# writeback_stage_flat

## src/rtl/writeback_if.sv

```systemverilog
// Writeback stage bus bundle: ALU result, load issue, LSU load-result
// handshake, register file write port and the pending-load scoreboard.
// The writeback stage sits on the slave side. The upstream pipeline,
// LSU and register file sit on the master side.
interface writeback_if;

   // ALU result path (no backpressure)
   logic        alu_valid_i;
   logic [4:0]  alu_rd_i;
   logic [31:0] alu_data_i;

   // Load issue from decode (scoreboard set)
   logic        ld_issue_i;
   logic [4:0]  ld_issue_rd_i;

   // LSU load-result handshake
   logic        ld_valid_i;
   logic        ld_ready_o;
   logic [4:0]  ld_rd_i;
   logic [31:0] ld_data_i;

   // Register file write port
   logic        reg_wr_en_o;
   logic [4:0]  rd_addr_o;
   logic [31:0] wr_data_o;

   // Outstanding-load scoreboard towards decode
   logic [31:0] pending_o;

   modport slave (
      input  alu_valid_i, alu_rd_i, alu_data_i,
      input  ld_issue_i, ld_issue_rd_i,
      input  ld_valid_i, ld_rd_i, ld_data_i,
      output ld_ready_o,
      output reg_wr_en_o, rd_addr_o, wr_data_o,
      output pending_o
   );

   modport master (
      output alu_valid_i, alu_rd_i, alu_data_i,
      output ld_issue_i, ld_issue_rd_i,
      output ld_valid_i, ld_rd_i, ld_data_i,
      input  ld_ready_o,
      input  reg_wr_en_o, rd_addr_o, wr_data_o,
      input  pending_o
   );

endinterface : writeback_if

```

## src/rtl/writeback_stage.sv

```systemverilog
// Writeback stage in front of the register file write port.
// It merges single-cycle ALU results and variable-latency LSU load results
// into one registered write per cycle. ALU writes have absolute priority.
// Loads that cannot be written immediately wait in a small in-order FIFO.
// A pending-load scoreboard lets decode stall on RAW hazards against
// loads that are still in flight.
module writeback_stage #(
   parameter int unsigned LD_FIFO_DEPTH = 2   // legal range 1..8
) (
   input  logic       clk_i,
   input  logic       rst_ni,
   writeback_if.slave wb
);

   // ---------------------------------------------------------------------
   // Sizing
   // ---------------------------------------------------------------------
   localparam int unsigned CNT_W = $clog2(LD_FIFO_DEPTH + 1);
   localparam int unsigned PTR_W = (LD_FIFO_DEPTH > 1) ? $clog2(LD_FIFO_DEPTH) : 1;

   localparam logic [CNT_W-1:0] FULL_CNT = CNT_W'(LD_FIFO_DEPTH);
   localparam logic [PTR_W-1:0] LAST_PTR = PTR_W'(LD_FIFO_DEPTH - 1);

   // ---------------------------------------------------------------------
   // State
   // ---------------------------------------------------------------------
   // Load-result FIFO storage: {rd, data} per entry
   logic [4:0]       fifo_rd_q   [LD_FIFO_DEPTH];
   logic [31:0]      fifo_data_q [LD_FIFO_DEPTH];

   logic [PTR_W-1:0] wr_ptr_q, wr_ptr_d;
   logic [PTR_W-1:0] rd_ptr_q, rd_ptr_d;
   logic [CNT_W-1:0] count_q,  count_d;

   // Output register feeding the register file
   logic             wr_en_q,  wr_en_d;
   logic             src_ld_q, src_ld_d;   // current write came from a load
   logic [4:0]       rd_q,     rd_d;
   logic [31:0]      data_q,   data_d;

   // Pending-load scoreboard
   logic [31:0]      pending_q, pending_d;

   // ---------------------------------------------------------------------
   // Datapath control
   // ---------------------------------------------------------------------
   logic alu_wr;      // ALU write to a real register this cycle
   logic ld_ready;    // FIFO has room; depends on registered state only
   logic ld_xfer;     // LSU handshake completes this cycle
   logic ld_keep;     // transferred load targets a real register
   logic fifo_empty;
   logic pop;         // FIFO head goes to the output register
   logic bypass;      // transferred load goes straight to the output register
   logic push;        // transferred load is buffered

   assign alu_wr     = wb.alu_valid_i && (wb.alu_rd_i != 5'd0);
   assign ld_ready   = (count_q != FULL_CNT);
   assign ld_xfer    = wb.ld_valid_i && ld_ready;
   assign ld_keep    = ld_xfer && (wb.ld_rd_i != 5'd0);
   assign fifo_empty = (count_q == '0);

   // Priority: ALU write, then FIFO head, then bypass of the new load.
   // The bypass only applies when the FIFO is empty, which keeps loads in
   // acceptance order. A load to x0 is consumed but neither pushed nor
   // written.
   assign pop    = !alu_wr && !fifo_empty;
   assign bypass = !alu_wr &&  fifo_empty && ld_keep;
   assign push   = ld_keep && !bypass;

   // ---------------------------------------------------------------------
   // Output register next-state: pick the single write for next cycle
   // ---------------------------------------------------------------------
   always_comb begin
      // NOTE: every variable gets a default before the priority chain so no
      //       path leaves it unassigned, which would infer a latch.
      wr_en_d  = 1'b0;
      src_ld_d = 1'b0;
      rd_d     = rd_q;
      data_d   = data_q;

      if (alu_wr) begin
         wr_en_d = 1'b1;
         rd_d    = wb.alu_rd_i;
         data_d  = wb.alu_data_i;
      end else if (!fifo_empty) begin
         wr_en_d  = 1'b1;
         src_ld_d = 1'b1;
         rd_d     = fifo_rd_q[rd_ptr_q];
         data_d   = fifo_data_q[rd_ptr_q];
      end else if (ld_keep) begin
         wr_en_d  = 1'b1;
         src_ld_d = 1'b1;
         rd_d     = wb.ld_rd_i;
         data_d   = wb.ld_data_i;
      end
   end

   // ---------------------------------------------------------------------
   // FIFO pointer and occupancy next-state
   // ---------------------------------------------------------------------
   always_comb begin
      wr_ptr_d = wr_ptr_q;
      rd_ptr_d = rd_ptr_q;
      count_d  = count_q;

      if (push) begin
         wr_ptr_d = (wr_ptr_q == LAST_PTR) ? '0 : wr_ptr_q + 1'b1;
      end
      if (pop) begin
         rd_ptr_d = (rd_ptr_q == LAST_PTR) ? '0 : rd_ptr_q + 1'b1;
      end

      // A simultaneous push and pop leaves the occupancy unchanged
      unique case ({push, pop})
         2'b10:   count_d = count_q + 1'b1;
         2'b01:   count_d = count_q - 1'b1;
         default: count_d = count_q;
      endcase
   end

   // ---------------------------------------------------------------------
   // Scoreboard next-state: set on issue, clear after a load write lands
   // ---------------------------------------------------------------------
   always_comb begin
      logic [31:0] set_mask;
      logic [31:0] clr_mask;

      set_mask = '0;
      clr_mask = '0;

      if (wb.ld_issue_i && (wb.ld_issue_rd_i != 5'd0)) begin
         set_mask[wb.ld_issue_rd_i] = 1'b1;
      end

      // The clear uses the registered write, so the bit drops exactly when
      // the register file holds the loaded value. ALU writes never clear a
      // bit: decode stalls on WAW against a pending load.
      if (wr_en_q && src_ld_q) begin
         clr_mask[rd_q] = 1'b1;
      end

      // Set wins over clear for the same register. x0 is never pending.
      pending_d = ((pending_q & ~clr_mask) | set_mask) & ~32'h0000_0001;
   end

   // ---------------------------------------------------------------------
   // Control and output state registers
   // ---------------------------------------------------------------------
   always_ff @(posedge clk_i or negedge rst_ni) begin
      // NOTE: sequential state uses non-blocking assignments so every
      //       register samples the pre-edge values of the others.
      if (!rst_ni) begin
         wr_ptr_q  <= '0;
         rd_ptr_q  <= '0;
         count_q   <= '0;
         wr_en_q   <= 1'b0;
         src_ld_q  <= 1'b0;
         rd_q      <= 5'd0;
         data_q    <= 32'd0;
         pending_q <= 32'd0;
      end else begin
         wr_ptr_q  <= wr_ptr_d;
         rd_ptr_q  <= rd_ptr_d;
         count_q   <= count_d;
         wr_en_q   <= wr_en_d;
         src_ld_q  <= src_ld_d;
         rd_q      <= rd_d;
         data_q    <= data_d;
         pending_q <= pending_d;
      end
   end

   // ---------------------------------------------------------------------
   // FIFO storage write
   // ---------------------------------------------------------------------
   always_ff @(posedge clk_i) begin
      // NOTE: the storage array has no reset. The occupancy count already
      //       marks every entry invalid after reset, so a stale entry is
      //       never read.
      if (push) begin
         fifo_rd_q[wr_ptr_q]   <= wb.ld_rd_i;
         fifo_data_q[wr_ptr_q] <= wb.ld_data_i;
      end
   end

   // ---------------------------------------------------------------------
   // Outputs
   // ---------------------------------------------------------------------
   assign wb.ld_ready_o  = ld_ready;
   assign wb.reg_wr_en_o = wr_en_q;
   assign wb.rd_addr_o   = rd_q;
   assign wb.wr_data_o   = data_q;
   assign wb.pending_o   = pending_q;

endmodule : writeback_stage

```

## src/flat_wrapper.sv

```systemverilog
// flat-port wrapper written by rule: the top's interface ports become plain ports
module writeback_stage_flat 
#(
   parameter int unsigned LD_FIFO_DEPTH = 2                      
)
  (clk_i, rst_ni, wb_alu_valid_i, wb_alu_rd_i, wb_alu_data_i, wb_ld_issue_i, wb_ld_issue_rd_i, wb_ld_valid_i, wb_ld_rd_i, wb_ld_data_i, wb_ld_ready_o, wb_reg_wr_en_o, wb_rd_addr_o, wb_wr_data_o, wb_pending_o);
  writeback_if wb_i ();
  input  logic clk_i;
  input  logic rst_ni;
  input wire logic [$bits(wb_i.alu_valid_i)-1:0] wb_alu_valid_i;
  input wire logic [$bits(wb_i.alu_rd_i)-1:0] wb_alu_rd_i;
  input wire logic [$bits(wb_i.alu_data_i)-1:0] wb_alu_data_i;
  input wire logic [$bits(wb_i.ld_issue_i)-1:0] wb_ld_issue_i;
  input wire logic [$bits(wb_i.ld_issue_rd_i)-1:0] wb_ld_issue_rd_i;
  input wire logic [$bits(wb_i.ld_valid_i)-1:0] wb_ld_valid_i;
  input wire logic [$bits(wb_i.ld_rd_i)-1:0] wb_ld_rd_i;
  input wire logic [$bits(wb_i.ld_data_i)-1:0] wb_ld_data_i;
  output wire logic [$bits(wb_i.ld_ready_o)-1:0] wb_ld_ready_o;
  output wire logic [$bits(wb_i.reg_wr_en_o)-1:0] wb_reg_wr_en_o;
  output wire logic [$bits(wb_i.rd_addr_o)-1:0] wb_rd_addr_o;
  output wire logic [$bits(wb_i.wr_data_o)-1:0] wb_wr_data_o;
  output wire logic [$bits(wb_i.pending_o)-1:0] wb_pending_o;
  assign wb_i.alu_valid_i = wb_alu_valid_i;
  assign wb_i.alu_rd_i = wb_alu_rd_i;
  assign wb_i.alu_data_i = wb_alu_data_i;
  assign wb_i.ld_issue_i = wb_ld_issue_i;
  assign wb_i.ld_issue_rd_i = wb_ld_issue_rd_i;
  assign wb_i.ld_valid_i = wb_ld_valid_i;
  assign wb_i.ld_rd_i = wb_ld_rd_i;
  assign wb_i.ld_data_i = wb_ld_data_i;
  assign wb_ld_ready_o = wb_i.ld_ready_o;
  assign wb_reg_wr_en_o = wb_i.reg_wr_en_o;
  assign wb_rd_addr_o = wb_i.rd_addr_o;
  assign wb_wr_data_o = wb_i.wr_data_o;
  assign wb_pending_o = wb_i.pending_o;
  writeback_stage #(.LD_FIFO_DEPTH(LD_FIFO_DEPTH)) u_core (.clk_i(clk_i), .rst_ni(rst_ni), .wb(wb_i));
endmodule
```

## config.mk

```make
export PLATFORM = sky130hd
export DESIGN_NAME = writeback_stage_flat
export DESIGN_NICKNAME = d
export VERILOG_FILES = /design/src/rtl/writeback_if.sv /design/src/rtl/writeback_stage.sv /design/src/flat_wrapper.sv
export SDC_FILE = /design/constraint.sdc
export NUM_CORES = 1
export LEC_CHECK = 0
export CORE_UTILIZATION = 45
export DETAILED_ROUTE_END_ITERATION = 6
export GPL_ROUTABILITY_DRIVEN = 1
export PLACE_DENSITY_LB_ADDON = 0.12
export SLEW_MARGIN = 20
export SYNTH_ARGS = -nofsm -noshare
export SYNTH_HDL_FRONTEND = slang
export SYNTH_SLANG_ARGS = --single-unit
```

## constraint.sdc

```tcl
create_clock -name clk_i -period 5.3 [get_ports clk_i]
set_input_delay 1.06 -clock clk_i [delete_from_list [all_inputs] [get_ports clk_i]]
set_output_delay 1.06 -clock clk_i [all_outputs]
set_load 0.02 [all_outputs]
```

# lsu_ctrl

`src/rtl/lsu_ctrl.sv`:
```
// Load/store initiator: checks mode/range, issues aligned accesses natively and
// splits misaligned half/word accesses into sequential byte accesses.
module lsu_ctrl #(
    parameter int ADDR_W    = 9,
    parameter int MEM_BYTES = 128,
    parameter bit SPLIT_EN  = 1'b1
) (
    input  logic              clk,
    input  logic              reset,
    input  logic              req_valid,
    output logic              req_ready,
    input  logic              req_we,
    input  logic [ADDR_W-1:0] req_addr,
    input  logic [2:0]        req_mode,
    input  logic [31:0]       req_wdata,
    output logic              resp_valid,
    output logic [31:0]       resp_rdata,
    output logic              resp_err,
    output logic [ADDR_W-1:0] mem_ra,
    output logic [2:0]        mem_rm,
    input  logic [31:0]       mem_rd,
    output logic              mem_we,
    output logic [ADDR_W-1:0] mem_wa,
    output logic [2:0]        mem_wm,
    output logic [31:0]       mem_wd
);
    typedef enum logic [1:0] {S_IDLE, S_ACCESS, S_RESP} state_t;

    localparam logic [ADDR_W:0] LP_LIMIT = (ADDR_W+1)'(MEM_BYTES);

    state_t            r_state, w_next;
    logic              r_we;
    logic [ADDR_W-1:0] r_addr;
    logic [2:0]        r_mode;
    logic [31:0]       r_wdata;
    logic [1:0]        r_szm1;
    logic              r_split;
    logic [1:0]        r_idx;
    logic [31:0]       r_data;
    logic [31:0]       r_rdata;
    logic              r_err;

    logic [1:0]        w_szm1;
    logic              w_illegal;
    logic [ADDR_W:0]   w_end;
    logic              w_range;
    logic              w_mis;
    logic              w_err;
    logic              w_last;
    logic [ADDR_W-1:0] w_cur;
    logic [31:0]       w_merge;
    logic [31:0]       w_ext;
    logic [31:0]       w_load_res;

    // Request decode; the range sum is one bit wider so it cannot wrap.
    always_comb begin
        case (req_mode[1:0])
            2'b00:   w_szm1 = 2'd0;
            2'b01:   w_szm1 = 2'd1;
            default: w_szm1 = 2'd3;
        endcase
    end

    assign w_illegal = (req_mode == 3'b011) || (req_mode[2:1] == 2'b11) ||
                       (req_mode[2] && req_we);
    assign w_end     = {1'b0, req_addr} + (ADDR_W+1)'(w_szm1);
    assign w_range   = (w_end >= LP_LIMIT);
    assign w_mis     = |(req_addr[1:0] & w_szm1);
    assign w_err     = w_illegal || w_range || (w_mis && !SPLIT_EN);

    assign w_last = r_split ? (r_idx == r_szm1) : 1'b1;
    assign w_cur  = r_addr + ADDR_W'(r_idx);

    always_comb begin
        w_merge = r_data;
        w_merge[{r_idx, 3'b000} +: 8] = mem_rd[7:0];
    end

    // Split loads arrive as raw bytes; only halfwords need explicit extension.
    always_comb begin
        w_ext = w_merge;
        if (r_szm1 == 2'd1)
            w_ext = r_mode[2] ? {16'h0, w_merge[15:0]} : {{16{w_merge[15]}}, w_merge[15:0]};
    end

    assign w_load_res = r_split ? w_ext : mem_rd;

    always_ff @(posedge clk or posedge reset) begin
        if (reset) r_state <= S_IDLE;
        else       r_state <= w_next;
    end

    always_comb begin
        w_next     = r_state;
        req_ready  = 1'b0;
        resp_valid = 1'b0;
        mem_we     = 1'b0;
        mem_ra     = '0;
        mem_wa     = '0;
        mem_rm     = 3'b111;
        mem_wm     = 3'b111;
        mem_wd     = '0;
        case (r_state)
            S_IDLE: begin
                req_ready = 1'b1;
                if (req_valid) w_next = w_err ? S_RESP : S_ACCESS;
            end
            S_ACCESS: begin
                mem_ra = w_cur;
                mem_wa = w_cur;
                if (r_we) begin
                    mem_we = 1'b1;
                    mem_wm = r_split ? 3'b000 : r_mode;
                    mem_wd = r_split ? {24'h0, r_wdata[{r_idx, 3'b000} +: 8]} : r_wdata;
                end else begin
                    mem_rm = r_split ? 3'b100 : r_mode;
                end
                if (w_last) w_next = S_RESP;
            end
            S_RESP: begin
                resp_valid = 1'b1;
                w_next     = S_IDLE;
            end
            default: w_next = S_IDLE;
        endcase
    end

    always_ff @(posedge clk or posedge reset) begin
        if (reset) begin
            r_we    <= 1'b0;
            r_addr  <= '0;
            r_mode  <= 3'b000;
            r_wdata <= '0;
            r_szm1  <= 2'd0;
            r_split <= 1'b0;
            r_idx   <= 2'd0;
            r_data  <= '0;
            r_rdata <= '0;
            r_err   <= 1'b0;
        end else begin
            case (r_state)
                S_IDLE: if (req_valid) begin
                    r_we    <= req_we;
                    r_addr  <= req_addr;
                    r_mode  <= req_mode;
                    r_wdata <= req_wdata;
                    r_szm1  <= w_szm1;
                    r_split <= w_mis;
                    r_idx   <= 2'd0;
                    r_data  <= '0;
                    if (w_err) begin
                        r_rdata <= '0;
                        r_err   <= 1'b1;
                    end
                end
                S_ACCESS: begin
                    if (!w_last) begin
                        r_data <= w_merge;
                        r_idx  <= r_idx + 2'd1;
                    end else begin
                        r_rdata <= r_we ? 32'h0 : w_load_res;
                        r_err   <= 1'b0;
                    end
                end
                default: ;
            endcase
        end
    end

    assign resp_rdata = r_rdata;
    assign resp_err   = r_err;

endmodule

```
`config.mk`:
```
export PLATFORM = sky130hd
export DESIGN_NAME = lsu_ctrl
export DESIGN_NICKNAME = d
export VERILOG_FILES = /design/src/rtl/lsu_ctrl.sv
export SDC_FILE = /design/constraint.sdc
export NUM_CORES = 1
export LEC_CHECK = 0
export ABC_CLOCK_PERIOD_IN_PS = 4600
export CAP_MARGIN = 20
export CORE_ASPECT_RATIO = 0.8
export CORE_MARGIN = 2
export CORE_UTILIZATION = 34
export CTS_CLUSTER_DIAMETER = 80
export CTS_CLUSTER_SIZE = 24
export DETAILED_ROUTE_END_ITERATION = 10
export GPL_TIMING_DRIVEN = 0
export PLACE_DENSITY = 0.71
export SYNTH_ARGS = -nofsm -noshare
export SYNTH_HDL_FRONTEND = slang
export SYNTH_SLANG_ARGS = --single-unit
```
`constraint.sdc`:
```
create_clock -name clk -period 4.6 [get_ports clk]
set_input_delay 0.92 -clock clk [delete_from_list [all_inputs] [get_ports clk]]
set_output_delay 0.92 -clock clk [all_outputs]
set_load 0.05 [all_outputs]
```
# fetch_unit

<file path="config.mk">
export PLATFORM = sky130hd
export DESIGN_NAME = fetch_unit
export DESIGN_NICKNAME = d
export VERILOG_FILES = /design/src/rtl/cpu_pkg.sv /design/src/rtl/fetch_fifo.sv /design/src/rtl/fetch_unit.sv
export SDC_FILE = /design/constraint.sdc
export NUM_CORES = 1
export LEC_CHECK = 0
export CAP_MARGIN = 40
export CORE_AREA = 3 3 157 113
export CTS_BUF_LIST = sky130_fd_sc_hd__clkbuf_8
export CTS_CLUSTER_SIZE = 20
export DETAILED_ROUTE_END_ITERATION = 10
export DIE_AREA = 0 0 160 116
export PLACE_DENSITY = 0.85
export SYNTH_ARGS = -nofsm -noshare
export SYNTH_HDL_FRONTEND = slang
export SYNTH_HIERARCHICAL = 1
export SYNTH_SLANG_ARGS = --single-unit
</file>
<file path="constraint.sdc">
create_clock -name clk -period 3 [get_ports clk]
set_input_delay 0.6 -clock clk [delete_from_list [all_inputs] [get_ports clk]]
set_output_delay 0.6 -clock clk [all_outputs]
set_load 0.03 [all_outputs]
</file>
<file path="src/rtl/cpu_pkg.sv">
// Shared core types and constants used by the fetch stage.
package cpu_pkg;

  localparam int XLEN = 32;
  localparam logic [XLEN-1:0] PC_STEP = 32'd1;
  localparam logic [XLEN-1:0] RESET_PC_DEFAULT = 32'h0000_0000;

  typedef struct packed {
    logic [XLEN-1:0] pc;
    logic [XLEN-1:0] data;
  } fetch_entry_t;

endpackage

</file>
<file path="src/rtl/fetch_fifo.sv">
// Circular instruction buffer of {pc, data} entries with push, pop and flush.
module fetch_fifo
  import cpu_pkg::*;
#(
  parameter int DEPTH = 2
) (
  input  logic                         clk,
  input  logic                         rst_n,
  input  logic                         flush,
  input  logic                         push,
  input  logic [XLEN-1:0]              push_pc,
  input  logic [XLEN-1:0]              push_data,
  input  logic                         pop,
  output logic [XLEN-1:0]              head_pc,
  output logic [XLEN-1:0]              head_data,
  output logic [$clog2(DEPTH):0]       count
);

  localparam int PW = $clog2(DEPTH);

  fetch_entry_t    mem [DEPTH];
  logic [PW-1:0]   wr_ptr;
  logic [PW-1:0]   rd_ptr;

  assign head_pc   = mem[rd_ptr].pc;
  assign head_data = mem[rd_ptr].data;

  // Pointers wrap naturally because DEPTH is a power of two.
  always_ff @(posedge clk or negedge rst_n) begin
    if (!rst_n) begin
      wr_ptr <= '0;
      rd_ptr <= '0;
      count  <= '0;
      for (int i = 0; i < DEPTH; i++) begin
        mem[i] <= '0;
      end
    end else if (flush) begin
      wr_ptr <= '0;
      rd_ptr <= '0;
      count  <= '0;
    end else begin
      if (push) begin
        mem[wr_ptr] <= '{pc: push_pc, data: push_data};
        wr_ptr      <= wr_ptr + 1'b1;
      end
      if (pop) begin
        rd_ptr <= rd_ptr + 1'b1;
      end
      case ({push, pop})
        2'b10:   count <= count + 1'b1;
        2'b01:   count <= count - 1'b1;
        default: count <= count;
      endcase
    end
  end

endmodule

</file>
<file path="src/rtl/fetch_unit.sv">
// Instruction fetch: PC, single-outstanding imem request, response buffer for decode.
// Optional FETCH_BYPASS_EN forwards a response to decode in the same cycle when the buffer is empty.
module fetch_unit
  import cpu_pkg::*;
#(
  parameter logic [31:0] RESET_PC = RESET_PC_DEFAULT,
  parameter int          DEPTH    = 2
) (
  input  logic        clk,
  input  logic        rst_n,
  input  logic        redirect,
  input  logic [31:0] redirect_addr,
  output logic        imem_req_valid,
  input  logic        imem_req_ready,
  output logic [31:0] imem_req_addr,
  input  logic        imem_rsp_valid,
  input  logic [31:0] imem_rsp_data,
  output logic        inst_valid,
  input  logic        inst_ready,
  output logic [31:0] inst_data,
  output logic [31:0] inst_pc
);

  localparam int CW = $clog2(DEPTH) + 1;

  logic [31:0]   fetch_pc;
  logic [31:0]   tag_pc;
  logic          outstanding;
  logic          drop;
  logic [CW-1:0] count;
  logic [31:0]   head_pc;
  logic [31:0]   head_data;
  logic          buf_empty;
  logic          req_fire;
  logic          rsp_fire;
  logic          rsp_accept;
  logic          push;
  logic          pop;

  // Handshakes: a transfer happens on a cycle where valid && ready are both high;
  // valid may drop before acceptance (imem tolerates withdrawal), payload is stable while valid.
  assign imem_req_valid = rst_n && !outstanding && !drop && (count < CW'(DEPTH)) && !redirect;
  assign imem_req_addr  = fetch_pc;
  assign req_fire       = imem_req_valid && imem_req_ready;

  // A response with nothing in flight is stray (e.g. after reset) and ignored.
  assign rsp_fire   = imem_rsp_valid && outstanding;
  assign rsp_accept = rsp_fire && !drop && !redirect;
  assign buf_empty  = (count == '0);
  assign pop        = !buf_empty && inst_ready;

`ifdef FETCH_BYPASS_EN
  logic bypass;
  assign bypass     = rsp_accept && buf_empty;
  assign inst_valid = !buf_empty || bypass;
  assign inst_data  = bypass ? imem_rsp_data : head_data;
  assign inst_pc    = bypass ? tag_pc : head_pc;
  assign push       = rsp_accept && !(bypass && inst_ready);
`else
  assign inst_valid = !buf_empty;
  assign inst_data  = head_data;
  assign inst_pc    = head_pc;
  assign push       = rsp_accept;
`endif

  fetch_fifo #(
    .DEPTH(DEPTH)
  ) u_fifo (
    .clk       (clk),
    .rst_n     (rst_n),
    .flush     (redirect),
    .push      (push),
    .push_pc   (tag_pc),
    .push_data (imem_rsp_data),
    .pop       (pop),
    .head_pc   (head_pc),
    .head_data (head_data),
    .count     (count)
  );

  // Redirect and request never coincide because the request is gated by redirect.
  always_ff @(posedge clk or negedge rst_n) begin
    if (!rst_n) begin
      fetch_pc    <= RESET_PC;
      tag_pc      <= '0;
      outstanding <= 1'b0;
      drop        <= 1'b0;
    end else begin
      if (redirect) begin
        fetch_pc <= redirect_addr;
      end else if (req_fire) begin
        fetch_pc <= fetch_pc + PC_STEP;
      end
      if (req_fire) begin
        tag_pc <= fetch_pc;
      end
      if (req_fire) begin
        outstanding <= 1'b1;
      end else if (rsp_fire) begin
        outstanding <= 1'b0;
      end
      // The stale response of a redirected request must be discarded when it lands.
      if (rsp_fire) begin
        drop <= 1'b0;
      end else if (redirect && outstanding) begin
        drop <= 1'b1;
      end
    end
  end

endmodule

</file>
# apb_timer_multi

===== config.mk =====
export PLATFORM = sky130hd
export DESIGN_NAME = apb_timer_multi
export DESIGN_NICKNAME = d
export VERILOG_FILES = /design/src/rtl/apb_timer_multi.sv
export SDC_FILE = /design/constraint.sdc
export NUM_CORES = 1
export LEC_CHECK = 0
export CAP_MARGIN = 10
export CORE_UTILIZATION = 55
export DETAILED_ROUTE_END_ITERATION = 12
export PLACE_DENSITY_LB_ADDON = 0.1
export SLEW_MARGIN = 25
export SYNTH_ARGS = -nofsm -noshare
export SYNTH_HDL_FRONTEND = slang
export SYNTH_SLANG_ARGS = --single-unit

===== constraint.sdc =====
create_clock -name PCLK -period 3.95 [get_ports PCLK]
set_input_delay 0.5925 -clock PCLK [delete_from_list [all_inputs] [get_ports PCLK]]
set_output_delay 0.5925 -clock PCLK [all_outputs]
set_load 0.02 [all_outputs]

===== src/rtl/apb_timer_multi.sv =====
// rtl/apb_timer_multi.sv - NUM_CH-channel APB up/down timer with shared prescaler and W1C flags.
// Optional auto-reload on wrap is built when TIMER_ARE_EN is defined.
module apb_timer_multi #(
    parameter int ADDR_WIDTH = 8,
    parameter int DATA_WIDTH = 8,
    parameter int NUM_CH     = 4
) (
    input  logic                  PCLK,
    input  logic                  PRESET,
    input  logic                  PSEL,
    input  logic                  PENABLE,
    input  logic                  PWRITE,
    input  logic [ADDR_WIDTH-1:0] PADDR,
    input  logic [DATA_WIDTH-1:0] PWDATA,
    output logic [DATA_WIDTH-1:0] PRDATA,
    output logic                  PREADY,
    output logic                  PSLVERR,
    output logic [NUM_CH-1:0]     TMR_OVF,
    output logic [NUM_CH-1:0]     TMR_URF
);

`ifdef TIMER_ARE_EN
    localparam logic [7:0] TCR_MASK = 8'hF3;
    localparam bit         ARE_IMPL = 1'b1;
`else
    localparam logic [7:0] TCR_MASK = 8'hB3;
    localparam bit         ARE_IMPL = 1'b0;
`endif
    localparam logic [DATA_WIDTH-1:0] ALL_ONES = '1;

    logic [3:0]            presc_q, presc_d;
    logic [DATA_WIDTH-1:0] tdr_q  [NUM_CH];
    logic [DATA_WIDTH-1:0] tdr_d  [NUM_CH];
    logic [DATA_WIDTH-1:0] tcnt_q [NUM_CH];
    logic [DATA_WIDTH-1:0] tcnt_d [NUM_CH];
    logic [7:0]            tcr_q  [NUM_CH];
    logic [7:0]            tcr_d  [NUM_CH];
    logic [1:0]            tsr_q  [NUM_CH];
    logic [1:0]            tsr_d  [NUM_CH];
    logic [NUM_CH-1:0]     lprev_q, lprev_d;

    logic [ADDR_WIDTH-3:0] ch_sel;
    logic [1:0]            reg_sel;
    logic                  ch_ok, access, acc_err, wr_en;

    assign ch_sel  = PADDR[ADDR_WIDTH-1:2];
    assign reg_sel = PADDR[1:0];
    assign ch_ok   = (int'(ch_sel) < NUM_CH);
    // Bus outputs are forced quiet while reset is held, even mid-access.
    assign access  = PSEL & PENABLE & ~PRESET;
    assign acc_err = access & (~ch_ok | (PWRITE & (reg_sel == 2'd3)));
    assign wr_en   = access & PWRITE & ~acc_err;
    assign PREADY  = access;
    assign PSLVERR = acc_err;

    always_comb begin
        logic [3:0] tmask;
        logic       tick, set_ovf, set_udf;
        presc_d = presc_q + 4'd1;
        lprev_d = lprev_q;
        for (int i = 0; i < NUM_CH; i++) begin
            tdr_d[i]   = tdr_q[i];
            tcr_d[i]   = tcr_q[i];
            tsr_d[i]   = tsr_q[i];
            tcnt_d[i]  = tcnt_q[i];
            lprev_d[i] = tcr_q[i][7];
            set_ovf    = 1'b0;
            set_udf    = 1'b0;
            case (tcr_q[i][1:0])
                2'd0:    tmask = 4'b0001;
                2'd1:    tmask = 4'b0011;
                2'd2:    tmask = 4'b0111;
                default: tmask = 4'b1111;
            endcase
            tick = ((presc_q & tmask) == tmask);
            if (tcr_q[i][7] && !lprev_q[i]) begin
                tcnt_d[i] = tdr_q[i];
            end else if (tcr_q[i][4] && tick) begin
                if (!tcr_q[i][5]) begin
                    if (tcnt_q[i] == ALL_ONES) begin
                        tcnt_d[i] = (ARE_IMPL && tcr_q[i][6]) ? tdr_q[i] : '0;
                        set_ovf   = 1'b1;
                    end else begin
                        tcnt_d[i] = tcnt_q[i] + 1'b1;
                    end
                end else begin
                    if (tcnt_q[i] == '0) begin
                        tcnt_d[i] = (ARE_IMPL && tcr_q[i][6]) ? tdr_q[i] : ALL_ONES;
                        set_udf   = 1'b1;
                    end else begin
                        tcnt_d[i] = tcnt_q[i] - 1'b1;
                    end
                end
            end
            if (wr_en && (int'(ch_sel) == i)) begin
                case (reg_sel)
                    2'd0:    tdr_d[i] = PWDATA;
                    2'd1:    tcr_d[i] = PWDATA[7:0] & TCR_MASK;
                    2'd2:    tsr_d[i] = tsr_q[i] & ~PWDATA[1:0];
                    default: ;
                endcase
            end
            // A flag being set outranks a W1C clear in the same cycle.
            tsr_d[i] = tsr_d[i] | {set_udf, set_ovf};
        end
    end

    always_comb begin
        PRDATA  = '0;
        TMR_OVF = '0;
        TMR_URF = '0;
        for (int i = 0; i < NUM_CH; i++) begin
            TMR_OVF[i] = tsr_q[i][0];
            TMR_URF[i] = tsr_q[i][1];
            if (access && !PWRITE && !acc_err && (int'(ch_sel) == i)) begin
                case (reg_sel)
                    2'd0:    PRDATA = tdr_q[i];
                    2'd1:    PRDATA = DATA_WIDTH'(tcr_q[i]);
                    2'd2:    PRDATA = DATA_WIDTH'(tsr_q[i]);
                    default: PRDATA = tcnt_q[i];
                endcase
            end
        end
    end

    always_ff @(posedge PCLK or posedge PRESET) begin
        if (PRESET) begin
            presc_q <= '0;
            lprev_q <= '0;
            for (int i = 0; i < NUM_CH; i++) begin
                tdr_q[i]  <= '0;
                tcr_q[i]  <= '0;
                tsr_q[i]  <= '0;
                tcnt_q[i] <= '0;
            end
        end else begin
            presc_q <= presc_d;
            lprev_q <= lprev_d;
            for (int i = 0; i < NUM_CH; i++) begin
                tdr_q[i]  <= tdr_d[i];
                tcr_q[i]  <= tcr_d[i];
                tsr_q[i]  <= tsr_d[i];
                tcnt_q[i] <= tcnt_d[i];
            end
        end
    end

endmodule


**writeback_stage_flat: wiring by layer**

Bar = 20 um.
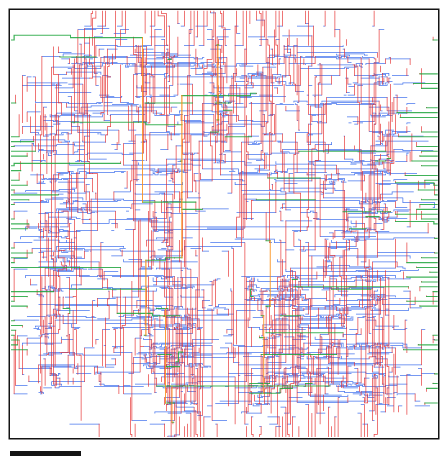
| color | layer | wire length |
|---|---|---|
| red | met2 | 7350 um |
| blue | met1 | 6600 um |
| green | met3 | 881 um |
| orange | met4 | 211 um |
via count: 4753
WL/cell: 17.6 um
total wire length: 15000 um

==> metrics.csv, writeback_stage_flat <==
stage,metric,value,unit
cts,cts_made_buffers,17,
floorplanning,initCoreUtil,46.8,%
yosys,flop_cell,edfxtp_1,
layout,most-common-layout-cells,"152 x clkdlybuf4s50_1, 74 x edfxtp_1, 73 x dfrtp_1",
timing,finalSetupViolations,0,
power,switching_share,34.6,%
hold_path,hold_depth,2,
yosys,synthMuxAreaShare,6.06,%
floorplanning,die_y,120,um
timing,drv_slew,0,
run_status,status,"finished, final reports clean",
place,preCtsSetupSlack,1.62,ns
timing,finalClockPeriodUsage,58.1,%
yosys,synth_area,0.00630,mm^2
setup_path,cp.arrival,3.38,ns
floorplanning,rows,42,
yosys,synth_warnings,0,
power,seq_power_share,40.1,%
setup_path,cpPeakStageDelay,0.85,ns
power,clock_power,0.00101,W
setup_path,path_cells,clkdlybuf4s50_1 -> or4_4 -> o21ai_4 -> a21oi_1 -> a311oi_1,
place,portBuffers,153,
cts,cts_resized,0,
yosys,ys_seq_share,64.7,%
yosys,xor_share,0.695,%
yosys,topCombFamilyByArea,AND-OR/OR-AND gates,
yosys,synthArstFlopShare,50.0,%
global_route,grt.total_usage,21.3,%
power,p_per_area,546,mW/mm^2
setup_path,timing.rr.start,u_core.count_q[1]$_DFFE_PN0P_,
==> writeback_stage_flat: layer usage <==
metal | vias up | part of all wire (%) | global-route usage (%)
li1 | 2234 | - | -
met1 | 2329 | 44 | 28.4
met2 | 169 | 49 | 33.8
met3 | 21 | 5.9 | 5.47
met4 | 0 | 1.4 | 7.56
met5 | - | 0 | 0
==> writeback_stage_flat: registers in the layout, summed over array words and instances, names as in the netlist <==
signal,flops
u_core.wb.wr_data_o,32
u_core.fifo_data_q,64
u_core.count_q,2
u_core.wb.rd_addr_o,5
u_core.wb.reg_wr_en_o,1
u_core.fifo_rd_q,10
u_core.rd_ptr_q,1
u_core.wr_ptr_q,1
u_core.wb.pending_o,31
u_core.src_ld_q,1
==> writeback_stage_flat: per-stage QoR <==
stage / util [%] / cell area (um^2)
floorplan: - / 6300
global route: 63.1 / 8480
global placement: 58.9 / 7920
detailed placement: 59.0 / 7930
finish: 63.1 / 8480
CTS: 62.6 / 8430
==> writeback_stage_flat: area by class of cell <==
class	count	share of cell area, %
tap	176	2.60
sequential	148	48.1
inverter	2	0.0885
timing repair buffer	157	18.8
clock inverter	8	0.428
multi-input combinational	340	24.6
clock buffer	23	5.40
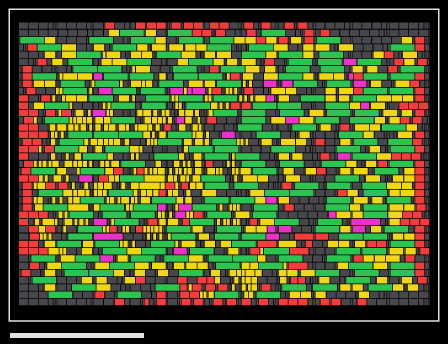
**Above:** fetch_unit (placed cells, one color a class).
Bar = 50 um. Fill, decap, tap and diode cells in gray.
| color | class | cells |
|---|---|---|
| yellow | all other logic | 496 |
| green | flip-flops | 198 |
| magenta | clock drivers and dummy loads | 32 |
| red | other buffers and delay cells | 185 |
fin area: 0.0115 mm^2
flop share of the area: 43.0%
core area: 0.0163 mm^2
placement row count: 39
utilization after layout: 70.8%

==> metrics.csv, fetch_unit <==
stage,metric,value,unit
run_status,status,"finished, final reports clean",
global_route,grt_max_degree,136,
setup_path,r2r_cells,7,
cts,clock_latency,0.49,ns
yosys,synth_area,0.00931,mm^2
global_route,use_met1,34.2,%
cts,cts_htree_levels,4,
cts,postCtsHoldBufs,0,
power,p_seq,0.00376,W
timing,tightest_slew,0.815,ns
layout,nonClockInverterCount,6,
drt,drt_drc_violations_left,0,
yosys,synth_cells,737,
cts,cts_tree,done,
layout,comb_area_share,34.7,%
cts,cts_resized,0,
yosys,top_area_cell,dfrtp_1,
cts,cts_sinks,198,
fetch_unit: sequential cells by signal, summed over array words and instances, names as in the netlist:
| name | flops |
|---|---|
| drop | 1 |
| imem_req_addr | 32 |
| outstanding | 1 |
| tag_pc | 32 |
| u_fifo/count | 2 |
| u_fifo/mem | 128 |
| u_fifo/rd_ptr | 1 |
| u_fifo/wr_ptr | 1 |
fetch_unit: how the worst min path moves through the flow:
stage / startpoint / end / slack (ns) / cells past startpoint
4_1_cts: rst_n / u_fifo/mem[29]$_DFFE_PN0P_ / 0.29 / 2
3_5_place_dp: u_fifo/mem[26]$_DFFE_PN0P_ / u_fifo/mem[26]$_DFFE_PN0P_ / 0.49 / 1
3_3_place_gp: u_fifo/mem[35]$_DFFE_PN0P_ / u_fifo/mem[35]$_DFFE_PN0P_ / 0.48 / 1
6_report: rst_n / u_fifo/mem[86]$_DFFE_PN0P_ / 0.25 / 2
5_1_grt: rst_n / u_fifo/mem[86]$_DFFE_PN0P_ / 0.29 / 2
2_1_floorplan: rst_n / drop$_DFFE_PN0P_ / 0.30 / 0
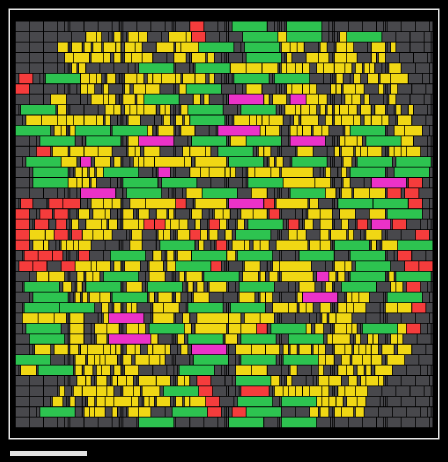
**Above:** apb_timer_multi (placed cells, one color a class).
Bar = 20 um. Fill, decap, tap and diode cells in gray.
| color | class | cells |
|---|---|---|
| green | flip-flops | 100 |
| magenta | clock drivers and dummy loads | 16 |
| red | other buffers and delay cells | 55 |
| yellow | all other logic | 564 |
placement row count: 39
core area: 0.0116 mm^2
utilization after layout: 64.5%
fin area: 0.00746 mm^2

**apb_timer_multi: cell outlines without signal wires**

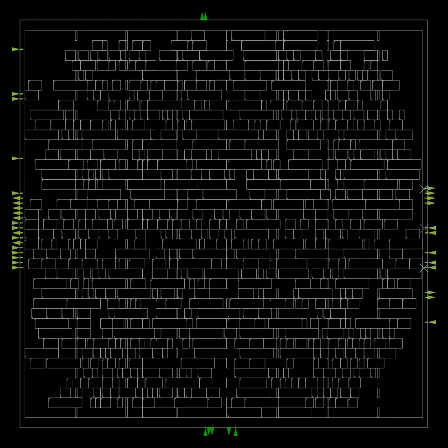
flop count: 100
final cell count without fillers: 878

==> metrics.csv, apb_timer_multi <==
stage,metric,value,unit
hold_path,hold_depth,0,
drt,routed_wl,18100,um
cts,cts_resized,2,
global_route,grt-ovfl-total,0,
run,warning_count,34,
drt,wl_per_cell,20.6,um
floorplanning,die_w,112,um
global_route,grt_max_degree,87,
run_status,status,"complete, but fails checks",
yosys,syn_area_per_cell,9.25,um^2
setup_path,cpPeakStageDelay,0.53,ns
layout,comb_area,0.00383,mm^2
global_route,grt_pass1_wl,30000,um
hold_path,hp-start,lprev_d[2]$_DFFE_PP0P_,
drt,drt_drc_violations_left,3,
run_status,violations,DRC,
yosys,synth_cells,716,
[apb_timer_multi: power breakdown]
part	switching (W)	internal [W]	total, W	leakage [nW]
logic	0.000209	0.000160	0.000370	1.59
clock network	0.000418	0.000579	0.000997	0.161
registers	0.0000815	0.00105	0.00114	1.34
total	0.000709	0.00179	0.00250	3.09
[apb_timer_multi: metal layers]
layer  wire length, um  GRT usage (%)
met2              8610           49.1
met1              7900           42.3
met4               329           9.01
met5                 0              0
met3              1290           6.53
[apb_timer_multi: worst max-delay path, delay by kind of cell]
kind | cells | cell delay, ns
compound gates | 2 | 0.39
buf+inv | 2 | 0.74
simple gates | 3 | 1.43
[apb_timer_multi: stage by stage]
stage	cells	worst slack (ns)	area, um^2
floorplan	716	0.739	6620
global placement	862	0.0326	7120
detailed placement	862	-0.0367	7120
CTS	878	0.00262	7450
global route	878	0.119	7460
finish	878	0.212	7460
[apb_timer_multi: area by class of cell]
type / instances / area share, %
Multi-Input combinational cell: 540 / 51.3
Sequential cell: 100 / 33.5
Timing Repair Buffer: 55 / 6.98
Clock buffer: 10 / 3.20
Tap cell: 143 / 2.40
Clock inverter: 6 / 1.29
Inverter: 24 / 1.27
**lsu_ctrl: placed cells, one color a class**

Bar = 50 um. Fill, decap, tap and diode cells in gray.
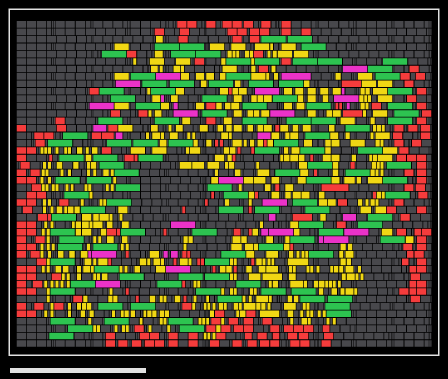
| color | class | cells |
|---|---|---|
| red | other buffers and delay cells | 226 |
| yellow | all other logic | 500 |
| green | flip-flops | 117 |
| magenta | clock drivers and dummy loads | 32 |
placement row count: 44
utilization after layout: 49.3%
core area: 0.0182 mm^2
flop share of the area: 32.6%

==> metrics.csv, lsu_ctrl <==
stage,metric,value,unit
drt,drtPass1Iterations,5,
hold_path,hold_path_end,r_wdata[4]$_DFFE_PP0P_,
cts,cts_htree_levels,4,
yosys,ys_area,0.00636,mm^2
global_route,antenna_found_initial,0,
yosys,ys_top_cells_by_count,"157 x nand2_1, 117 x dfrtp_1, 46 x nor2_1",
layout,instances_no_fill,1128,
layout,syn2layout_area_growth,41.2,%
cts,cts_resized,0,
power,p_seq,0.00125,W
run_status,status,"finished, final reports clean",
layout,comb_area_share,34.7,%
cts,postCtsHoldBufs,0,
power,p_switching,0.00104,W
setup_path,crit_fanout,11,
yosys,ys_types,45,
setup_path,critPathKind,flip-flop to output port,
cts,cts_setup_buffers,0,
floorplanning,initCoreUtil,34.9,%
-- lsu_ctrl: cells by family (layout without fill, tap and decap cells) --
logic type	Yosys count	count (layout)	share of synthesized area, %
mux	41	41	8.75
compound gates	119	119	14.0
xor+xnor	6	6	0.826
fa+ha+maj	11	11	2.40
flops	117	117	46.0
simple gates	316	316	22.9
buf+inv	62	265	5.10
-- lsu_ctrl: cells in the final DEF, fill, tap and decap left out, types with 4 or more instances in the layout --
master	instances
o31ai_1	9
and3_1	27
o21ai_0	19
nor3_1	24
buf_4	10
mux2i_1	8
inv_1	6
a22o_1	32
dfrtp_1	117
mux2_2	5
nand2b_1	4
clkdlybuf4s50_1	170
nand2_1	157
nor2_1	46
clkinvlp_4	4
buf_2	4
a22oi_1	8
ha_1	9
nand3_1	5
clkbuf_16	17
mux2_4	28
a21oi_1	17
nor2b_1	35
and2_1	6
clkbuf_1	38
a311oi_1	23
-- lsu_ctrl: per-layer routing --
metal  part of all wire, %  wire [um]  track usage, %  up-vias
met3                   7.5       1460            6.49       13
met1                    47       9220            29.2     2691
met5                     0          0               0        -
met2                    45       8700            30.0      215
li1                      -          -               -     2708
met4                  0.70        137            3.67        0

# seq_restoring_divider

**seq_restoring_divider: cell outlines without signal wires**

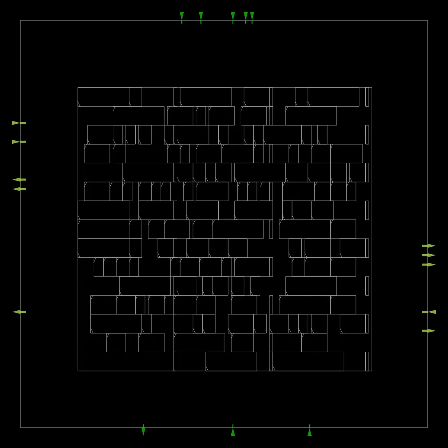

$ cat src/rtl/seq_restoring_divider_pkg.sv
// Shared types and constants for the restoring divider family.
package div_pkg;

  typedef enum logic [1:0] {
    IDLE = 2'd0,
    RUN  = 2'd1,
    DONE = 2'd2
  } div_state_t;

  localparam int unsigned DIV_WIDTH_DEFAULT = 2;

  // All-ones quotient reported on divide-by-zero or overflow, for a w-bit quotient.
  // Callers slice the low w bits.
  function automatic logic [63:0] err_quotient(input int unsigned w);
    if (w >= 64) begin
      return '1;
    end
    return (64'd1 << w) - 64'd1;
  endfunction

endpackage

$ cat src/rtl/seq_restoring_divider_step.sv
// One radix-2 restoring step: shift in one dividend bit, trial-subtract the divisor.
module div_step
  import div_pkg::*;
#(
  parameter int unsigned WIDTH = DIV_WIDTH_DEFAULT
) (
  input  logic [WIDTH-1:0] rem,
  input  logic             next_bit,
  input  logic [WIDTH-1:0] divisor,
  output logic [WIDTH-1:0] new_rem,
  output logic             q_bit
);

  logic [WIDTH:0] t;

  // Compare on WIDTH+1 bits; since rem < divisor, t - divisor always fits in WIDTH bits.
  always_comb begin
    t       = {rem, next_bit};
    q_bit   = (t >= {1'b0, divisor});
    new_rem = q_bit ? (t[WIDTH-1:0] - divisor) : t[WIDTH-1:0];
  end

endmodule

$ cat src/rtl/seq_restoring_divider.sv
// Iterative radix-2 restoring divider: 2*WIDTH-bit dividend / WIDTH-bit divisor,
// one quotient bit per clock, valid/ready on both sides.
module seq_restoring_divider
  import div_pkg::*;
#(
  parameter int unsigned WIDTH = DIV_WIDTH_DEFAULT
) (
  input  logic               clk,
  input  logic               rst,
  input  logic               in_valid,
  output logic               in_ready,
  input  logic [2*WIDTH-1:0] dividend,
  input  logic [WIDTH-1:0]   divisor,
  output logic               out_valid,
  input  logic               out_ready,
  output logic [WIDTH-1:0]   quotient,
  output logic [WIDTH-1:0]   remainder,
  output logic               div_by_zero,
  output logic               overflow
);

  localparam int unsigned     CW         = (WIDTH > 1) ? $clog2(WIDTH) : 1;
  localparam logic [CW-1:0]   CNT_LAST   = CW'(WIDTH - 1);
  localparam logic [63:0]     ERR_Q_WIDE = err_quotient(WIDTH);
  localparam logic [WIDTH-1:0] ERR_Q     = ERR_Q_WIDE[WIDTH-1:0];

  div_state_t       state_q;
  logic [WIDTH-1:0] divisor_q;
  logic [WIDTH-1:0] rem_q;
  logic [WIDTH-1:0] shreg_q;
  logic [WIDTH-1:0] qacc_q;
  logic [CW-1:0]    cnt_q;
  logic             in_ready_q;
  logic             out_valid_q;
  logic [WIDTH-1:0] quotient_q;
  logic [WIDTH-1:0] remainder_q;
  logic             dbz_q;
  logic             ovf_q;

  logic [WIDTH-1:0] dvd_hi;
  logic [WIDTH-1:0] dvd_lo;
  logic [WIDTH-1:0] rem_d;
  logic             qbit_d;
  logic [WIDTH-1:0] qacc_d;

  assign dvd_hi = dividend[2*WIDTH-1:WIDTH];
  assign dvd_lo = dividend[WIDTH-1:0];

  div_step #(.WIDTH(WIDTH)) u_step (
    .rem      (rem_q),
    .next_bit (shreg_q[WIDTH-1]),
    .divisor  (divisor_q),
    .new_rem  (rem_d),
    .q_bit    (qbit_d)
  );

  // Quotient accumulator with the new bit shifted in at the LSB.
  always_comb begin
    qacc_d = (qacc_q << 1) | WIDTH'(qbit_d);
  end

  // Control FSM and datapath registers; all outputs are registered.
  always_ff @(posedge clk) begin
    if (rst) begin
      state_q     <= IDLE;
      divisor_q   <= '0;
      rem_q       <= '0;
      shreg_q     <= '0;
      qacc_q      <= '0;
      cnt_q       <= '0;
      in_ready_q  <= 1'b1;
      out_valid_q <= 1'b0;
      quotient_q  <= '0;
      remainder_q <= '0;
      dbz_q       <= 1'b0;
      ovf_q       <= 1'b0;
    end else begin
      case (state_q)
        IDLE: begin
          if (in_valid && in_ready_q) begin
            divisor_q  <= divisor;
            rem_q      <= dvd_hi;
            shreg_q    <= dvd_lo;
            qacc_q     <= '0;
            cnt_q      <= CNT_LAST;
            dbz_q      <= 1'b0;
            ovf_q      <= 1'b0;
            in_ready_q <= 1'b0;
            if (divisor == '0) begin
              dbz_q       <= 1'b1;
              quotient_q  <= ERR_Q;
              remainder_q <= '0;
              out_valid_q <= 1'b1;
              state_q     <= DONE;
            end else if (dvd_hi >= divisor) begin
              ovf_q       <= 1'b1;
              quotient_q  <= ERR_Q;
              remainder_q <= '0;
              out_valid_q <= 1'b1;
              state_q     <= DONE;
            end else begin
              state_q <= RUN;
            end
          end
        end
        RUN: begin
          rem_q   <= rem_d;
          shreg_q <= shreg_q << 1;
          qacc_q  <= qacc_d;
          cnt_q   <= cnt_q - 1'b1;
          if (cnt_q == '0) begin
            quotient_q  <= qacc_d;
            remainder_q <= rem_d;
            out_valid_q <= 1'b1;
            state_q     <= DONE;
          end
        end
        DONE: begin
          if (out_ready) begin
            out_valid_q <= 1'b0;
            in_ready_q  <= 1'b1;
            state_q     <= IDLE;
          end
        end
        default: begin
          out_valid_q <= 1'b0;
          in_ready_q  <= 1'b1;
          state_q     <= IDLE;
        end
      endcase
    end
  end

  assign in_ready    = in_ready_q;
  assign out_valid   = out_valid_q;
  assign quotient    = quotient_q;
  assign remainder   = remainder_q;
  assign div_by_zero = dbz_q;
  assign overflow    = ovf_q;

endmodule
$ cat config.mk
export PLATFORM = sky130hd
export DESIGN_NAME = seq_restoring_divider
export DESIGN_NICKNAME = d
export VERILOG_FILES = /design/src/rtl/seq_restoring_divider_pkg.sv /design/src/rtl/seq_restoring_divider_step.sv /design/src/rtl/seq_restoring_divider.sv
export SDC_FILE = /design/constraint.sdc
export NUM_CORES = 1
export LEC_CHECK = 0
export ABC_CLOCK_PERIOD_IN_PS = 3200
export CAP_MARGIN = 20
export CORE_MARGIN = 8
export CORE_UTILIZATION = 54
export CTS_CLUSTER_DIAMETER = 60
export CTS_CLUSTER_SIZE = 16
export DETAILED_ROUTE_END_ITERATION = 10
export PLACE_DENSITY_LB_ADDON = 0.08
export SLEW_MARGIN = 40
export SYNTH_ARGS = -nofsm -noshare
export SYNTH_HDL_FRONTEND = slang
export SYNTH_HIERARCHICAL = 1
export SYNTH_SLANG_ARGS = --single-unit
$ cat constraint.sdc
create_clock -name clk -period 3.2 [get_ports clk]
set_clock_uncertainty 0.1 [all_clocks]
set_input_delay 0.64 -clock clk [delete_from_list [all_inputs] [get_ports clk]]
set_output_delay 0.64 -clock clk [all_outputs]
set_load 0.05 [all_outputs]
# dmi_debug_module

===== config.mk =====
export PLATFORM = sky130hd
export DESIGN_NAME = dmi_debug_module
export DESIGN_NICKNAME = d
export VERILOG_FILES = /design/src/rtl/dmi_debug_module.sv
export SDC_FILE = /design/constraint.sdc
export NUM_CORES = 1
export LEC_CHECK = 0
export CAP_MARGIN = 20
export CORE_MARGIN = 2
export CORE_UTILIZATION = 45
export DETAILED_ROUTE_END_ITERATION = 8
export PLACE_DENSITY = 0.77
export SLEW_MARGIN = 20
export SYNTH_ARGS = -nofsm -noshare
export SYNTH_HDL_FRONTEND = slang
export SYNTH_SLANG_ARGS = --single-unit

===== constraint.sdc =====
create_clock -name clk -period 4.9 [get_ports clk]
set_input_delay 0.98 -clock clk [delete_from_list [all_inputs] [get_ports clk]]
set_output_delay 0.98 -clock clk [all_outputs]
set_load 0.02 [all_outputs]

===== src/rtl/dmi_debug_module.sv =====
// Minimal RISC-V style Debug Module sitting behind a DTM's DMI initiator.
// Decodes data0/dmcontrol/dmstatus/abstractcs/command, drives halt/resume
// requests, and runs abstract register-access commands over a req/ack port.
module dmi_debug_module #(
    parameter int ABITS       = 7,
    parameter int DM_VERSION  = 2,
    parameter int REG_TIMEOUT = 255
) (
    input  logic             clk,
    input  logic             rst,
    input  logic [ABITS-1:0] dmi_addr,
    input  logic [31:0]      dmi_wdata,
    input  logic [1:0]       dmi_op,
    input  logic             dmi_req,
    output logic [31:0]      dmi_rdata,
    output logic [1:0]       dmi_resp,
    output logic             dmi_ack,
    input  logic             halted,
    output logic             halt_req,
    output logic             resume_req,
    output logic             reg_req,
    output logic             reg_we,
    output logic [15:0]      reg_addr,
    output logic [31:0]      reg_wdata,
    input  logic [31:0]      reg_rdata,
    input  logic             reg_ack
);

    localparam logic [ABITS-1:0] ADDR_DATA0      = ABITS'('h04);
    localparam logic [ABITS-1:0] ADDR_DMCONTROL  = ABITS'('h10);
    localparam logic [ABITS-1:0] ADDR_DMSTATUS   = ABITS'('h11);
    localparam logic [ABITS-1:0] ADDR_ABSTRACTCS = ABITS'('h16);
    localparam logic [ABITS-1:0] ADDR_COMMAND    = ABITS'('h17);

    localparam logic [1:0] OP_READ  = 2'd1;
    localparam logic [1:0] OP_WRITE = 2'd2;
    localparam logic [1:0] OP_RSVD  = 2'd3;

    localparam int            TW       = $clog2(REG_TIMEOUT + 1);
    localparam logic [TW-1:0] CNT_LAST = TW'(REG_TIMEOUT - 1);

    typedef enum logic [1:0] {ST_IDLE, ST_ISSUE, ST_WAIT} state_e;

    state_e        state_q, state_d;
    logic          dmi_ack_q, dmi_ack_d;
    logic [31:0]   dmi_rdata_q, dmi_rdata_d;
    logic [1:0]    dmi_resp_q, dmi_resp_d;
    logic [31:0]   data0_q, data0_d;
    logic          haltreq_q, haltreq_d;
    logic          ndmreset_q, ndmreset_d;
    logic          dmactive_q, dmactive_d;
    logic          resume_req_q, resume_req_d;
    logic          resumeack_q, resumeack_d;
    logic [2:0]    cmderr_q, cmderr_d;
    logic          cmd_write_q, cmd_write_d;
    logic [15:0]   cmd_regno_q, cmd_regno_d;
    logic          reg_req_q, reg_req_d;
    logic          reg_we_q, reg_we_d;
    logic [15:0]   reg_addr_q, reg_addr_d;
    logic [31:0]   reg_wdata_q, reg_wdata_d;
    logic [TW-1:0] cnt_q, cnt_d;

    logic          busy;
    logic [31:0]   rdata_mux;

    assign busy = (state_q != ST_IDLE);

    // Read-side register view, captured into dmi_rdata when a read is accepted
    always_comb begin
        // NOTE: every combinational output gets a default first so no latch is inferred.
        rdata_mux = 32'd0;
        case (dmi_addr)
            ADDR_DATA0:      rdata_mux = data0_q;
            ADDR_DMCONTROL:  rdata_mux = {haltreq_q, 1'b0, 28'd0, ndmreset_q, dmactive_q};
            ADDR_DMSTATUS:   rdata_mux = {14'd0, resumeack_q, resumeack_q, 4'd0,
                                          ~halted, ~halted, halted, halted,
                                          1'b1, 3'd0, 4'(DM_VERSION)};
            ADDR_ABSTRACTCS: rdata_mux = {3'd0, 5'd0, 11'd0, busy, 1'b0, cmderr_q, 4'd0, 4'd1};
            default:         rdata_mux = 32'd0;
        endcase
    end

    // Next-state: resume handshake, abstract FSM, DMI decode, then dmactive override
    always_comb begin
        state_d      = state_q;
        dmi_ack_d    = 1'b0;
        dmi_rdata_d  = dmi_rdata_q;
        dmi_resp_d   = dmi_resp_q;
        data0_d      = data0_q;
        haltreq_d    = haltreq_q;
        ndmreset_d   = ndmreset_q;
        dmactive_d   = dmactive_q;
        resume_req_d = resume_req_q;
        resumeack_d  = resumeack_q;
        cmderr_d     = cmderr_q;
        cmd_write_d  = cmd_write_q;
        cmd_regno_d  = cmd_regno_q;
        reg_req_d    = reg_req_q;
        reg_we_d     = reg_we_q;
        reg_addr_d   = reg_addr_q;
        reg_wdata_d  = reg_wdata_q;
        cnt_d        = cnt_q;

        // The CPU has left halt: retire the resume request and report it.
        if (resume_req_q && !halted) begin
            resume_req_d = 1'b0;
            resumeack_d  = 1'b1;
        end

        case (state_q)
            ST_ISSUE: begin
                reg_req_d   = 1'b1;
                reg_we_d    = cmd_write_q;
                reg_addr_d  = cmd_regno_q;
                reg_wdata_d = data0_q;
                cnt_d       = '0;
                state_d     = ST_WAIT;
            end
            ST_WAIT: begin
                if (reg_ack) begin
                    reg_req_d = 1'b0;
                    if (!reg_we_q) data0_d = reg_rdata;
                    state_d = ST_IDLE;
                end else if (cnt_q == CNT_LAST) begin
                    reg_req_d = 1'b0;
                    cmderr_d  = 3'd7;
                    state_d   = ST_IDLE;
                end else begin
                    cnt_d = cnt_q + TW'(1);
                end
            end
            default: ;
        endcase

        if (dmi_req && !dmi_ack_q) begin
            dmi_ack_d  = 1'b1;
            dmi_resp_d = (dmi_op == OP_RSVD) ? 2'b10 : 2'b00;
            if (dmi_op == OP_READ) dmi_rdata_d = rdata_mux;
            if (dmi_op == OP_WRITE) begin
                case (dmi_addr)
                    ADDR_DATA0: begin
                        if (busy) begin
                            if (cmderr_d == 3'd0) cmderr_d = 3'd1;
                        end else begin
                            data0_d = dmi_wdata;
                        end
                    end
                    ADDR_DMCONTROL: begin
                        dmactive_d = dmi_wdata[0];
                        ndmreset_d = dmi_wdata[1];
                        haltreq_d  = dmi_wdata[31];
                        if (dmi_wdata[30] && !dmi_wdata[31]) begin
                            resume_req_d = 1'b1;
                            resumeack_d  = 1'b0;
                        end
                    end
                    ADDR_ABSTRACTCS: begin
                        if (busy) begin
                            if (cmderr_d == 3'd0) cmderr_d = 3'd1;
                        end else begin
                            cmderr_d = cmderr_d & ~dmi_wdata[10:8];
                        end
                    end
                    ADDR_COMMAND: begin
                        if (busy) begin
                            if (cmderr_d == 3'd0) cmderr_d = 3'd1;
                        end else if (cmderr_q != 3'd0) begin
                            // Sticky error blocks new commands until cleared.
                        end else if (dmi_wdata[31:24] != 8'd0 || dmi_wdata[22:20] != 3'd2) begin
                            cmderr_d = 3'd2;
                        end else if (dmi_wdata[17] && !halted) begin
                            cmderr_d = 3'd4;
                        end else if (dmi_wdata[17]) begin
                            cmd_write_d = dmi_wdata[16];
                            cmd_regno_d = dmi_wdata[15:0];
                            state_d     = ST_ISSUE;
                        end
                    end
                    default: ;
                endcase
            end
        end

        // An inactive DM holds everything but dmactive itself at reset values.
        if (!dmactive_d) begin
            data0_d      = 32'd0;
            cmderr_d     = 3'd0;
            resumeack_d  = 1'b0;
            haltreq_d    = 1'b0;
            ndmreset_d   = 1'b0;
            resume_req_d = 1'b0;
            reg_req_d    = 1'b0;
            state_d      = ST_IDLE;
        end
    end

    // State registers with asynchronous reset
    always_ff @(posedge clk or posedge rst) begin
        // NOTE: sequential state uses non-blocking assignments only.
        if (rst) begin
            state_q      <= ST_IDLE;
            dmi_ack_q    <= 1'b0;
            dmi_rdata_q  <= 32'd0;
            dmi_resp_q   <= 2'd0;
            data0_q      <= 32'd0;
            haltreq_q    <= 1'b0;
            ndmreset_q   <= 1'b0;
            dmactive_q   <= 1'b0;
            resume_req_q <= 1'b0;
            resumeack_q  <= 1'b0;
            cmderr_q     <= 3'd0;
            cmd_write_q  <= 1'b0;
            cmd_regno_q  <= 16'd0;
            reg_req_q    <= 1'b0;
            reg_we_q     <= 1'b0;
            reg_addr_q   <= 16'd0;
            reg_wdata_q  <= 32'd0;
            cnt_q        <= '0;
        end else begin
            state_q      <= state_d;
            dmi_ack_q    <= dmi_ack_d;
            dmi_rdata_q  <= dmi_rdata_d;
            dmi_resp_q   <= dmi_resp_d;
            data0_q      <= data0_d;
            haltreq_q    <= haltreq_d;
            ndmreset_q   <= ndmreset_d;
            dmactive_q   <= dmactive_d;
            resume_req_q <= resume_req_d;
            resumeack_q  <= resumeack_d;
            cmderr_q     <= cmderr_d;
            cmd_write_q  <= cmd_write_d;
            cmd_regno_q  <= cmd_regno_d;
            reg_req_q    <= reg_req_d;
            reg_we_q     <= reg_we_d;
            reg_addr_q   <= reg_addr_d;
            reg_wdata_q  <= reg_wdata_d;
            cnt_q        <= cnt_d;
        end
    end

    assign dmi_ack    = dmi_ack_q;
    assign dmi_rdata  = dmi_rdata_q;
    assign dmi_resp   = dmi_resp_q;
    assign halt_req   = dmactive_q & haltreq_q;
    assign resume_req = resume_req_q;
    assign reg_req    = reg_req_q;
    assign reg_we     = reg_we_q;
    assign reg_addr   = reg_addr_q;
    assign reg_wdata  = reg_wdata_q;

endmodule


# ac_match_sequencer

$ cat config.mk
export PLATFORM = sky130hd
export DESIGN_NAME = ac_match_sequencer
export DESIGN_NICKNAME = d
export VERILOG_FILES = /design/src/rtl/ac_match_sequencer.sv
export SDC_FILE = /design/constraint.sdc
export NUM_CORES = 1
export LEC_CHECK = 0
export CAP_MARGIN = 20
export CORE_MARGIN = 1.5
export CORE_UTILIZATION = 60
export CTS_CLUSTER_DIAMETER = 60
export DETAILED_ROUTE_END_ITERATION = 10
export DONT_BUFFER_PORTS = 1
export GPL_ROUTABILITY_DRIVEN = 0
export HOLD_SLACK_MARGIN = 0.12
export PLACE_DENSITY = 0.76
export RECOVER_POWER = 100
export SKIP_CTS_REPAIR_TIMING = 1
export SYNTH_ARGS = -nofsm -noshare
export SYNTH_HDL_FRONTEND = slang
export SYNTH_SLANG_ARGS = --single-unit
$ cat constraint.sdc
create_clock -name CLK -period 3.3 [get_ports CLK]
set_input_delay 0.66 -clock CLK [delete_from_list [all_inputs] [get_ports CLK]]
set_output_delay 0.66 -clock CLK [all_outputs]
set_load 0.01 [all_outputs]
$ cat src/rtl/ac_match_sequencer.sv
// Aho-Corasick table-walk sequencer: 3 cycles per char on a goto hit, +2 per failure hop; EN low freezes, CHAR_READY only in IDLE.
// AC_MATCH_COUNT_EN adds a saturating MATCH_COUNT; otherwise MATCH_COUNT is tied to 0.
module ac_match_sequencer #(
   parameter int STATE_W  = 8,
   parameter int CHAR_W   = 4,
   parameter int MAX_FAIL = 16
) (
   input  logic               CLK,
   input  logic               RST,
   input  logic               EN,
   input  logic               CLR,
   input  logic               CHAR_VALID,
   input  logic [CHAR_W-1:0]  CHAR_IN,
   output logic               CHAR_READY,
   output logic               TBL_RD,
   output logic [STATE_W-1:0] TBL_ADDR,
   input  logic [CHAR_W-1:0]  TBL_CHARA,
   input  logic [STATE_W-1:0] TBL_NEXT,
   input  logic [STATE_W-1:0] TBL_FAIL,
   input  logic               TBL_ACCEPT,
   output logic [STATE_W-1:0] CUR_STATE,
   output logic               BUSY,
   output logic               MATCH_VALID,
   output logic [STATE_W-1:0] MATCH_STATE,
   output logic               ERR_LOOP,
   output logic [15:0]        MATCH_COUNT
);

   localparam logic [1:0] S_IDLE   = 2'd0;
   localparam logic [1:0] S_LOOKUP = 2'd1;
   localparam logic [1:0] S_EVAL   = 2'd2;
   localparam logic [7:0] FAIL_LIM = 8'(MAX_FAIL);

   logic [1:0]         fsm;
   logic [STATE_W-1:0] work_state;
   logic [STATE_W-1:0] cur_state;
   logic [7:0]         fail_cnt;
   logic [CHAR_W-1:0]  char_q;
   logic               match_valid_q;
   logic [STATE_W-1:0] match_state_q;
   logic               err_loop_q;

   logic accept;
   logic hit;
   logic last_hop;
   logic match_commit;

   // A handshake is never offered while RST/CLR would discard it.
   assign CHAR_READY   = (fsm == S_IDLE) & EN & ~RST & ~CLR;
   assign accept       = CHAR_VALID & CHAR_READY;
   assign TBL_RD       = (fsm == S_LOOKUP) & EN & ~RST & ~CLR;
   assign TBL_ADDR     = work_state;
   assign BUSY         = (fsm != S_IDLE);
   assign hit          = (TBL_CHARA == char_q);
   assign last_hop     = ((fail_cnt + 8'd1) == FAIL_LIM);
   assign match_commit = EN & ~RST & ~CLR & (fsm == S_EVAL) & hit & TBL_ACCEPT;

   assign CUR_STATE   = cur_state;
   assign MATCH_VALID = match_valid_q;
   assign MATCH_STATE = match_state_q;
   assign ERR_LOOP    = err_loop_q;

   always_ff @(posedge CLK) begin
      if (RST) begin
         fsm           <= S_IDLE;
         work_state    <= '0;
         cur_state     <= '0;
         fail_cnt      <= '0;
         char_q        <= '0;
         match_valid_q <= 1'b0;
         match_state_q <= '0;
         err_loop_q    <= 1'b0;
      end else if (CLR) begin
         fsm           <= S_IDLE;
         work_state    <= '0;
         cur_state     <= '0;
         match_valid_q <= 1'b0;
      end else begin
         // MATCH_VALID is a pulse even if EN drops right after the commit.
         match_valid_q <= 1'b0;
         if (EN) begin
            case (fsm)
               S_IDLE: begin
                  if (accept) begin
                     char_q     <= CHAR_IN;
                     work_state <= cur_state;
                     fail_cnt   <= '0;
                     fsm        <= S_LOOKUP;
                  end
               end
               S_LOOKUP: fsm <= S_EVAL;
               S_EVAL: begin
                  if (hit) begin
                     cur_state <= TBL_NEXT;
                     if (match_commit) begin
                        match_valid_q <= 1'b1;
                        match_state_q <= TBL_NEXT;
                     end
                     fsm <= S_IDLE;
                  end else if (work_state == '0) begin
                     cur_state <= '0;
                     fsm       <= S_IDLE;
                  end else if (last_hop) begin
                     cur_state  <= '0;
                     err_loop_q <= 1'b1;
                     fsm        <= S_IDLE;
                  end else begin
                     // Intermediate states stay private until the walk resolves.
                     work_state <= TBL_FAIL;
                     fail_cnt   <= fail_cnt + 8'd1;
                     fsm        <= S_LOOKUP;
                  end
               end
               default: fsm <= S_IDLE;
            endcase
         end
      end
   end

`ifdef AC_MATCH_COUNT_EN
   logic [15:0] match_count_q;

   always_ff @(posedge CLK) begin
      if (RST) begin
         match_count_q <= '0;
      end else if (match_commit && (match_count_q != 16'hFFFF)) begin
         match_count_q <= match_count_q + 16'd1;
      end
   end

   assign MATCH_COUNT = match_count_q;
`else
   assign MATCH_COUNT = '0;
`endif

endmodule

**dmi_debug_module: the metal 4 layer**

Bar = 50 um.
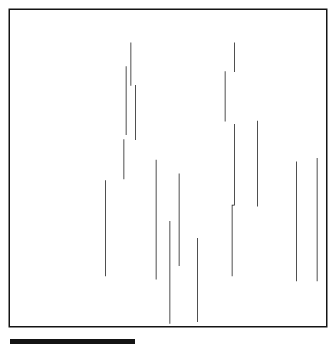
longest straight run: 49.0 um
share of all routed wire: 2.9%
nets with wire on the layer: 9
total wire length: 17600 um
via count: 4978

==> metrics.csv, dmi_debug_module <==
stage,metric,value,unit
floorplanning,core_area,0.0146,mm^2
setup_path,cp.arrival,3.91,ns
run_status,status,"finished, final reports clean",
timing,whs,0.496,ns
layout,instances_no_fill,878,
layout,comb_cells,329,
cts,postCtsHoldBufs,0,
run,warning_count,30,
setup_path,crit_fanout,36,
yosys,yosysTopAreaCellShare,56.1,%
setup_path,r2r-end,data0_q[29]$_DFF_PP0_,
timing,rsz0062_at_grt,no,
timing,finalHoldViolCount,0,
cts,cts_buffer_depth,2,
place,placed_cells,846,
layout,most-common-layout-cells,"163 x clkdlybuf4s50_1, 151 x dfrtp_1, 67 x mux2_2",
layout,ff_count,151,
global_route,grt.busiest_layer,met2,
drt,drt-initial-drc-count,415,
setup_path,reg2reg_slack,2.21,ns
yosys,ys_area,0.00673,mm^2
hold_path,hold_depth,2,
dmi_debug_module: sequential cells by signal (all words and copies together), names as in the netlist:
name and cells:
haltreq_q 1, reg_wdata 32, data0_q 32, dmi_ack 1, resumeack_q 1, resume_req 1
cnt_q 8, reg_we 1, state_q 2, dmi_rdata 32, dmi_resp 1, cmderr_q 3
reg_addr 16, dmactive_q 1, ndmreset_q 1, reg_req 1, cmd_write_q 1, cmd_regno_q 16
dmi_debug_module: cells by family (layout without fill, tap and decap cells):
group | count (synthesis) | in the layout | share of synthesized area [%]
simple gates | 105 | 105 | 8.10
mux | 101 | 101 | 16.3
flops | 151 | 151 | 56.1
compound gates | 115 | 115 | 15.0
other cells | 1 | 1 | 0.0557
buf+inv | 42 | 214 | 3.21
fa+ha+maj | 6 | 6 | 1.11
xor+xnor | 1 | 1 | 0.130
dmi_debug_module: critical path, delay by kind of cell:
kind	cells	cell delay (ns)
AND/OR/NAND/NOR	4	1.78
buffers and inverters	2	1.06
AND-OR/OR-AND	1	0.07
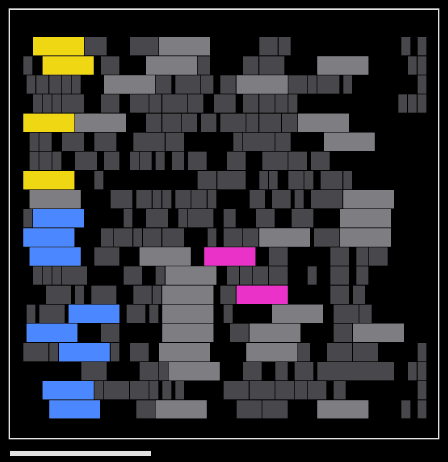
**Above:** ac_match_sequencer (sequential cells colored by netlist name).
Bar = 20 um. Other sequential cells in the stronger gray, the rest of the logic in the fainter gray.
| color | signal | flops |
|---|---|---|
| blue | MATCH_STATE | 8 |
| magenta | fsm | 2 |
| yellow | char_q | 4 |
utilization after layout: 65.0%
Flop+latch power: 0.000485 W

==> metrics.csv, ac_match_sequencer <==
stage,metric,value,unit
run_status,status,"finished, final reports clean",
yosys,synth-edff-count,0,
yosys,synth_warnings,0,
yosys,synthMuxAreaShare,10.0,%
yosys,synthTopCellsByArea,"dfxtp_1 40%, mux2i_1 9.4%, buf_4 6.0%, nor2_1 4.1%, o31ai_1 3.7%",
timing,max_freq,391,MHz
layout,most-common-layout-cells,"40 x dfxtp_1, 23 x nor2_1, 19 x mux2i_1",
yosys,ys_seq_share,39.8,%
power,p_int,0.000654,W
yosys,synthArstFlopShare,0,%
timing,drv_slew,0,
layout,insertedDiodeCount,0,
timing,whs,0.343,ns
layout,syn2layout_area_growth,0.932,%
yosys,synth_cells,225,
power,p_clk_share,39.9,%
power,combPwrFrac,3.6,%
yosys,ys_area,0.00201,mm^2
layout,comb_area,0.00105,mm^2
cts,clk_pin_slew,0.13,ns
drt,drt_drc_violations_left,0,
yosys,synth_area,0.00201,mm^2
power,clock_power,0.000342,W
yosys,flop_cell,dfxtp_1,
power,ir_drop,0.000355,V
power,p_switching,0.000202,W
place,dp_hpwl,3240,um
layout,fillers,273,
layout,seq_area,801,um^2
timing,finalHoldViolCount,0,
[ac_match_sequencer: cells by family (layout without fill, tap and decap cells)]
| logic type | after synthesis | after routing |
|---|---|---|
| flops | 40 | 40 |
| xor+xnor | 4 | 4 |
| simple gates | 89 | 89 |
| buf+inv | 33 | 16 |
| compound gates | 37 | 37 |
| fa+ha+maj | 1 | 1 |
| other cells | 1 | 16 |
| mux | 20 | 20 |
[ac_match_sequencer: through the flow]
stage / std cells / total power, W / utilization [%]
finish: 267 / 0.000857 / 65.0
global route: 267 / 0.000889 / 65.0
CTS: 267 / 0.000858 / 65.8
detailed placement: 259 / 0.000527 / 63.1
global placement: 259 / 0.000526 / 63.1
floorplan: 240 / 0.000542 / -
[ac_match_sequencer: worst max-delay path, stage by stage, from the launching register on]
cell and delay [ns]:
dfxtp_1 0.42, and2_1 0.24, mux2i_1 0.26, a211oi_1 0.12, o311ai_0 1.11, a22oi_1 0.18
nor2_1 0.17
[ac_match_sequencer: per-layer routing]
layer	vias to the layer above	track usage, %	share of wire [%]
met1	748	29.9	42
li1	770	-	-
met4	0	8.70	1.7
met5	-	0	0
met3	11	11.3	9.1
met2	76	40.2	47
**seq_restoring_divider: met1 routing**

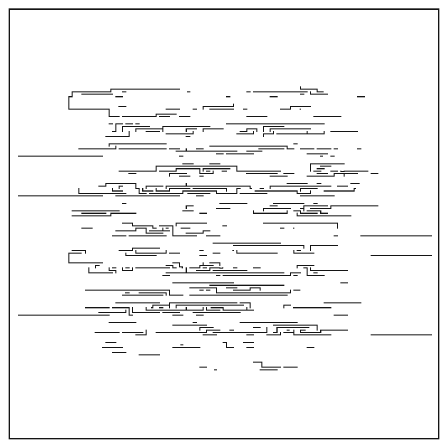
wire length on this layer: 1000 um
share of all routed wire: 48%
main direction: horizontal
nets with wire on the layer: 134
longest straight run: 16.1 um
via count: 845
global-route track usage on met1: 17.3%
total wire length: 2090 um

About 'cell outlines without signal wires' of seq_restoring_divider:
core area: 0.00173 mm^2
Fillers: 155
tap cells: 25
flop count: 18

==> metrics.csv, seq_restoring_divider <==
stage,metric,value,unit
power,p_switching,0.000193,W
yosys,ys_seq_share,36.7,%
yosys,synth_cells,114,
power,p_int,0.000388,W
yosys,ys_types,36,
run_status,status,"finished, final reports clean",
layout,comb_area_share,48.1,%
run,maxCapViolCount,0,
setup_path,crit_slowest_cell,clkdlybuf4s50_1,
global_route,grt-ovfl-total,0,
cts,cts_buffer_depth,2,
yosys,xor_share,0,%
yosys,synthMuxAreaShare,2.04,%
run,warning_count,26,
cts,postCtsHoldBufs,0,
yosys,syn_area_per_cell,8.60,um^2
layout,nNetsFinal,145,
global_route,antenna_found_initial,0,
power,seq_power_share,45.3,%
[seq_restoring_divider: state kept, by name (all words and copies together), names as in the netlist]
signal       cells
cnt_q            1
div_by_zero      1
divisor_q        2
in_ready         1
out_valid        1
overflow         1
qacc_q           1
quotient         2
rem_q            2
remainder        2
shreg_q          2
state_q          2
[seq_restoring_divider: cells in the final DEF (no fill, tap or decap), drive strengths merged]
master         Yosys  routed
a21o               1       1
or2                3       3
nand2b             4       4
nor3               5       5
nor2b              3       3
clkbuf             2       4
inv                5       5
a22oi              2       2
or3                1       1
clkdlybuf4s50      0      17
a221oi             1       1
o31a               1       1
nor2              18      18
dfxtp             18      18
o21ai              3       3
a221o              1       1
nand4bb            1       1
ha                 4       4
nand3b             2       2
nand2             12      12
a2111oi            1       1
a311oi             2       2
a21oi              9       9
mux2i              2       2
o31ai              1       1
nand3              2       2
or3b               2       2
nor4               1       1
a211oi             4       4
[seq_restoring_divider: worst reg2reg max path: stages, from the launching register on]
cell and delay [ns]:
dfxtp_1 0.36, inv_1 0.05, ha_1 0.34, a2111oi_0 0.48
a211oi_1 0.12, nor2_1 0.15, a311oi_2 0.06

==> notes/layouts.md <==
Pictures saved along the way, in no particular order.

Wiring by layer.
(a)
Bar = 20 um.
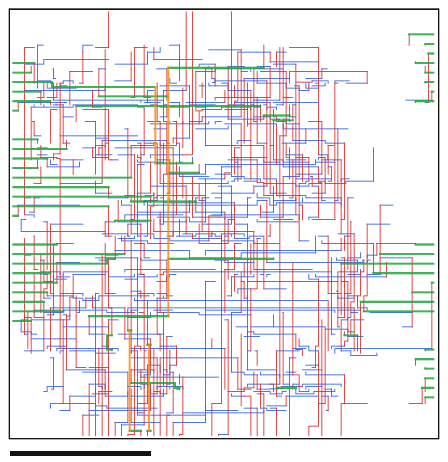
(b)
Bar = 50 um.
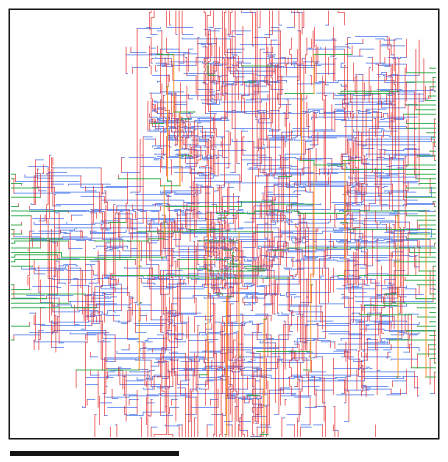
(c)
Bar = 20 um.
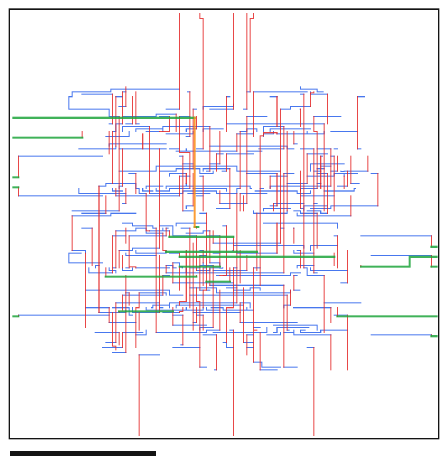
dmi_debug_module -> (b)
ac_match_sequencer -> (a)
seq_restoring_divider -> (c)
Of these, largest die: (b)
Of these, least wire: (c)


# link_align_ctrl

**link_align_ctrl: sequential cells colored by netlist name**

Bar = 20 um. Other sequential cells in the stronger gray, the rest of the logic in the fainter gray.
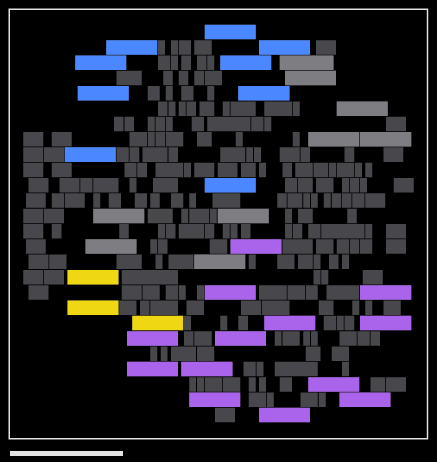

### config.mk
export PLATFORM = sky130hd
export DESIGN_NAME = link_align_ctrl
export DESIGN_NICKNAME = d
export VERILOG_FILES = /design/src/rtl/link_pkg.sv /design/src/rtl/link_align_ctrl_sync_mon.sv /design/src/rtl/link_align_ctrl.sv
export SDC_FILE = /design/constraint.sdc
export NUM_CORES = 1
export LEC_CHECK = 0
export CAP_MARGIN = 20
export CORE_AREA = 2 2 72 74
export DETAILED_ROUTE_END_ITERATION = 12
export DIE_AREA = 0 0 74 76
export PLACE_DENSITY_LB_ADDON = 0.25
export SLEW_MARGIN = 30
export SYNTH_ARGS = -nofsm -noshare
export SYNTH_HDL_FRONTEND = slang
export SYNTH_HIERARCHICAL = 1
export SYNTH_SLANG_ARGS = --single-unit
### constraint.sdc
create_clock -name CLK -period 3.9 [get_ports CLK]
set_clock_uncertainty 0.15 [all_clocks]
set_input_delay 0.78 -clock CLK [delete_from_list [all_inputs] [get_ports CLK]]
set_output_delay 0.78 -clock CLK [all_outputs]
set_load 0.05 [all_outputs]
### src/rtl/link_pkg.sv
// Shared definitions for the link alignment controller: FSM state encoding,
// the sync word pattern and the aligned word width.
package link_pkg;

  localparam int WORD_W = 16;
  localparam logic [WORD_W-1:0] SYNC_WORD = 16'hF731;

  typedef enum logic [2:0] {
    IDLE   = 3'd0,
    INIT   = 3'd1,
    SEARCH = 3'd2,
    VERIFY = 3'd3,
    LOCKED = 3'd4
  } link_state_e;

endpackage

### src/rtl/link_align_ctrl_sync_mon.sv
// Sync word monitor: counts aligned words since the last sync (wc), good syncs
// seen while verifying (gc) and consecutive missed intervals while locked (mc).
module sync_mon
  import link_pkg::*;
#(
  parameter int unsigned SYNC_INTV = 256,
  parameter int unsigned LOCK_NUM  = 4,
  parameter int unsigned MISS_MAX  = 3
) (
  input  logic              clk,
  input  logic              rst_n,
  input  logic              mode,
  input  logic              clear,
  input  logic              dopush,
  input  logic [WORD_W-1:0] dout,
  output logic              lock_ok,
  output logic              sync_lost
);

  localparam int WC_W = $clog2(SYNC_INTV) + 1;
  localparam int GC_W = $clog2(LOCK_NUM) + 1;
  localparam int MC_W = $clog2(MISS_MAX) + 1;

  localparam logic [WC_W-1:0] WC_LAST = WC_W'(SYNC_INTV - 1);
  localparam logic [WC_W-1:0] WC_FULL = WC_W'(SYNC_INTV);
  localparam logic [GC_W-1:0] GC_DONE = GC_W'(LOCK_NUM);
  localparam logic [MC_W-1:0] MC_FULL = MC_W'(MISS_MAX);

  logic [WC_W-1:0] wc;
  logic [GC_W-1:0] gc;
  logic [MC_W-1:0] mc;
  logic            is_sync;

  assign is_sync = dopush && (dout == SYNC_WORD);

  // A sync arriving on the wrap push takes the sync branch, so it never counts as a miss.
  always_ff @(posedge clk or negedge rst_n) begin
    if (!rst_n) begin
      wc <= '0;
      gc <= '0;
      mc <= '0;
    end else if (clear) begin
      wc <= '0;
      gc <= '0;
      mc <= '0;
    end else if (is_sync) begin
      wc <= '0;
      mc <= '0;
      if (!mode && gc != GC_DONE) begin
        gc <= gc + 1'b1;
      end
    end else if (dopush) begin
      if (wc >= WC_LAST) begin
        if (mode) begin
          wc <= '0;
          if (mc != MC_FULL) begin
            mc <= mc + 1'b1;
          end
        end else begin
          wc <= WC_FULL;
        end
      end else begin
        wc <= wc + 1'b1;
      end
    end
  end

  assign lock_ok   = !mode && (gc == GC_DONE);
  assign sync_lost = mode ? (mc == MC_FULL) : (wc == WC_FULL);

endmodule

### src/rtl/link_align_ctrl.sv
// Link bring-up controller sequencing the receive word aligner through
// INIT/SEARCH/VERIFY/LOCKED. Optional relink statistics: LINK_ALIGN_STAT_EN.
module link_align_ctrl
  import link_pkg::*;
#(
  parameter int unsigned INIT_CYC  = 8,
  parameter int unsigned SRCH_TMO  = 4096,
  parameter int unsigned SYNC_INTV = 256,
  parameter int unsigned LOCK_NUM  = 4,
  parameter int unsigned MISS_MAX  = 3
) (
  input  logic              CLK,
  input  logic              RSTX,
  input  logic              ENABLE,
  input  logic              RELINK_REQ,
  input  logic              ALIGNED,
  input  logic              DOPUSH,
  input  logic [WORD_W-1:0] DOUT,
  output logic              PHY_INIT,
  output logic              LINK_UP,
  output logic              LINK_ERR,
  output logic [2:0]        STATE
`ifdef LINK_ALIGN_STAT_EN
  ,
  output logic [15:0]       RELINK_CNT
`endif
);

  localparam int unsigned T_MAX = (SRCH_TMO > INIT_CYC) ? SRCH_TMO : INIT_CYC;
  localparam int T_W = $clog2(T_MAX) + 1;
  localparam logic [T_W-1:0] INIT_LAST = T_W'(INIT_CYC - 1);
  localparam logic [T_W-1:0] TMO_LAST  = T_W'(SRCH_TMO - 1);

  link_state_e    state_q, state_d;
  logic [T_W-1:0] tmr;
  logic           fail;
  logic           restart;
  logic           entering;
  logic           mon_clear;
  logic           lock_ok;
  logic           sync_lost;

  assign entering  = restart || (state_d != state_q);
  assign mon_clear = entering || !(state_q inside {VERIFY, LOCKED});

  sync_mon #(
    .SYNC_INTV (SYNC_INTV),
    .LOCK_NUM  (LOCK_NUM),
    .MISS_MAX  (MISS_MAX)
  ) u_sync_mon (
    .clk       (CLK),
    .rst_n     (RSTX),
    .mode      (state_q == LOCKED),
    .clear     (mon_clear),
    .dopush    (DOPUSH),
    .dout      (DOUT),
    .lock_ok   (lock_ok),
    .sync_lost (sync_lost)
  );

  always_ff @(posedge CLK or negedge RSTX) begin
    if (!RSTX) begin
      state_q <= IDLE;
    end else begin
      state_q <= state_d;
    end
  end

  // Disable beats a software relink, which beats every per-state rule.
  always_comb begin
    state_d = state_q;
    fail    = 1'b0;
    restart = 1'b0;
    if (!ENABLE) begin
      state_d = IDLE;
    end else if (RELINK_REQ) begin
      state_d = INIT;
      restart = 1'b1;
    end else begin
      case (state_q)
        IDLE: state_d = INIT;
        INIT: begin
          if (tmr == INIT_LAST) begin
            state_d = SEARCH;
          end
        end
        SEARCH: begin
          if (ALIGNED) begin
            state_d = VERIFY;
          end else if (tmr == TMO_LAST) begin
            state_d = INIT;
            fail    = 1'b1;
          end
        end
        VERIFY: begin
          if (!ALIGNED || sync_lost) begin
            state_d = INIT;
            fail    = 1'b1;
          end else if (lock_ok) begin
            state_d = LOCKED;
          end
        end
        LOCKED: begin
          if (!ALIGNED || sync_lost) begin
            state_d = INIT;
            fail    = 1'b1;
          end
        end
        default: state_d = IDLE;
      endcase
    end
  end

  // Shared INIT hold / SEARCH timeout timer, restarted on every state entry.
  always_ff @(posedge CLK or negedge RSTX) begin
    if (!RSTX) begin
      tmr <= '0;
    end else if (entering || !(state_q inside {INIT, SEARCH})) begin
      tmr <= '0;
    end else begin
      tmr <= tmr + 1'b1;
    end
  end

  always_ff @(posedge CLK or negedge RSTX) begin
    if (!RSTX) begin
      PHY_INIT <= 1'b1;
      LINK_UP  <= 1'b0;
      LINK_ERR <= 1'b0;
    end else begin
      PHY_INIT <= (state_d == IDLE) || (state_d == INIT);
      LINK_UP  <= (state_q == LOCKED);
      LINK_ERR <= fail;
    end
  end

  assign STATE = state_q;

`ifdef LINK_ALIGN_STAT_EN
  always_ff @(posedge CLK or negedge RSTX) begin
    if (!RSTX) begin
      RELINK_CNT <= '0;
    end else if (!ENABLE) begin
      RELINK_CNT <= '0;
    end else if (fail && RELINK_CNT != 16'hFFFF) begin
      RELINK_CNT <= RELINK_CNT + 1'b1;
    end
  end
`endif

endmodule

# pulse_train_gen

File: src/rtl/pixel_cfg_pkg.sv
// Shared definitions for the pixel-config trigger path: FSM encoding, default widths
// and the minimum pulse spacing.
package pixel_cfg_pkg;

   localparam int DEF_CNT_WIDTH = 32;
   localparam int DEF_NUM_WIDTH = 16;
   localparam int MIN_PERIOD    = 2;

   typedef enum logic [4:0] {
      ST_IDLE   = 5'b00001,
      ST_DELAY  = 5'b00010,
      ST_PULSE  = 5'b00100,
      ST_GAP    = 5'b01000,
      ST_FINISH = 5'b10000
   } train_state_t;

endpackage

File: src/rtl/pulse_train_gen_cycle_counter.sv
// Loadable up-counter with synchronous clear/enable and an equality match against a
// terminal value; shared by the DELAY and GAP phases of the train generator.
module cycle_counter
   import pixel_cfg_pkg::*;
#(
   parameter int CNT_WIDTH = DEF_CNT_WIDTH
) (
   input  logic                 clk_in,
   input  logic                 rst,
   input  logic                 clear,
   input  logic                 load,
   input  logic [CNT_WIDTH-1:0] load_value,
   input  logic                 enable,
   input  logic [CNT_WIDTH-1:0] terminal,
   output logic                 match
);

   logic [CNT_WIDTH-1:0] count;

   always_ff @(posedge clk_in or posedge rst) begin
      if (rst) begin
         count <= '0;
      end else if (clear) begin
         count <= '0;
      end else if (load) begin
         count <= load_value;
      end else if (enable) begin
         count <= count + CNT_WIDTH'(1);
      end
   end

   // Equality only: the owner clears on match, so the count never passes the terminal.
   assign match = (count == terminal);

endmodule

File: src/rtl/pulse_train_gen.sv
// Programmable trigger source: after a start, emits N single-cycle pulses, the first
// D cycles after the start edge and then one every max(P, MIN_PERIOD) cycles.
module pulse_train_gen
   import pixel_cfg_pkg::*;
#(
   parameter int CNT_WIDTH = DEF_CNT_WIDTH,
   parameter int NUM_WIDTH = DEF_NUM_WIDTH
) (
   input  logic                 clk_in,
   input  logic                 rst,
   input  logic                 start,
   input  logic                 abort,
   input  logic [NUM_WIDTH-1:0] num_pulses,
   input  logic [CNT_WIDTH-1:0] delay,
   input  logic [CNT_WIDTH-1:0] period,
   output logic                 pulse_out,
   output logic                 busy,
   output logic                 done,
   output logic [NUM_WIDTH-1:0] pulse_count
);

   train_state_t state, state_next;

   logic [NUM_WIDTH-1:0] n_q;
   logic [CNT_WIDTH-1:0] d_q;
   logic [CNT_WIDTH-1:0] pe_q;
   logic [CNT_WIDTH-1:0] pe_in;
   logic [CNT_WIDTH-1:0] terminal;
   logic                 match;
   logic                 timing;
   logic                 latch;
   logic                 pulse_next;
   logic                 busy_next;
   logic                 done_next;
   logic [NUM_WIDTH-1:0] count_next;

   assign pe_in  = (period < CNT_WIDTH'(MIN_PERIOD)) ? CNT_WIDTH'(MIN_PERIOD) : period;
   assign timing = (state == ST_DELAY) || (state == ST_GAP);

   // DELAY spans D cycles, GAP spans Pe-1 cycles; the counter starts from zero in both.
   assign terminal = (state == ST_DELAY) ? (d_q - CNT_WIDTH'(1)) : (pe_q - CNT_WIDTH'(2));

   cycle_counter #(
      .CNT_WIDTH (CNT_WIDTH)
   ) u_counter (
      .clk_in     (clk_in),
      .rst        (rst),
      .clear      (!timing || match || abort),
      .load       (1'b0),
      .load_value ('0),
      .enable     (timing),
      .terminal   (terminal),
      .match      (match)
   );

   always_comb begin
      state_next = state;
      latch      = 1'b0;
      done_next  = 1'b0;
      count_next = pulse_count;
      unique case (state)
         ST_IDLE: begin
            if (start && !abort) begin
               count_next = '0;
               if (num_pulses == '0) begin
                  done_next = 1'b1;
               end else begin
                  latch = 1'b1;
                  if (delay == '0) begin
                     state_next = ST_PULSE;
                     count_next = NUM_WIDTH'(1);
                  end else begin
                     state_next = ST_DELAY;
                  end
               end
            end
         end
         ST_DELAY, ST_GAP: begin
            if (abort) begin
               state_next = ST_IDLE;
            end else if (match) begin
               state_next = ST_PULSE;
               count_next = pulse_count + NUM_WIDTH'(1);
            end
         end
         ST_PULSE: begin
            if (abort) begin
               state_next = ST_IDLE;
            end else if (pulse_count == n_q) begin
               state_next = ST_FINISH;
            end else begin
               state_next = ST_GAP;
            end
         end
         ST_FINISH: begin
            state_next = ST_IDLE;
         end
         default: begin
            state_next = ST_IDLE;
         end
      endcase
      // Outputs are registered from the next state so they line up with it.
      pulse_next = (state_next == ST_PULSE);
      busy_next  = (state_next == ST_DELAY) || (state_next == ST_PULSE) ||
                   (state_next == ST_GAP);
      done_next  = done_next || (state_next == ST_FINISH);
   end

   always_ff @(posedge clk_in or posedge rst) begin
      if (rst) begin
         state       <= ST_IDLE;
         pulse_out   <= 1'b0;
         busy        <= 1'b0;
         done        <= 1'b0;
         pulse_count <= '0;
      end else begin
         state       <= state_next;
         pulse_out   <= pulse_next;
         busy        <= busy_next;
         done        <= done_next;
         pulse_count <= count_next;
      end
   end

   always_ff @(posedge clk_in or posedge rst) begin
      if (rst) begin
         n_q  <= '0;
         d_q  <= '0;
         pe_q <= '0;
      end else if (latch) begin
         n_q  <= num_pulses;
         d_q  <= delay;
         pe_q <= pe_in;
      end
   end

endmodule

File: config.mk
export PLATFORM = sky130hd
export DESIGN_NAME = pulse_train_gen
export DESIGN_NICKNAME = d
export VERILOG_FILES = /design/src/rtl/pixel_cfg_pkg.sv /design/src/rtl/pulse_train_gen_cycle_counter.sv /design/src/rtl/pulse_train_gen.sv
export SDC_FILE = /design/constraint.sdc
export NUM_CORES = 1
export LEC_CHECK = 0
export ABC_AREA = 1
export CAP_MARGIN = 10
export CORE_AREA = 3 3 121 152
export DETAILED_ROUTE_END_ITERATION = 12
export DIE_AREA = 0 0 124 155
export HOLD_SLACK_MARGIN = 0.1
export PLACE_DENSITY_LB_ADDON = 0.08
export SLEW_MARGIN = 20
export SYNTH_ARGS = -nofsm -noshare
export SYNTH_HDL_FRONTEND = slang
export SYNTH_SLANG_ARGS = --single-unit
File: constraint.sdc
create_clock -name clk_in -period 6.3 [get_ports clk_in]
set_clock_uncertainty 0.2 [all_clocks]
set_input_delay 1.575 -clock clk_in [delete_from_list [all_inputs] [get_ports clk_in]]
set_output_delay 1.575 -clock clk_in [all_outputs]
set_load 0.03 [all_outputs]

==> gallery <==
Cell outlines without signal wires.
panel A
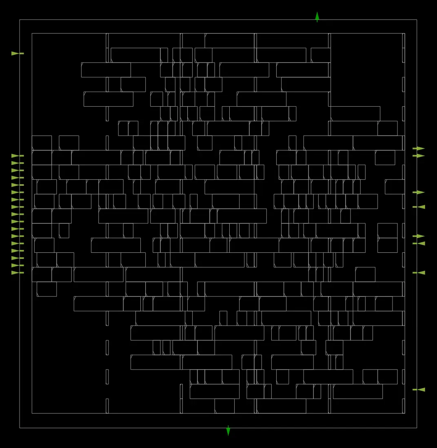
panel B
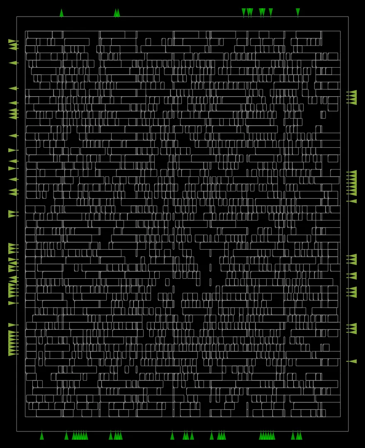
| from | picture |
|---|---|
| pulse_train_gen | panel B |
| link_align_ctrl | panel A |
- most cells: panel B
- highest utilization: panel B

**link_align_ctrl: logic cells by family**

Bar = 20 um.
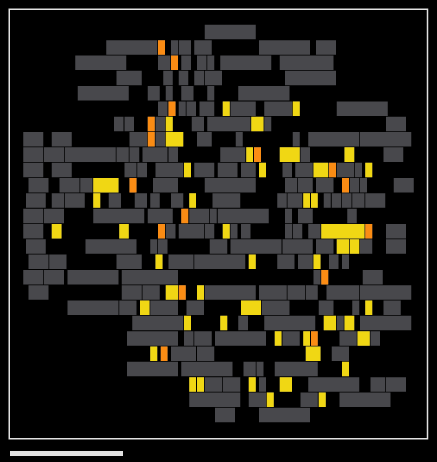
| color | family | cells | most used |
|---|---|---|---|
| yellow | NOR gates | 47 | nor2_1 |
| orange | inverters | 16 | inv_1 |
final cell count without fillers: 324
most frequent logic cell in the layout: dfrtp_1

**link_align_ctrl: placed cells, one color a class**

Bar = 20 um. Fill, decap, tap and diode cells in gray.
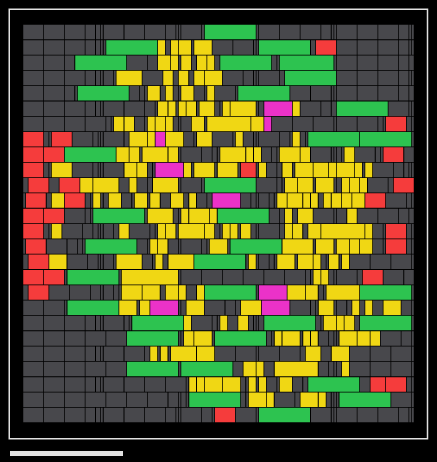
| color | class | cells |
|---|---|---|
| green | flip-flops | 34 |
| magenta | clock drivers and dummy loads | 8 |
| red | other buffers and delay cells | 29 |
| yellow | all other logic | 183 |
core area: 0.00491 mm^2
placement row count: 26
flop share of the area: 34.0%

Notes on 'sequential cells colored by netlist name' of link_align_ctrl above:
| color | signal | flops |
|---|---|---|
| purple | tmr | 13 |
| blue | u_sync_mon/wc | 9 |
| yellow | u_sync_mon/mc | 3 |
utilization after layout: 51.0%
Flop+latch power: 0.000360 W

==> metrics.csv, link_align_ctrl <==
stage,metric,value,unit
run_status,status,"finished, final reports clean",
global_route,antenna_found_initial,0,
layout,drive_above_1_share,8.66,%
drt,ant_nets,0,
yosys,flop_cell,dfrtp_1,
layout,reg_top3,"tmr (13), u_sync_mon/wc (9)",
global_route,use_met1,24.1,%
floorplanning,pin_count,28,
cts,cts_setup_buffers,0,
setup_path,cp.arrival,3.09,ns
drt,routed-wl-met2,1980,um
layout,syn2layout_area_growth,20.0,%
yosys,synth-edff-count,0,
yosys,most_common_cell,dfrtp_1,
yosys,synthArstFlopShare,100,%
cts,clk_pin_slew,0.07,ns
place,portBuffers,27,
drt,vias,1711,
yosys,synthTopCellsByArea,"dfrtp_1 40%, nor2_1 5.0%, ha_1 4.8%, nand3_1 3.8%, nand2_1 3.8%",
global_route,grtUsageMet2,25.5,%
timing,rsz0062_at_grt,no,
cts,postCtsHoldBufs,0,
[link_align_ctrl: placed cells by master (no fill, tap or decap), types with 2 or more instances in the layout]
master / n
a211oi_1: 2
a31oi_1: 2
xnor2_1: 7
nor2_1: 28
xor2_1: 7
o22ai_1: 3
inv_1: 16
nand4_1: 3
and3_1: 4
nor4bb_1: 2
a21oi_1: 11
o21ai_0: 3
o311ai_0: 3
nand4b_1: 2
mux2i_1: 2
clkbuf_8: 6
nor2b_1: 2
nor3_1: 6
nand2_1: 21
nand2b_1: 4
nor3b_1: 2
dfrtp_1: 33
and4_1: 2
ha_1: 8
nand3_1: 16
buf_4: 2
nor4_1: 3
clkdlybuf4s50_1: 27
[link_align_ctrl: stage by stage]
step | utilization (%) | cells | total power [W]
5_1_grt | 51.0 | 324 | 0.000732
3_5_place_dp | 49.2 | 316 | 0.000430
2_1_floorplan | - | 224 | 0.000395
3_3_place_gp | 49.2 | 316 | 0.000431
6_report | 51.0 | 324 | 0.000695
4_1_cts | 51.0 | 324 | 0.000707
**pulse_train_gen: wiring by layer**

Bar = 20 um.
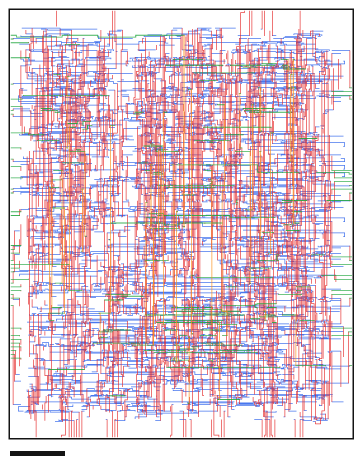
| color | layer | wire length |
|---|---|---|
| green | met3 | 1460 um |
| red | met2 | 14600 um |
| orange | met4 | 1410 um |
| blue | met1 | 12200 um |
total wire length: 29600 um
WL/cell: 16.8 um
GRT Total Usage: 31.8%
via count: 9874

==> metrics.csv, pulse_train_gen <==
stage,metric,value,unit
setup_path,r2r-end,state[3]$_DFF_PP0_,
hold_path,hold_depth,2,
yosys,synth_warnings,0,
yosys,most_common_cell,nand2_1,
drt,viasPerCell,5.60,
cts,cts_buffer_depth,2,
setup_path,cp.arrival,4.21,ns
global_route,grt_max_degree,130,
drt,drtPass1Iterations,6,
hold_path,min_path_type,flip-flop to flip-flop,
yosys,yosys_cells,1440,
run_status,status,"finished, final reports clean",
cts,clock_latency,0.42,ns
layout,finalInstanceArea,0.0112,mm^2
setup_path,worstSetupEndpoint,d_q[27]$_DFFE_PP0P_,
setup_path,startpoint_type,input pin,
setup_path,crit_fanout,129,
timing,finalHoldViolCount,0,
timing,finalClockPeriodUsage,65.5,%
yosys,yosys.area_share.aoi,6.63,%
place,dp_hpwl,22700,um
floorplanning,pin_count,103,
yosys,synth_area,0.00936,mm^2
timing,whs,0.307,ns
setup_path,end_kind,flip-flop,
yosys,ys_area,0.00936,mm^2
cts,cts_resized,0,
setup_path,crit_slowest_cell,nand2_1,
yosys,synth_cells,1440,
timing,max_freq,243,MHz
[pulse_train_gen: routing by layer]
metal | global-route usage [%] | share of wire, % | vias to the layer above
met2 | 54.7 | 49 | 362
li1 | - | - | 4866
met4 | 15.1 | 4.8 | 0
met3 | 3.64 | 4.9 | 75
met5 | 0 | 0 | -
met1 | 39.4 | 41 | 4571
[pulse_train_gen: layout make-up]
cell class | count | area (um^2)
clock buffers | 23 | 488
clock inverters | 9 | 161
fillers | 1598 | 5780
inverters | 147 | 558
multi-input cells | 1121 | 5240
flip-flops and latches | 136 | 3400
well taps | 220 | 275
repair buffers | 107 | 1070
[pulse_train_gen: sequential cells by signal, indices dropped and copies added (netlist names)]
signal,flops
d_q,32
pe_q,32
u_counter.count,32
n_q,16
pulse_count,16
state,5
busy,1
done,1
pulse_out,1
[pulse_train_gen: power by group through the flow]
stage | Sequential (W) | Clock [W] | Combinational, W
after floorplan | 0.00108 | 0 | 0.000551
after global placement | 0.00112 | 0 | 0.000771
after detailed placement | 0.00112 | 0 | 0.000783
after CTS | 0.00111 | 0.00112 | 0.000788
after global routing | 0.00113 | 0.00116 | 0.000893
final | 0.00111 | 0.00111 | 0.000792

# if_fetch_flat

**if_fetch_flat: the metal 4 layer**

Bar = 50 um.
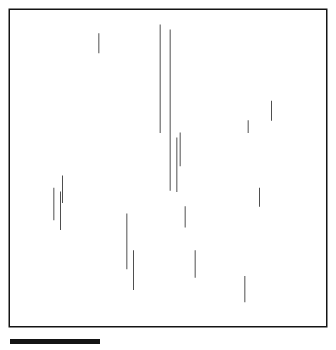

===== src/rtl/if_fetch_if.sv =====
// Instruction-memory request/response bus between the fetch stage and imem.
interface if_fetch_if;
    logic        imem_req;
    logic [31:0] imem_addr;
    logic        imem_ready;
    logic        imem_rvalid;
    logic [31:0] imem_rdata;

    modport master (
        output imem_req,
        output imem_addr,
        input  imem_ready,
        input  imem_rvalid,
        input  imem_rdata
    );

    modport slave (
        input  imem_req,
        input  imem_addr,
        output imem_ready,
        output imem_rvalid,
        output imem_rdata
    );
endinterface


===== src/rtl/if_fetch.sv =====
// Instruction-fetch stage: owns the PC, issues credit-limited word fetches and
// buffers up to two returned instructions for the IF/ID register.
module if_fetch #(
    parameter logic [31:0] RESET_PC = 32'h0000_0000
) (
    input  logic              clk,
    input  logic              rst,
    input  logic              data_hazard,
    input  logic              control_hazard,
    input  logic [31:0]       redirect_pc,
    if_fetch_if.master        imem,
    output logic [31:0]       IF_inst,
    output logic [31:0]       IF_pc,
    output logic [31:0]       IF_pc4
);

    logic [31:0] fetch_pc_r;
    logic [31:0] oq_pc_r [2];
    logic        oq_rd_ptr_r;
    logic        oq_wr_ptr_r;
    logic [1:0]  out_cnt_r;
    logic [31:0] buf_pc_r [2];
    logic [31:0] buf_inst_r [2];
    logic        buf_rd_ptr_r;
    logic        buf_wr_ptr_r;
    logic [1:0]  buf_cnt_r;
    logic [1:0]  drop_cnt_r;

    logic        pop_s;
    logic [2:0]  credit_s;
    logic        req_s;
    logic        accept_s;
    logic        rsp_drop_s;
    logic        rsp_keep_s;
    logic [1:0]  drop_sum_s;

    assign pop_s      = (buf_cnt_r != 2'd0) & ~data_hazard & ~control_hazard;
    // Stale responses still awaiting discard occupy credit like live ones.
    assign credit_s   = {1'b0, out_cnt_r} + {1'b0, drop_cnt_r} + {1'b0, buf_cnt_r}
                      - {2'b00, pop_s};
    assign req_s      = rst & ~control_hazard & (credit_s < 3'd2);
    assign accept_s   = req_s & imem.imem_ready;
    assign rsp_drop_s = imem.imem_rvalid & (drop_cnt_r != 2'd0);
    assign rsp_keep_s = imem.imem_rvalid & (drop_cnt_r == 2'd0) & (out_cnt_r != 2'd0);
    assign drop_sum_s = drop_cnt_r + out_cnt_r;

    assign imem.imem_req  = req_s;
    assign imem.imem_addr = fetch_pc_r;

    // Present the buffer head downstream, or an all-zero bubble when empty.
    always_comb begin
        IF_inst = 32'd0;
        IF_pc   = 32'd0;
        IF_pc4  = 32'd0;
        if (buf_cnt_r != 2'd0) begin
            IF_inst = buf_inst_r[buf_rd_ptr_r];
            IF_pc   = buf_pc_r[buf_rd_ptr_r];
            IF_pc4  = buf_pc_r[buf_rd_ptr_r] + 32'd4;
        end else begin
            IF_inst = 32'd0;
            IF_pc   = 32'd0;
            IF_pc4  = 32'd0;
        end
    end

    // PC, in-flight address queue, instruction buffer and drop counter.
    always_ff @(posedge clk or negedge rst) begin
        if (!rst) begin
            fetch_pc_r    <= RESET_PC;
            oq_pc_r[0]    <= 32'd0;
            oq_pc_r[1]    <= 32'd0;
            oq_rd_ptr_r   <= 1'b0;
            oq_wr_ptr_r   <= 1'b0;
            out_cnt_r     <= 2'd0;
            buf_pc_r[0]   <= 32'd0;
            buf_pc_r[1]   <= 32'd0;
            buf_inst_r[0] <= 32'd0;
            buf_inst_r[1] <= 32'd0;
            buf_rd_ptr_r  <= 1'b0;
            buf_wr_ptr_r  <= 1'b0;
            buf_cnt_r     <= 2'd0;
            drop_cnt_r    <= 2'd0;
        end else if (control_hazard) begin
            fetch_pc_r   <= redirect_pc;
            oq_rd_ptr_r  <= 1'b0;
            oq_wr_ptr_r  <= 1'b0;
            out_cnt_r    <= 2'd0;
            buf_rd_ptr_r <= 1'b0;
            buf_wr_ptr_r <= 1'b0;
            buf_cnt_r    <= 2'd0;
            // A response landing in this very cycle is one of the outstanding ones.
            if (imem.imem_rvalid && (drop_sum_s != 2'd0)) begin
                drop_cnt_r <= drop_sum_s - 2'd1;
            end else begin
                drop_cnt_r <= drop_sum_s;
            end
        end else begin
            if (accept_s) begin
                oq_pc_r[oq_wr_ptr_r] <= fetch_pc_r;
                oq_wr_ptr_r          <= ~oq_wr_ptr_r;
                fetch_pc_r           <= fetch_pc_r + 32'd4;
            end
            if (rsp_drop_s) begin
                drop_cnt_r <= drop_cnt_r - 2'd1;
            end
            if (rsp_keep_s) begin
                buf_pc_r[buf_wr_ptr_r]   <= oq_pc_r[oq_rd_ptr_r];
                buf_inst_r[buf_wr_ptr_r] <= imem.imem_rdata;
                buf_wr_ptr_r             <= ~buf_wr_ptr_r;
                oq_rd_ptr_r              <= ~oq_rd_ptr_r;
            end
            if (pop_s) begin
                buf_rd_ptr_r <= ~buf_rd_ptr_r;
            end
            out_cnt_r <= out_cnt_r + {1'b0, accept_s} - {1'b0, rsp_keep_s};
            buf_cnt_r <= buf_cnt_r + {1'b0, rsp_keep_s} - {1'b0, pop_s};
        end
    end

endmodule


===== src/flat_wrapper.sv =====
// flat-port wrapper written by rule: the top's interface ports become plain ports
module if_fetch_flat 
#(
    parameter logic [31:0] RESET_PC = 32'h0000_0000
)
  (clk, rst, data_hazard, control_hazard, redirect_pc, IF_inst, IF_pc, IF_pc4, imem_imem_req, imem_imem_addr, imem_imem_ready, imem_imem_rvalid, imem_imem_rdata);
  if_fetch_if imem_i ();
  input  logic clk;
  input  logic rst;
  input  logic data_hazard;
  input  logic control_hazard;
  input  logic [31:0] redirect_pc;
  output logic [31:0] IF_inst;
  output logic [31:0] IF_pc;
  output logic [31:0] IF_pc4;
  output wire logic [$bits(imem_i.imem_req)-1:0] imem_imem_req;
  output wire logic [$bits(imem_i.imem_addr)-1:0] imem_imem_addr;
  input wire logic [$bits(imem_i.imem_ready)-1:0] imem_imem_ready;
  input wire logic [$bits(imem_i.imem_rvalid)-1:0] imem_imem_rvalid;
  input wire logic [$bits(imem_i.imem_rdata)-1:0] imem_imem_rdata;
  assign imem_imem_req = imem_i.imem_req;
  assign imem_imem_addr = imem_i.imem_addr;
  assign imem_i.imem_ready = imem_imem_ready;
  assign imem_i.imem_rvalid = imem_imem_rvalid;
  assign imem_i.imem_rdata = imem_imem_rdata;
  if_fetch #(.RESET_PC(RESET_PC)) u_core (.clk(clk), .rst(rst), .data_hazard(data_hazard), .control_hazard(control_hazard), .redirect_pc(redirect_pc), .imem(imem_i), .IF_inst(IF_inst), .IF_pc(IF_pc), .IF_pc4(IF_pc4));
endmodule

===== config.mk =====
export PLATFORM = sky130hd
export DESIGN_NAME = if_fetch_flat
export DESIGN_NICKNAME = d
export VERILOG_FILES = /design/src/rtl/if_fetch_if.sv /design/src/rtl/if_fetch.sv /design/src/flat_wrapper.sv
export SDC_FILE = /design/constraint.sdc
export NUM_CORES = 1
export LEC_CHECK = 0
export CELL_PAD_IN_SITES_DETAIL_PLACEMENT = 1
export CELL_PAD_IN_SITES_GLOBAL_PLACEMENT = 1
export CORE_MARGIN = 4
export CORE_UTILIZATION = 42
export DETAILED_ROUTE_END_ITERATION = 8
export PLACE_DENSITY_LB_ADDON = 0.1
export RECOVER_POWER = 25
export SLEW_MARGIN = 20
export SYNTH_ARGS = -nofsm -noshare
export SYNTH_HDL_FRONTEND = slang
export SYNTH_SLANG_ARGS = --single-unit

===== constraint.sdc =====
create_clock -name clk -period 4.7 [get_ports clk]
set_clock_uncertainty 0.2 [all_clocks]
set_input_delay 0.705 -clock clk [delete_from_list [all_inputs] [get_ports clk]]
set_output_delay 0.705 -clock clk [all_outputs]
set_load 0.01 [all_outputs]

# sipo_deframer_flat

**config.mk**
```make
export PLATFORM = sky130hd
export DESIGN_NAME = sipo_deframer_flat
export DESIGN_NICKNAME = d
export VERILOG_FILES = /design/src/rtl/sipo_deframer_if.sv /design/src/rtl/sipo_deframer.sv /design/src/flat_wrapper.sv
export SDC_FILE = /design/constraint.sdc
export NUM_CORES = 1
export LEC_CHECK = 0
export CORE_MARGIN = 2
export CORE_UTILIZATION = 29
export DETAILED_ROUTE_END_ITERATION = 6
export GPL_TIMING_DRIVEN = 0
export PLACE_DENSITY = 0.6
export SLEW_MARGIN = 25
export SYNTH_ARGS = -nofsm -noshare
export SYNTH_HDL_FRONTEND = slang
export SYNTH_SLANG_ARGS = --single-unit
```
**constraint.sdc**
```tcl
create_clock -name clk -period 2.72 [get_ports clk]
set_clock_uncertainty 0.15 [all_clocks]
set_input_delay 0.544 -clock clk [delete_from_list [all_inputs] [get_ports clk]]
set_output_delay 0.544 -clock clk [all_outputs]
set_load 0.05 [all_outputs]
```
**src/rtl/sipo_deframer_if.sv**
```systemverilog
// Bus bundle for the serial deframer: serial line in, one-entry word buffer out.
// The master side is the deframer; the slave side is whoever drives the line and consumes words.
interface sipo_deframer_if #(
  parameter int WIDTH = 4
);
  logic             serial_in;
  logic [WIDTH-1:0] data_out;
  logic             data_valid;
  logic             data_ready;
  logic             parity_err;
  logic             frame_err;
  logic             overrun;
  logic             busy;

  // Handshake: a word moves to the consumer on any rising edge where data_valid && data_ready;
  // data_valid, once high, holds with data_out stable until that edge; data_ready alone does nothing.
  modport master (
    input  serial_in, data_ready,
    output data_out, data_valid, parity_err, frame_err, overrun, busy
  );

  modport slave (
    output serial_in, data_ready,
    input  data_out, data_valid, parity_err, frame_err, overrun, busy
  );
endinterface

```
**src/rtl/sipo_deframer.sv**
```systemverilog
// Serial-to-parallel receive stage: start bit, MSB-first data, optional even parity, stop bit,
// delivered through a one-entry valid/ready buffer with parity, framing and overrun flags.
module sipo_deframer #(
  parameter int WIDTH     = 4,
  parameter int PARITY_EN = 1
) (
  input  logic              clk,
  input  logic              rst,
  sipo_deframer_if.master   bus,
  output logic [1:0]        o_dbg_state
);

  localparam logic [1:0] S_IDLE   = 2'd0;
  localparam logic [1:0] S_DATA   = 2'd1;
  localparam logic [1:0] S_PARITY = 2'd2;
  localparam logic [1:0] S_STOP   = 2'd3;

  localparam int              CNT_W    = (WIDTH > 2) ? $clog2(WIDTH) : 1;
  localparam logic [CNT_W-1:0] CNT_LAST = CNT_W'(WIDTH - 1);

  logic [1:0]       r_state;
  logic [CNT_W-1:0] r_cnt;
  logic [WIDTH-1:0] r_shreg;
  logic             r_perr;
  logic [WIDTH-1:0] r_data;
  logic             r_valid;
  logic             r_perr_out;
  logic             r_ferr;
  logic             r_ovr;
  logic             r_busy;

  always_ff @(posedge clk) begin
    if (rst) begin
      r_state    <= S_IDLE;
      r_cnt      <= '0;
      r_shreg    <= '0;
      r_perr     <= 1'b0;
      r_data     <= '0;
      r_valid    <= 1'b0;
      r_perr_out <= 1'b0;
      r_ferr     <= 1'b0;
      r_ovr      <= 1'b0;
      r_busy     <= 1'b0;
    end else begin
      r_ferr <= 1'b0;
      if (r_valid && bus.data_ready) r_valid <= 1'b0;

      case (r_state)
        S_IDLE: begin
          if (bus.serial_in) begin
            r_state <= S_DATA;
            r_cnt   <= '0;
            r_busy  <= 1'b1;
          end
        end
        S_DATA: begin
          r_shreg <= {r_shreg[WIDTH-2:0], bus.serial_in};
          r_cnt   <= r_cnt + CNT_W'(1);
          if (r_cnt == CNT_LAST) r_state <= (PARITY_EN != 0) ? S_PARITY : S_STOP;
        end
        S_PARITY: begin
          r_perr  <= ^{r_shreg, bus.serial_in};
          r_state <= S_STOP;
        end
        S_STOP: begin
          r_state <= S_IDLE;
          r_busy  <= 1'b0;
          // A load on the same edge as an accept keeps data_valid high with the new word.
          if (bus.serial_in) begin
            r_ferr <= 1'b1;
          end else if (!r_valid || bus.data_ready) begin
            r_data     <= r_shreg;
            r_perr_out <= (PARITY_EN != 0) ? r_perr : 1'b0;
            r_valid    <= 1'b1;
          end else begin
            r_ovr <= 1'b1;
          end
        end
        default: r_state <= S_IDLE;
      endcase
    end
  end

  assign bus.data_out   = r_data;
  assign bus.data_valid = r_valid;
  assign bus.parity_err = r_perr_out;
  assign bus.frame_err  = r_ferr;
  assign bus.overrun    = r_ovr;
  assign bus.busy       = r_busy;
  assign o_dbg_state    = r_state;

endmodule

```
**src/flat_wrapper.sv**
```systemverilog
// flat-port wrapper written by rule: the top's interface ports become plain ports
module sipo_deframer_flat 
#(
  parameter int WIDTH     = 4,
  parameter int PARITY_EN = 1
)
  (clk, rst, o_dbg_state, bus_serial_in, bus_data_ready, bus_data_out, bus_data_valid, bus_parity_err, bus_frame_err, bus_overrun, bus_busy);
  sipo_deframer_if #(.WIDTH(WIDTH)) bus_i ();
  input  logic clk;
  input  logic rst;
  output logic [1:0] o_dbg_state;
  input wire logic [$bits(bus_i.serial_in)-1:0] bus_serial_in;
  input wire logic [$bits(bus_i.data_ready)-1:0] bus_data_ready;
  output wire logic [$bits(bus_i.data_out)-1:0] bus_data_out;
  output wire logic [$bits(bus_i.data_valid)-1:0] bus_data_valid;
  output wire logic [$bits(bus_i.parity_err)-1:0] bus_parity_err;
  output wire logic [$bits(bus_i.frame_err)-1:0] bus_frame_err;
  output wire logic [$bits(bus_i.overrun)-1:0] bus_overrun;
  output wire logic [$bits(bus_i.busy)-1:0] bus_busy;
  assign bus_i.serial_in = bus_serial_in;
  assign bus_i.data_ready = bus_data_ready;
  assign bus_data_out = bus_i.data_out;
  assign bus_data_valid = bus_i.data_valid;
  assign bus_parity_err = bus_i.parity_err;
  assign bus_frame_err = bus_i.frame_err;
  assign bus_overrun = bus_i.overrun;
  assign bus_busy = bus_i.busy;
  sipo_deframer #(.WIDTH(WIDTH), .PARITY_EN(PARITY_EN)) u_core (.clk(clk), .rst(rst), .bus(bus_i), .o_dbg_state(o_dbg_state));
endmodule
```
**if_fetch_flat: cell outlines without signal wires**

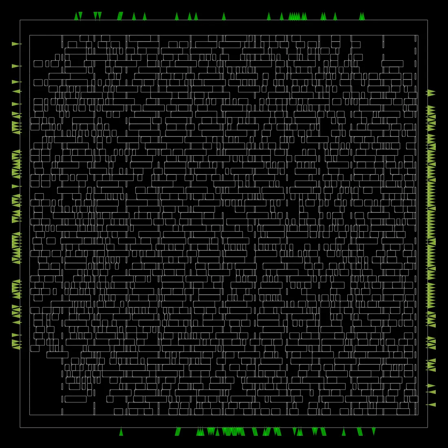
tap cells: 372
flop count: 234

**if_fetch_flat: wiring by layer**

Bar = 50 um.
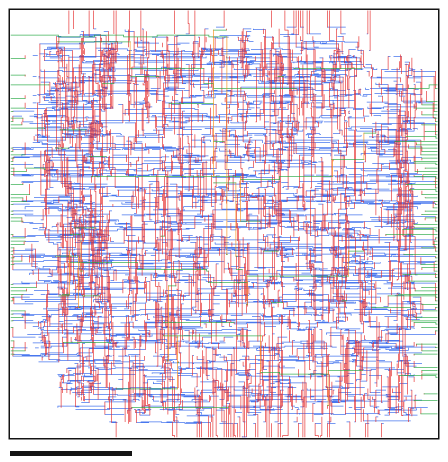
| color | layer | wire length |
|---|---|---|
| red | met2 | 14000 um |
| green | met3 | 1550 um |
| blue | met1 | 15900 um |
| orange | met4 | 383 um |
GRT Total Usage: 20.3%
total wire length: 31800 um
via count: 9108
WL/cell: 18.8 um

About 'the metal 4 layer' of if_fetch_flat:
longest straight run: 89.1 um
main direction: vertical
share of all routed wire: 1.2%
nets with wire on the layer: 7

==> metrics.csv, if_fetch_flat <==
stage,metric,value,unit
place,place_area,0.0141,mm^2
run,maxCapViolCount,3,
layout,nClkBuffers,40,
global_route,grt-ovfl-total,0,
floorplanning,chipArea,0.0307,mm^2
setup_path,startpoint_type,input pin,
timing,drv_slew,273,
layout,instances_no_fill,1688,
global_route,grt.busiest_layer,met2,
timing,finalHoldViolCount,0,
layout,most-common-layout-cells,"232 x dfrtp_1, 196 x clkdlybuf4s50_1, 169 x nor2_1",
yosys,synth_flops,234,
setup_path,cp.arrival,3.59,ns
layout,seq-cell-share,38.9,%
layout,reg_top3,"u_core.buf_inst_r (64), u_core.buf_pc_r (64), u_core.oq_pc_r (64)",
run_status,violations,"capacitance limit, slew limit",
power,p_leak,6.27,nW
power,p_total,0.00707,W
hold_path,hp-start,u_core.oq_pc_r[26]$_DFFE_PN0P_,
drt,wl_met3,1550,um
cts,clk_pin_slew,0.06,ns
run_status,status,"complete, but fails checks",
layout,top_area_cell_class,registers,
==> if_fetch_flat: repair_timing <==
item	CTS	global route
setup endpoints to repair	0	1
buffers inserted	0	1
hold endpoints to repair	50	0
hold buffers	1	0
==> if_fetch_flat: cell families (layout without fill, tap and decap cells) <==
family          Yosys count  in the layout  share of synthesized area (%)
buf+inv                 101            292                           3.53
fa+ha+maj                13             13                           1.45
flops                   234            234                           49.9
compound gates          184            184                           9.46
mux                     224            224                           20.5
xor+xnor                 24             24                           1.91
simple gates            345            345                           13.3
==> if_fetch_flat: power by group <==
group | switching (W) | total [W] | internal (W)
Clock | 0.000816 | 0.00212 | 0.00130
Sequential | 0.000434 | 0.00298 | 0.00255
Combinational | 0.000987 | 0.00197 | 0.000987
==> if_fetch_flat: critical path, stage by stage <==
cell and delay, ns:
clkdlybuf4s50_1 0.47, nor3_1 0.24, ha_1 0.28, inv_1 0.08
ha_1 0.23, a21o_1 0.18, ha_1 0.19, xnor3_1 0.34
nor3_1 0.28, clkdlybuf4s50_1 0.60
**sipo_deframer_flat: logic cells by family**

Bar = 20 um.
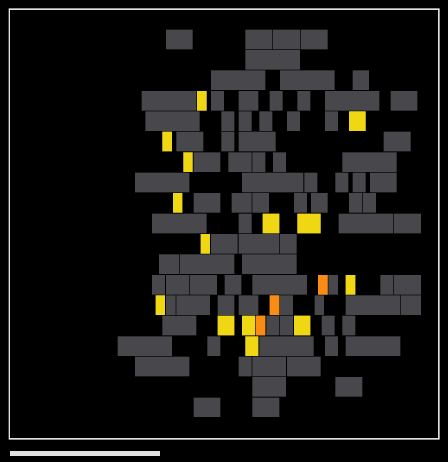
| color | family | cells | most used |
|---|---|---|---|
| yellow | NOR gates | 14 | nor2_1 |
| orange | inverters | 3 | inv_1 |
final cell count without fillers: 135
most frequent logic cell in the layout: dfxtp_1
logic share of the area: 41.7%

**sipo_deframer_flat: sequential cells colored by netlist name**

Bar = 20 um. Other sequential cells in the stronger gray, the rest of the logic in the fainter gray.
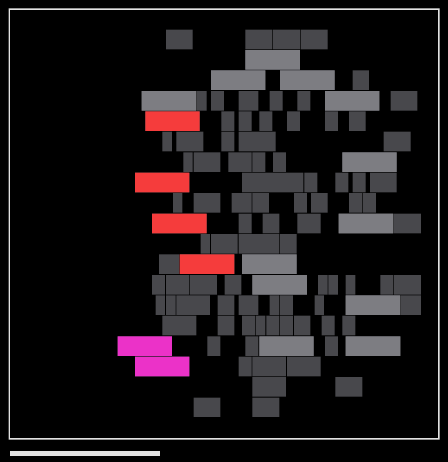
| color | signal | flops |
|---|---|---|
| red | u_core.r_shreg | 4 |
| magenta | u_core.r_cnt | 2 |
not colored: 12
Flop+latch power: 0.000329 W
Reg area: 360 um^2
utilization after layout: 37.2%
flop share of the area: 35.7%

==> metrics.csv, sipo_deframer_flat <==
stage,metric,value,unit
floorplanning,core_area,0.00271,mm^2
drt,ant_nets,0,
drt,wl_per_cell,11.4,um
timing,rsz0062_at_grt,no,
yosys,ys_types,21,
layout,nNetsFinal,114,
hold_path,hp-start,u_core.bus.parity_err$_SDFFE_PP0P_,
yosys,yosys_cells,88,
timing,maxSlewHeadroom,66.7,%
setup_path,cp.arrival,1.57,ns
timing,finalClockPeriodUsage,83.2,%
floorplanning,chipArea,0.00324,mm^2
setup_path,crit_path_start,u_core.o_dbg_state[0]$_SDFFE_PP0P_,
power,switching_share,37.3,%
cts,cts_htree_levels,1,
setup_path,cp_top_family,buffers and inverters,
run_status,status,"finished, final reports clean",
cts,cts_sinks,18,
yosys,ys_top_cells_by_count,"18 x dfxtp_1, 11 x a21oi_1, 8 x nand3_1",
yosys,synth_warnings,0,
yosys,floorplan.nets,97,
global_route,grt_pass1_vias,613,
drt,routed_wl,1540,um
power,p_clk_share,20.1,%
yosys,syn_area_per_cell,9.24,um^2
timing,timing.final.crit_period,2.26,ns
cts,postCtsHoldBufs,0,
timing,fin_ws,0.458,ns
sipo_deframer_flat: layout make-up:
type	instances	share of cell area (%)
sequential	18	35.7
buffer	4	2.11
inverter	3	1.12
clock buffer	4	3.60
multi-input combinational	63	41.7
tap	31	3.85
timing repair buffer	12	11.9
sipo_deframer_flat: final timing paths:
path / cells past startpoint / endpoint
setup reg to reg: 6 / u_core.o_dbg_state[1]$_SDFFE_PP0P_
hold / removal: 2 / u_core.bus.parity_err$_SDFFE_PP0P_
hold reg to reg: 2 / u_core.bus.parity_err$_SDFFE_PP0P_
setup / recovery: 1 / o_dbg_state[0]
sipo_deframer_flat: kinds of logic after synthesis:
kind of cell             count (synthesis)  share of synthesized area, %
AND-OR/OR-AND                           20                          14.0
XOR/XNOR                                 2                          3.85
adder cells (fa/ha/maj)                  5                          7.69
buffers and inverters                    7                          4.00
flip-flops                              18                          44.3
multiplexers                             5                          6.15
AND/OR/NAND/NOR                         31                          20.0
sipo_deframer_flat: routing by layer:
layer / GRT usage [%] / part of all wire (%) / vias up
li1: - / - / 333
met5: 0 / 0 / -
met2: 16.4 / 46 / 19
met3: 2.72 / 5.4 / 5
met1: 12.2 / 46 / 313
met4: 4.98 / 2.0 / 0

==> notes/layouts.md <==
Pictures saved along the way, in no particular order.

Placed cells, one color a class.
picture 1
Bar = 20 um. Fill, decap, tap and diode cells in gray.
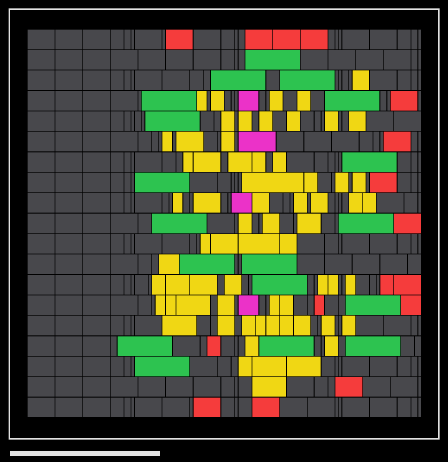
picture 2
Bar = 50 um. Fill, decap, tap and diode cells in gray.
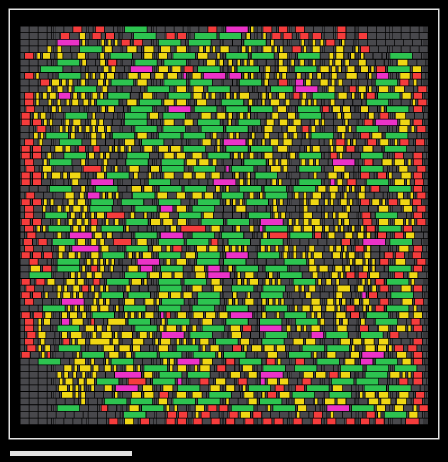
sipo_deframer_flat: picture 1
if_fetch_flat: picture 2
Of these, most sequential cells: picture 2
Of these, most cells: picture 2



==> gallery <==
Placed cells, one color a class.
shot_01.png
Bar = 20 um. Fill, decap, tap and diode cells in gray.
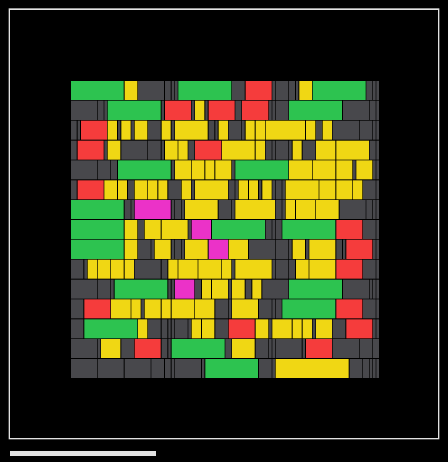
shot_02.png
Bar = 20 um. Fill, decap, tap and diode cells in gray.
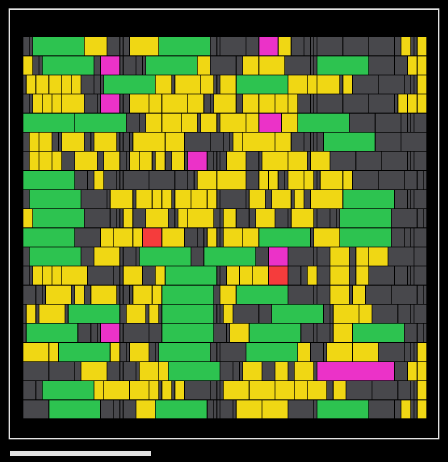
shot_03.png
Bar = 20 um. Fill, decap, tap and diode cells in gray.
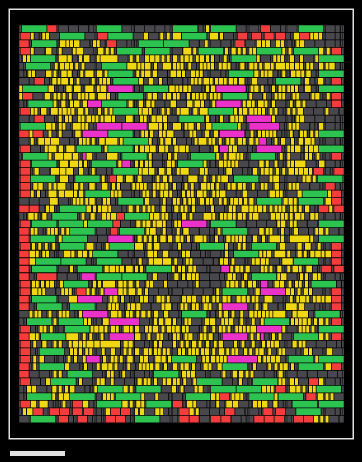
shot_04.png
Bar = 20 um. Fill, decap, tap and diode cells in gray.
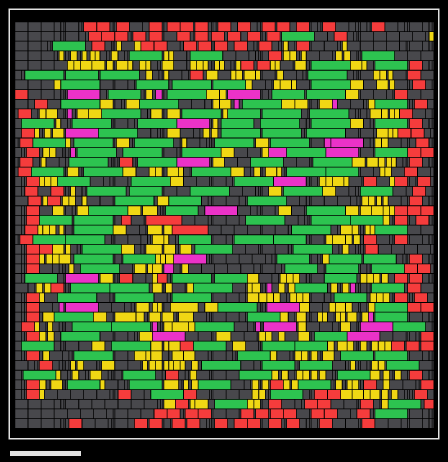
shot_05.png
Bar = 50 um. Fill, decap, tap and diode cells in gray.
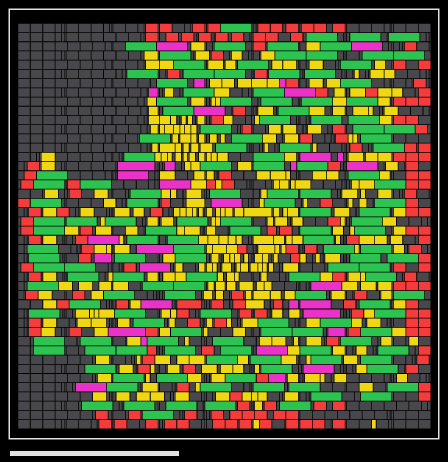
shot_02.png -> ac_match_sequencer
shot_04.png -> writeback_stage_flat
shot_03.png -> pulse_train_gen
shot_05.png -> dmi_debug_module
shot_01.png -> seq_restoring_divider


==> layout pictures side by side <==
Wiring by layer.
image #1
Bar = 20 um.
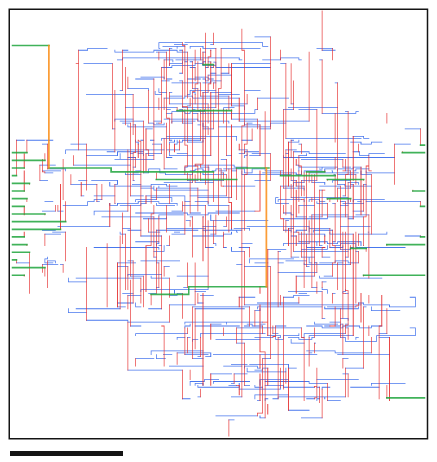
image #2
Bar = 50 um.
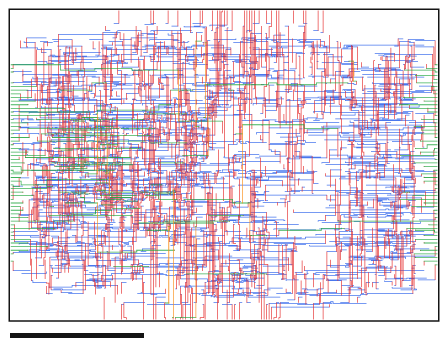
image #3
Bar = 20 um.
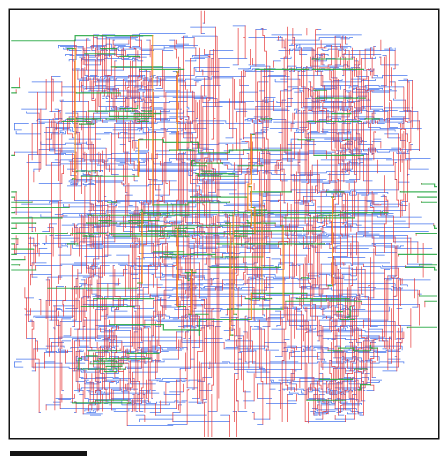
image #4
Bar = 20 um.
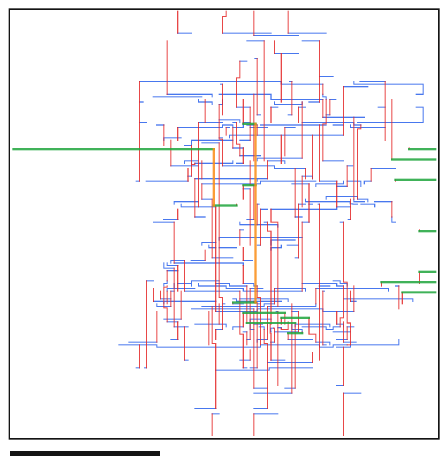
image #5
Bar = 50 um.
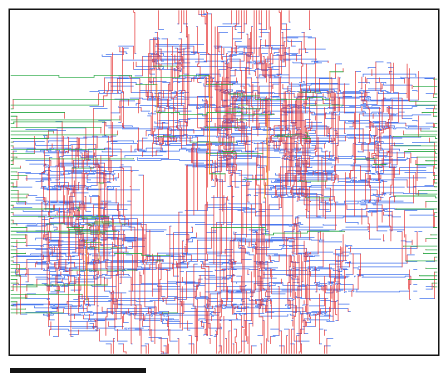
lsu_ctrl -> image #5
sipo_deframer_flat -> image #4
fetch_unit -> image #2
link_align_ctrl -> image #1
apb_timer_multi -> image #3
The one with the least wire is image #4.

No activity file was given, so power comes from the tool's default toggle rates.
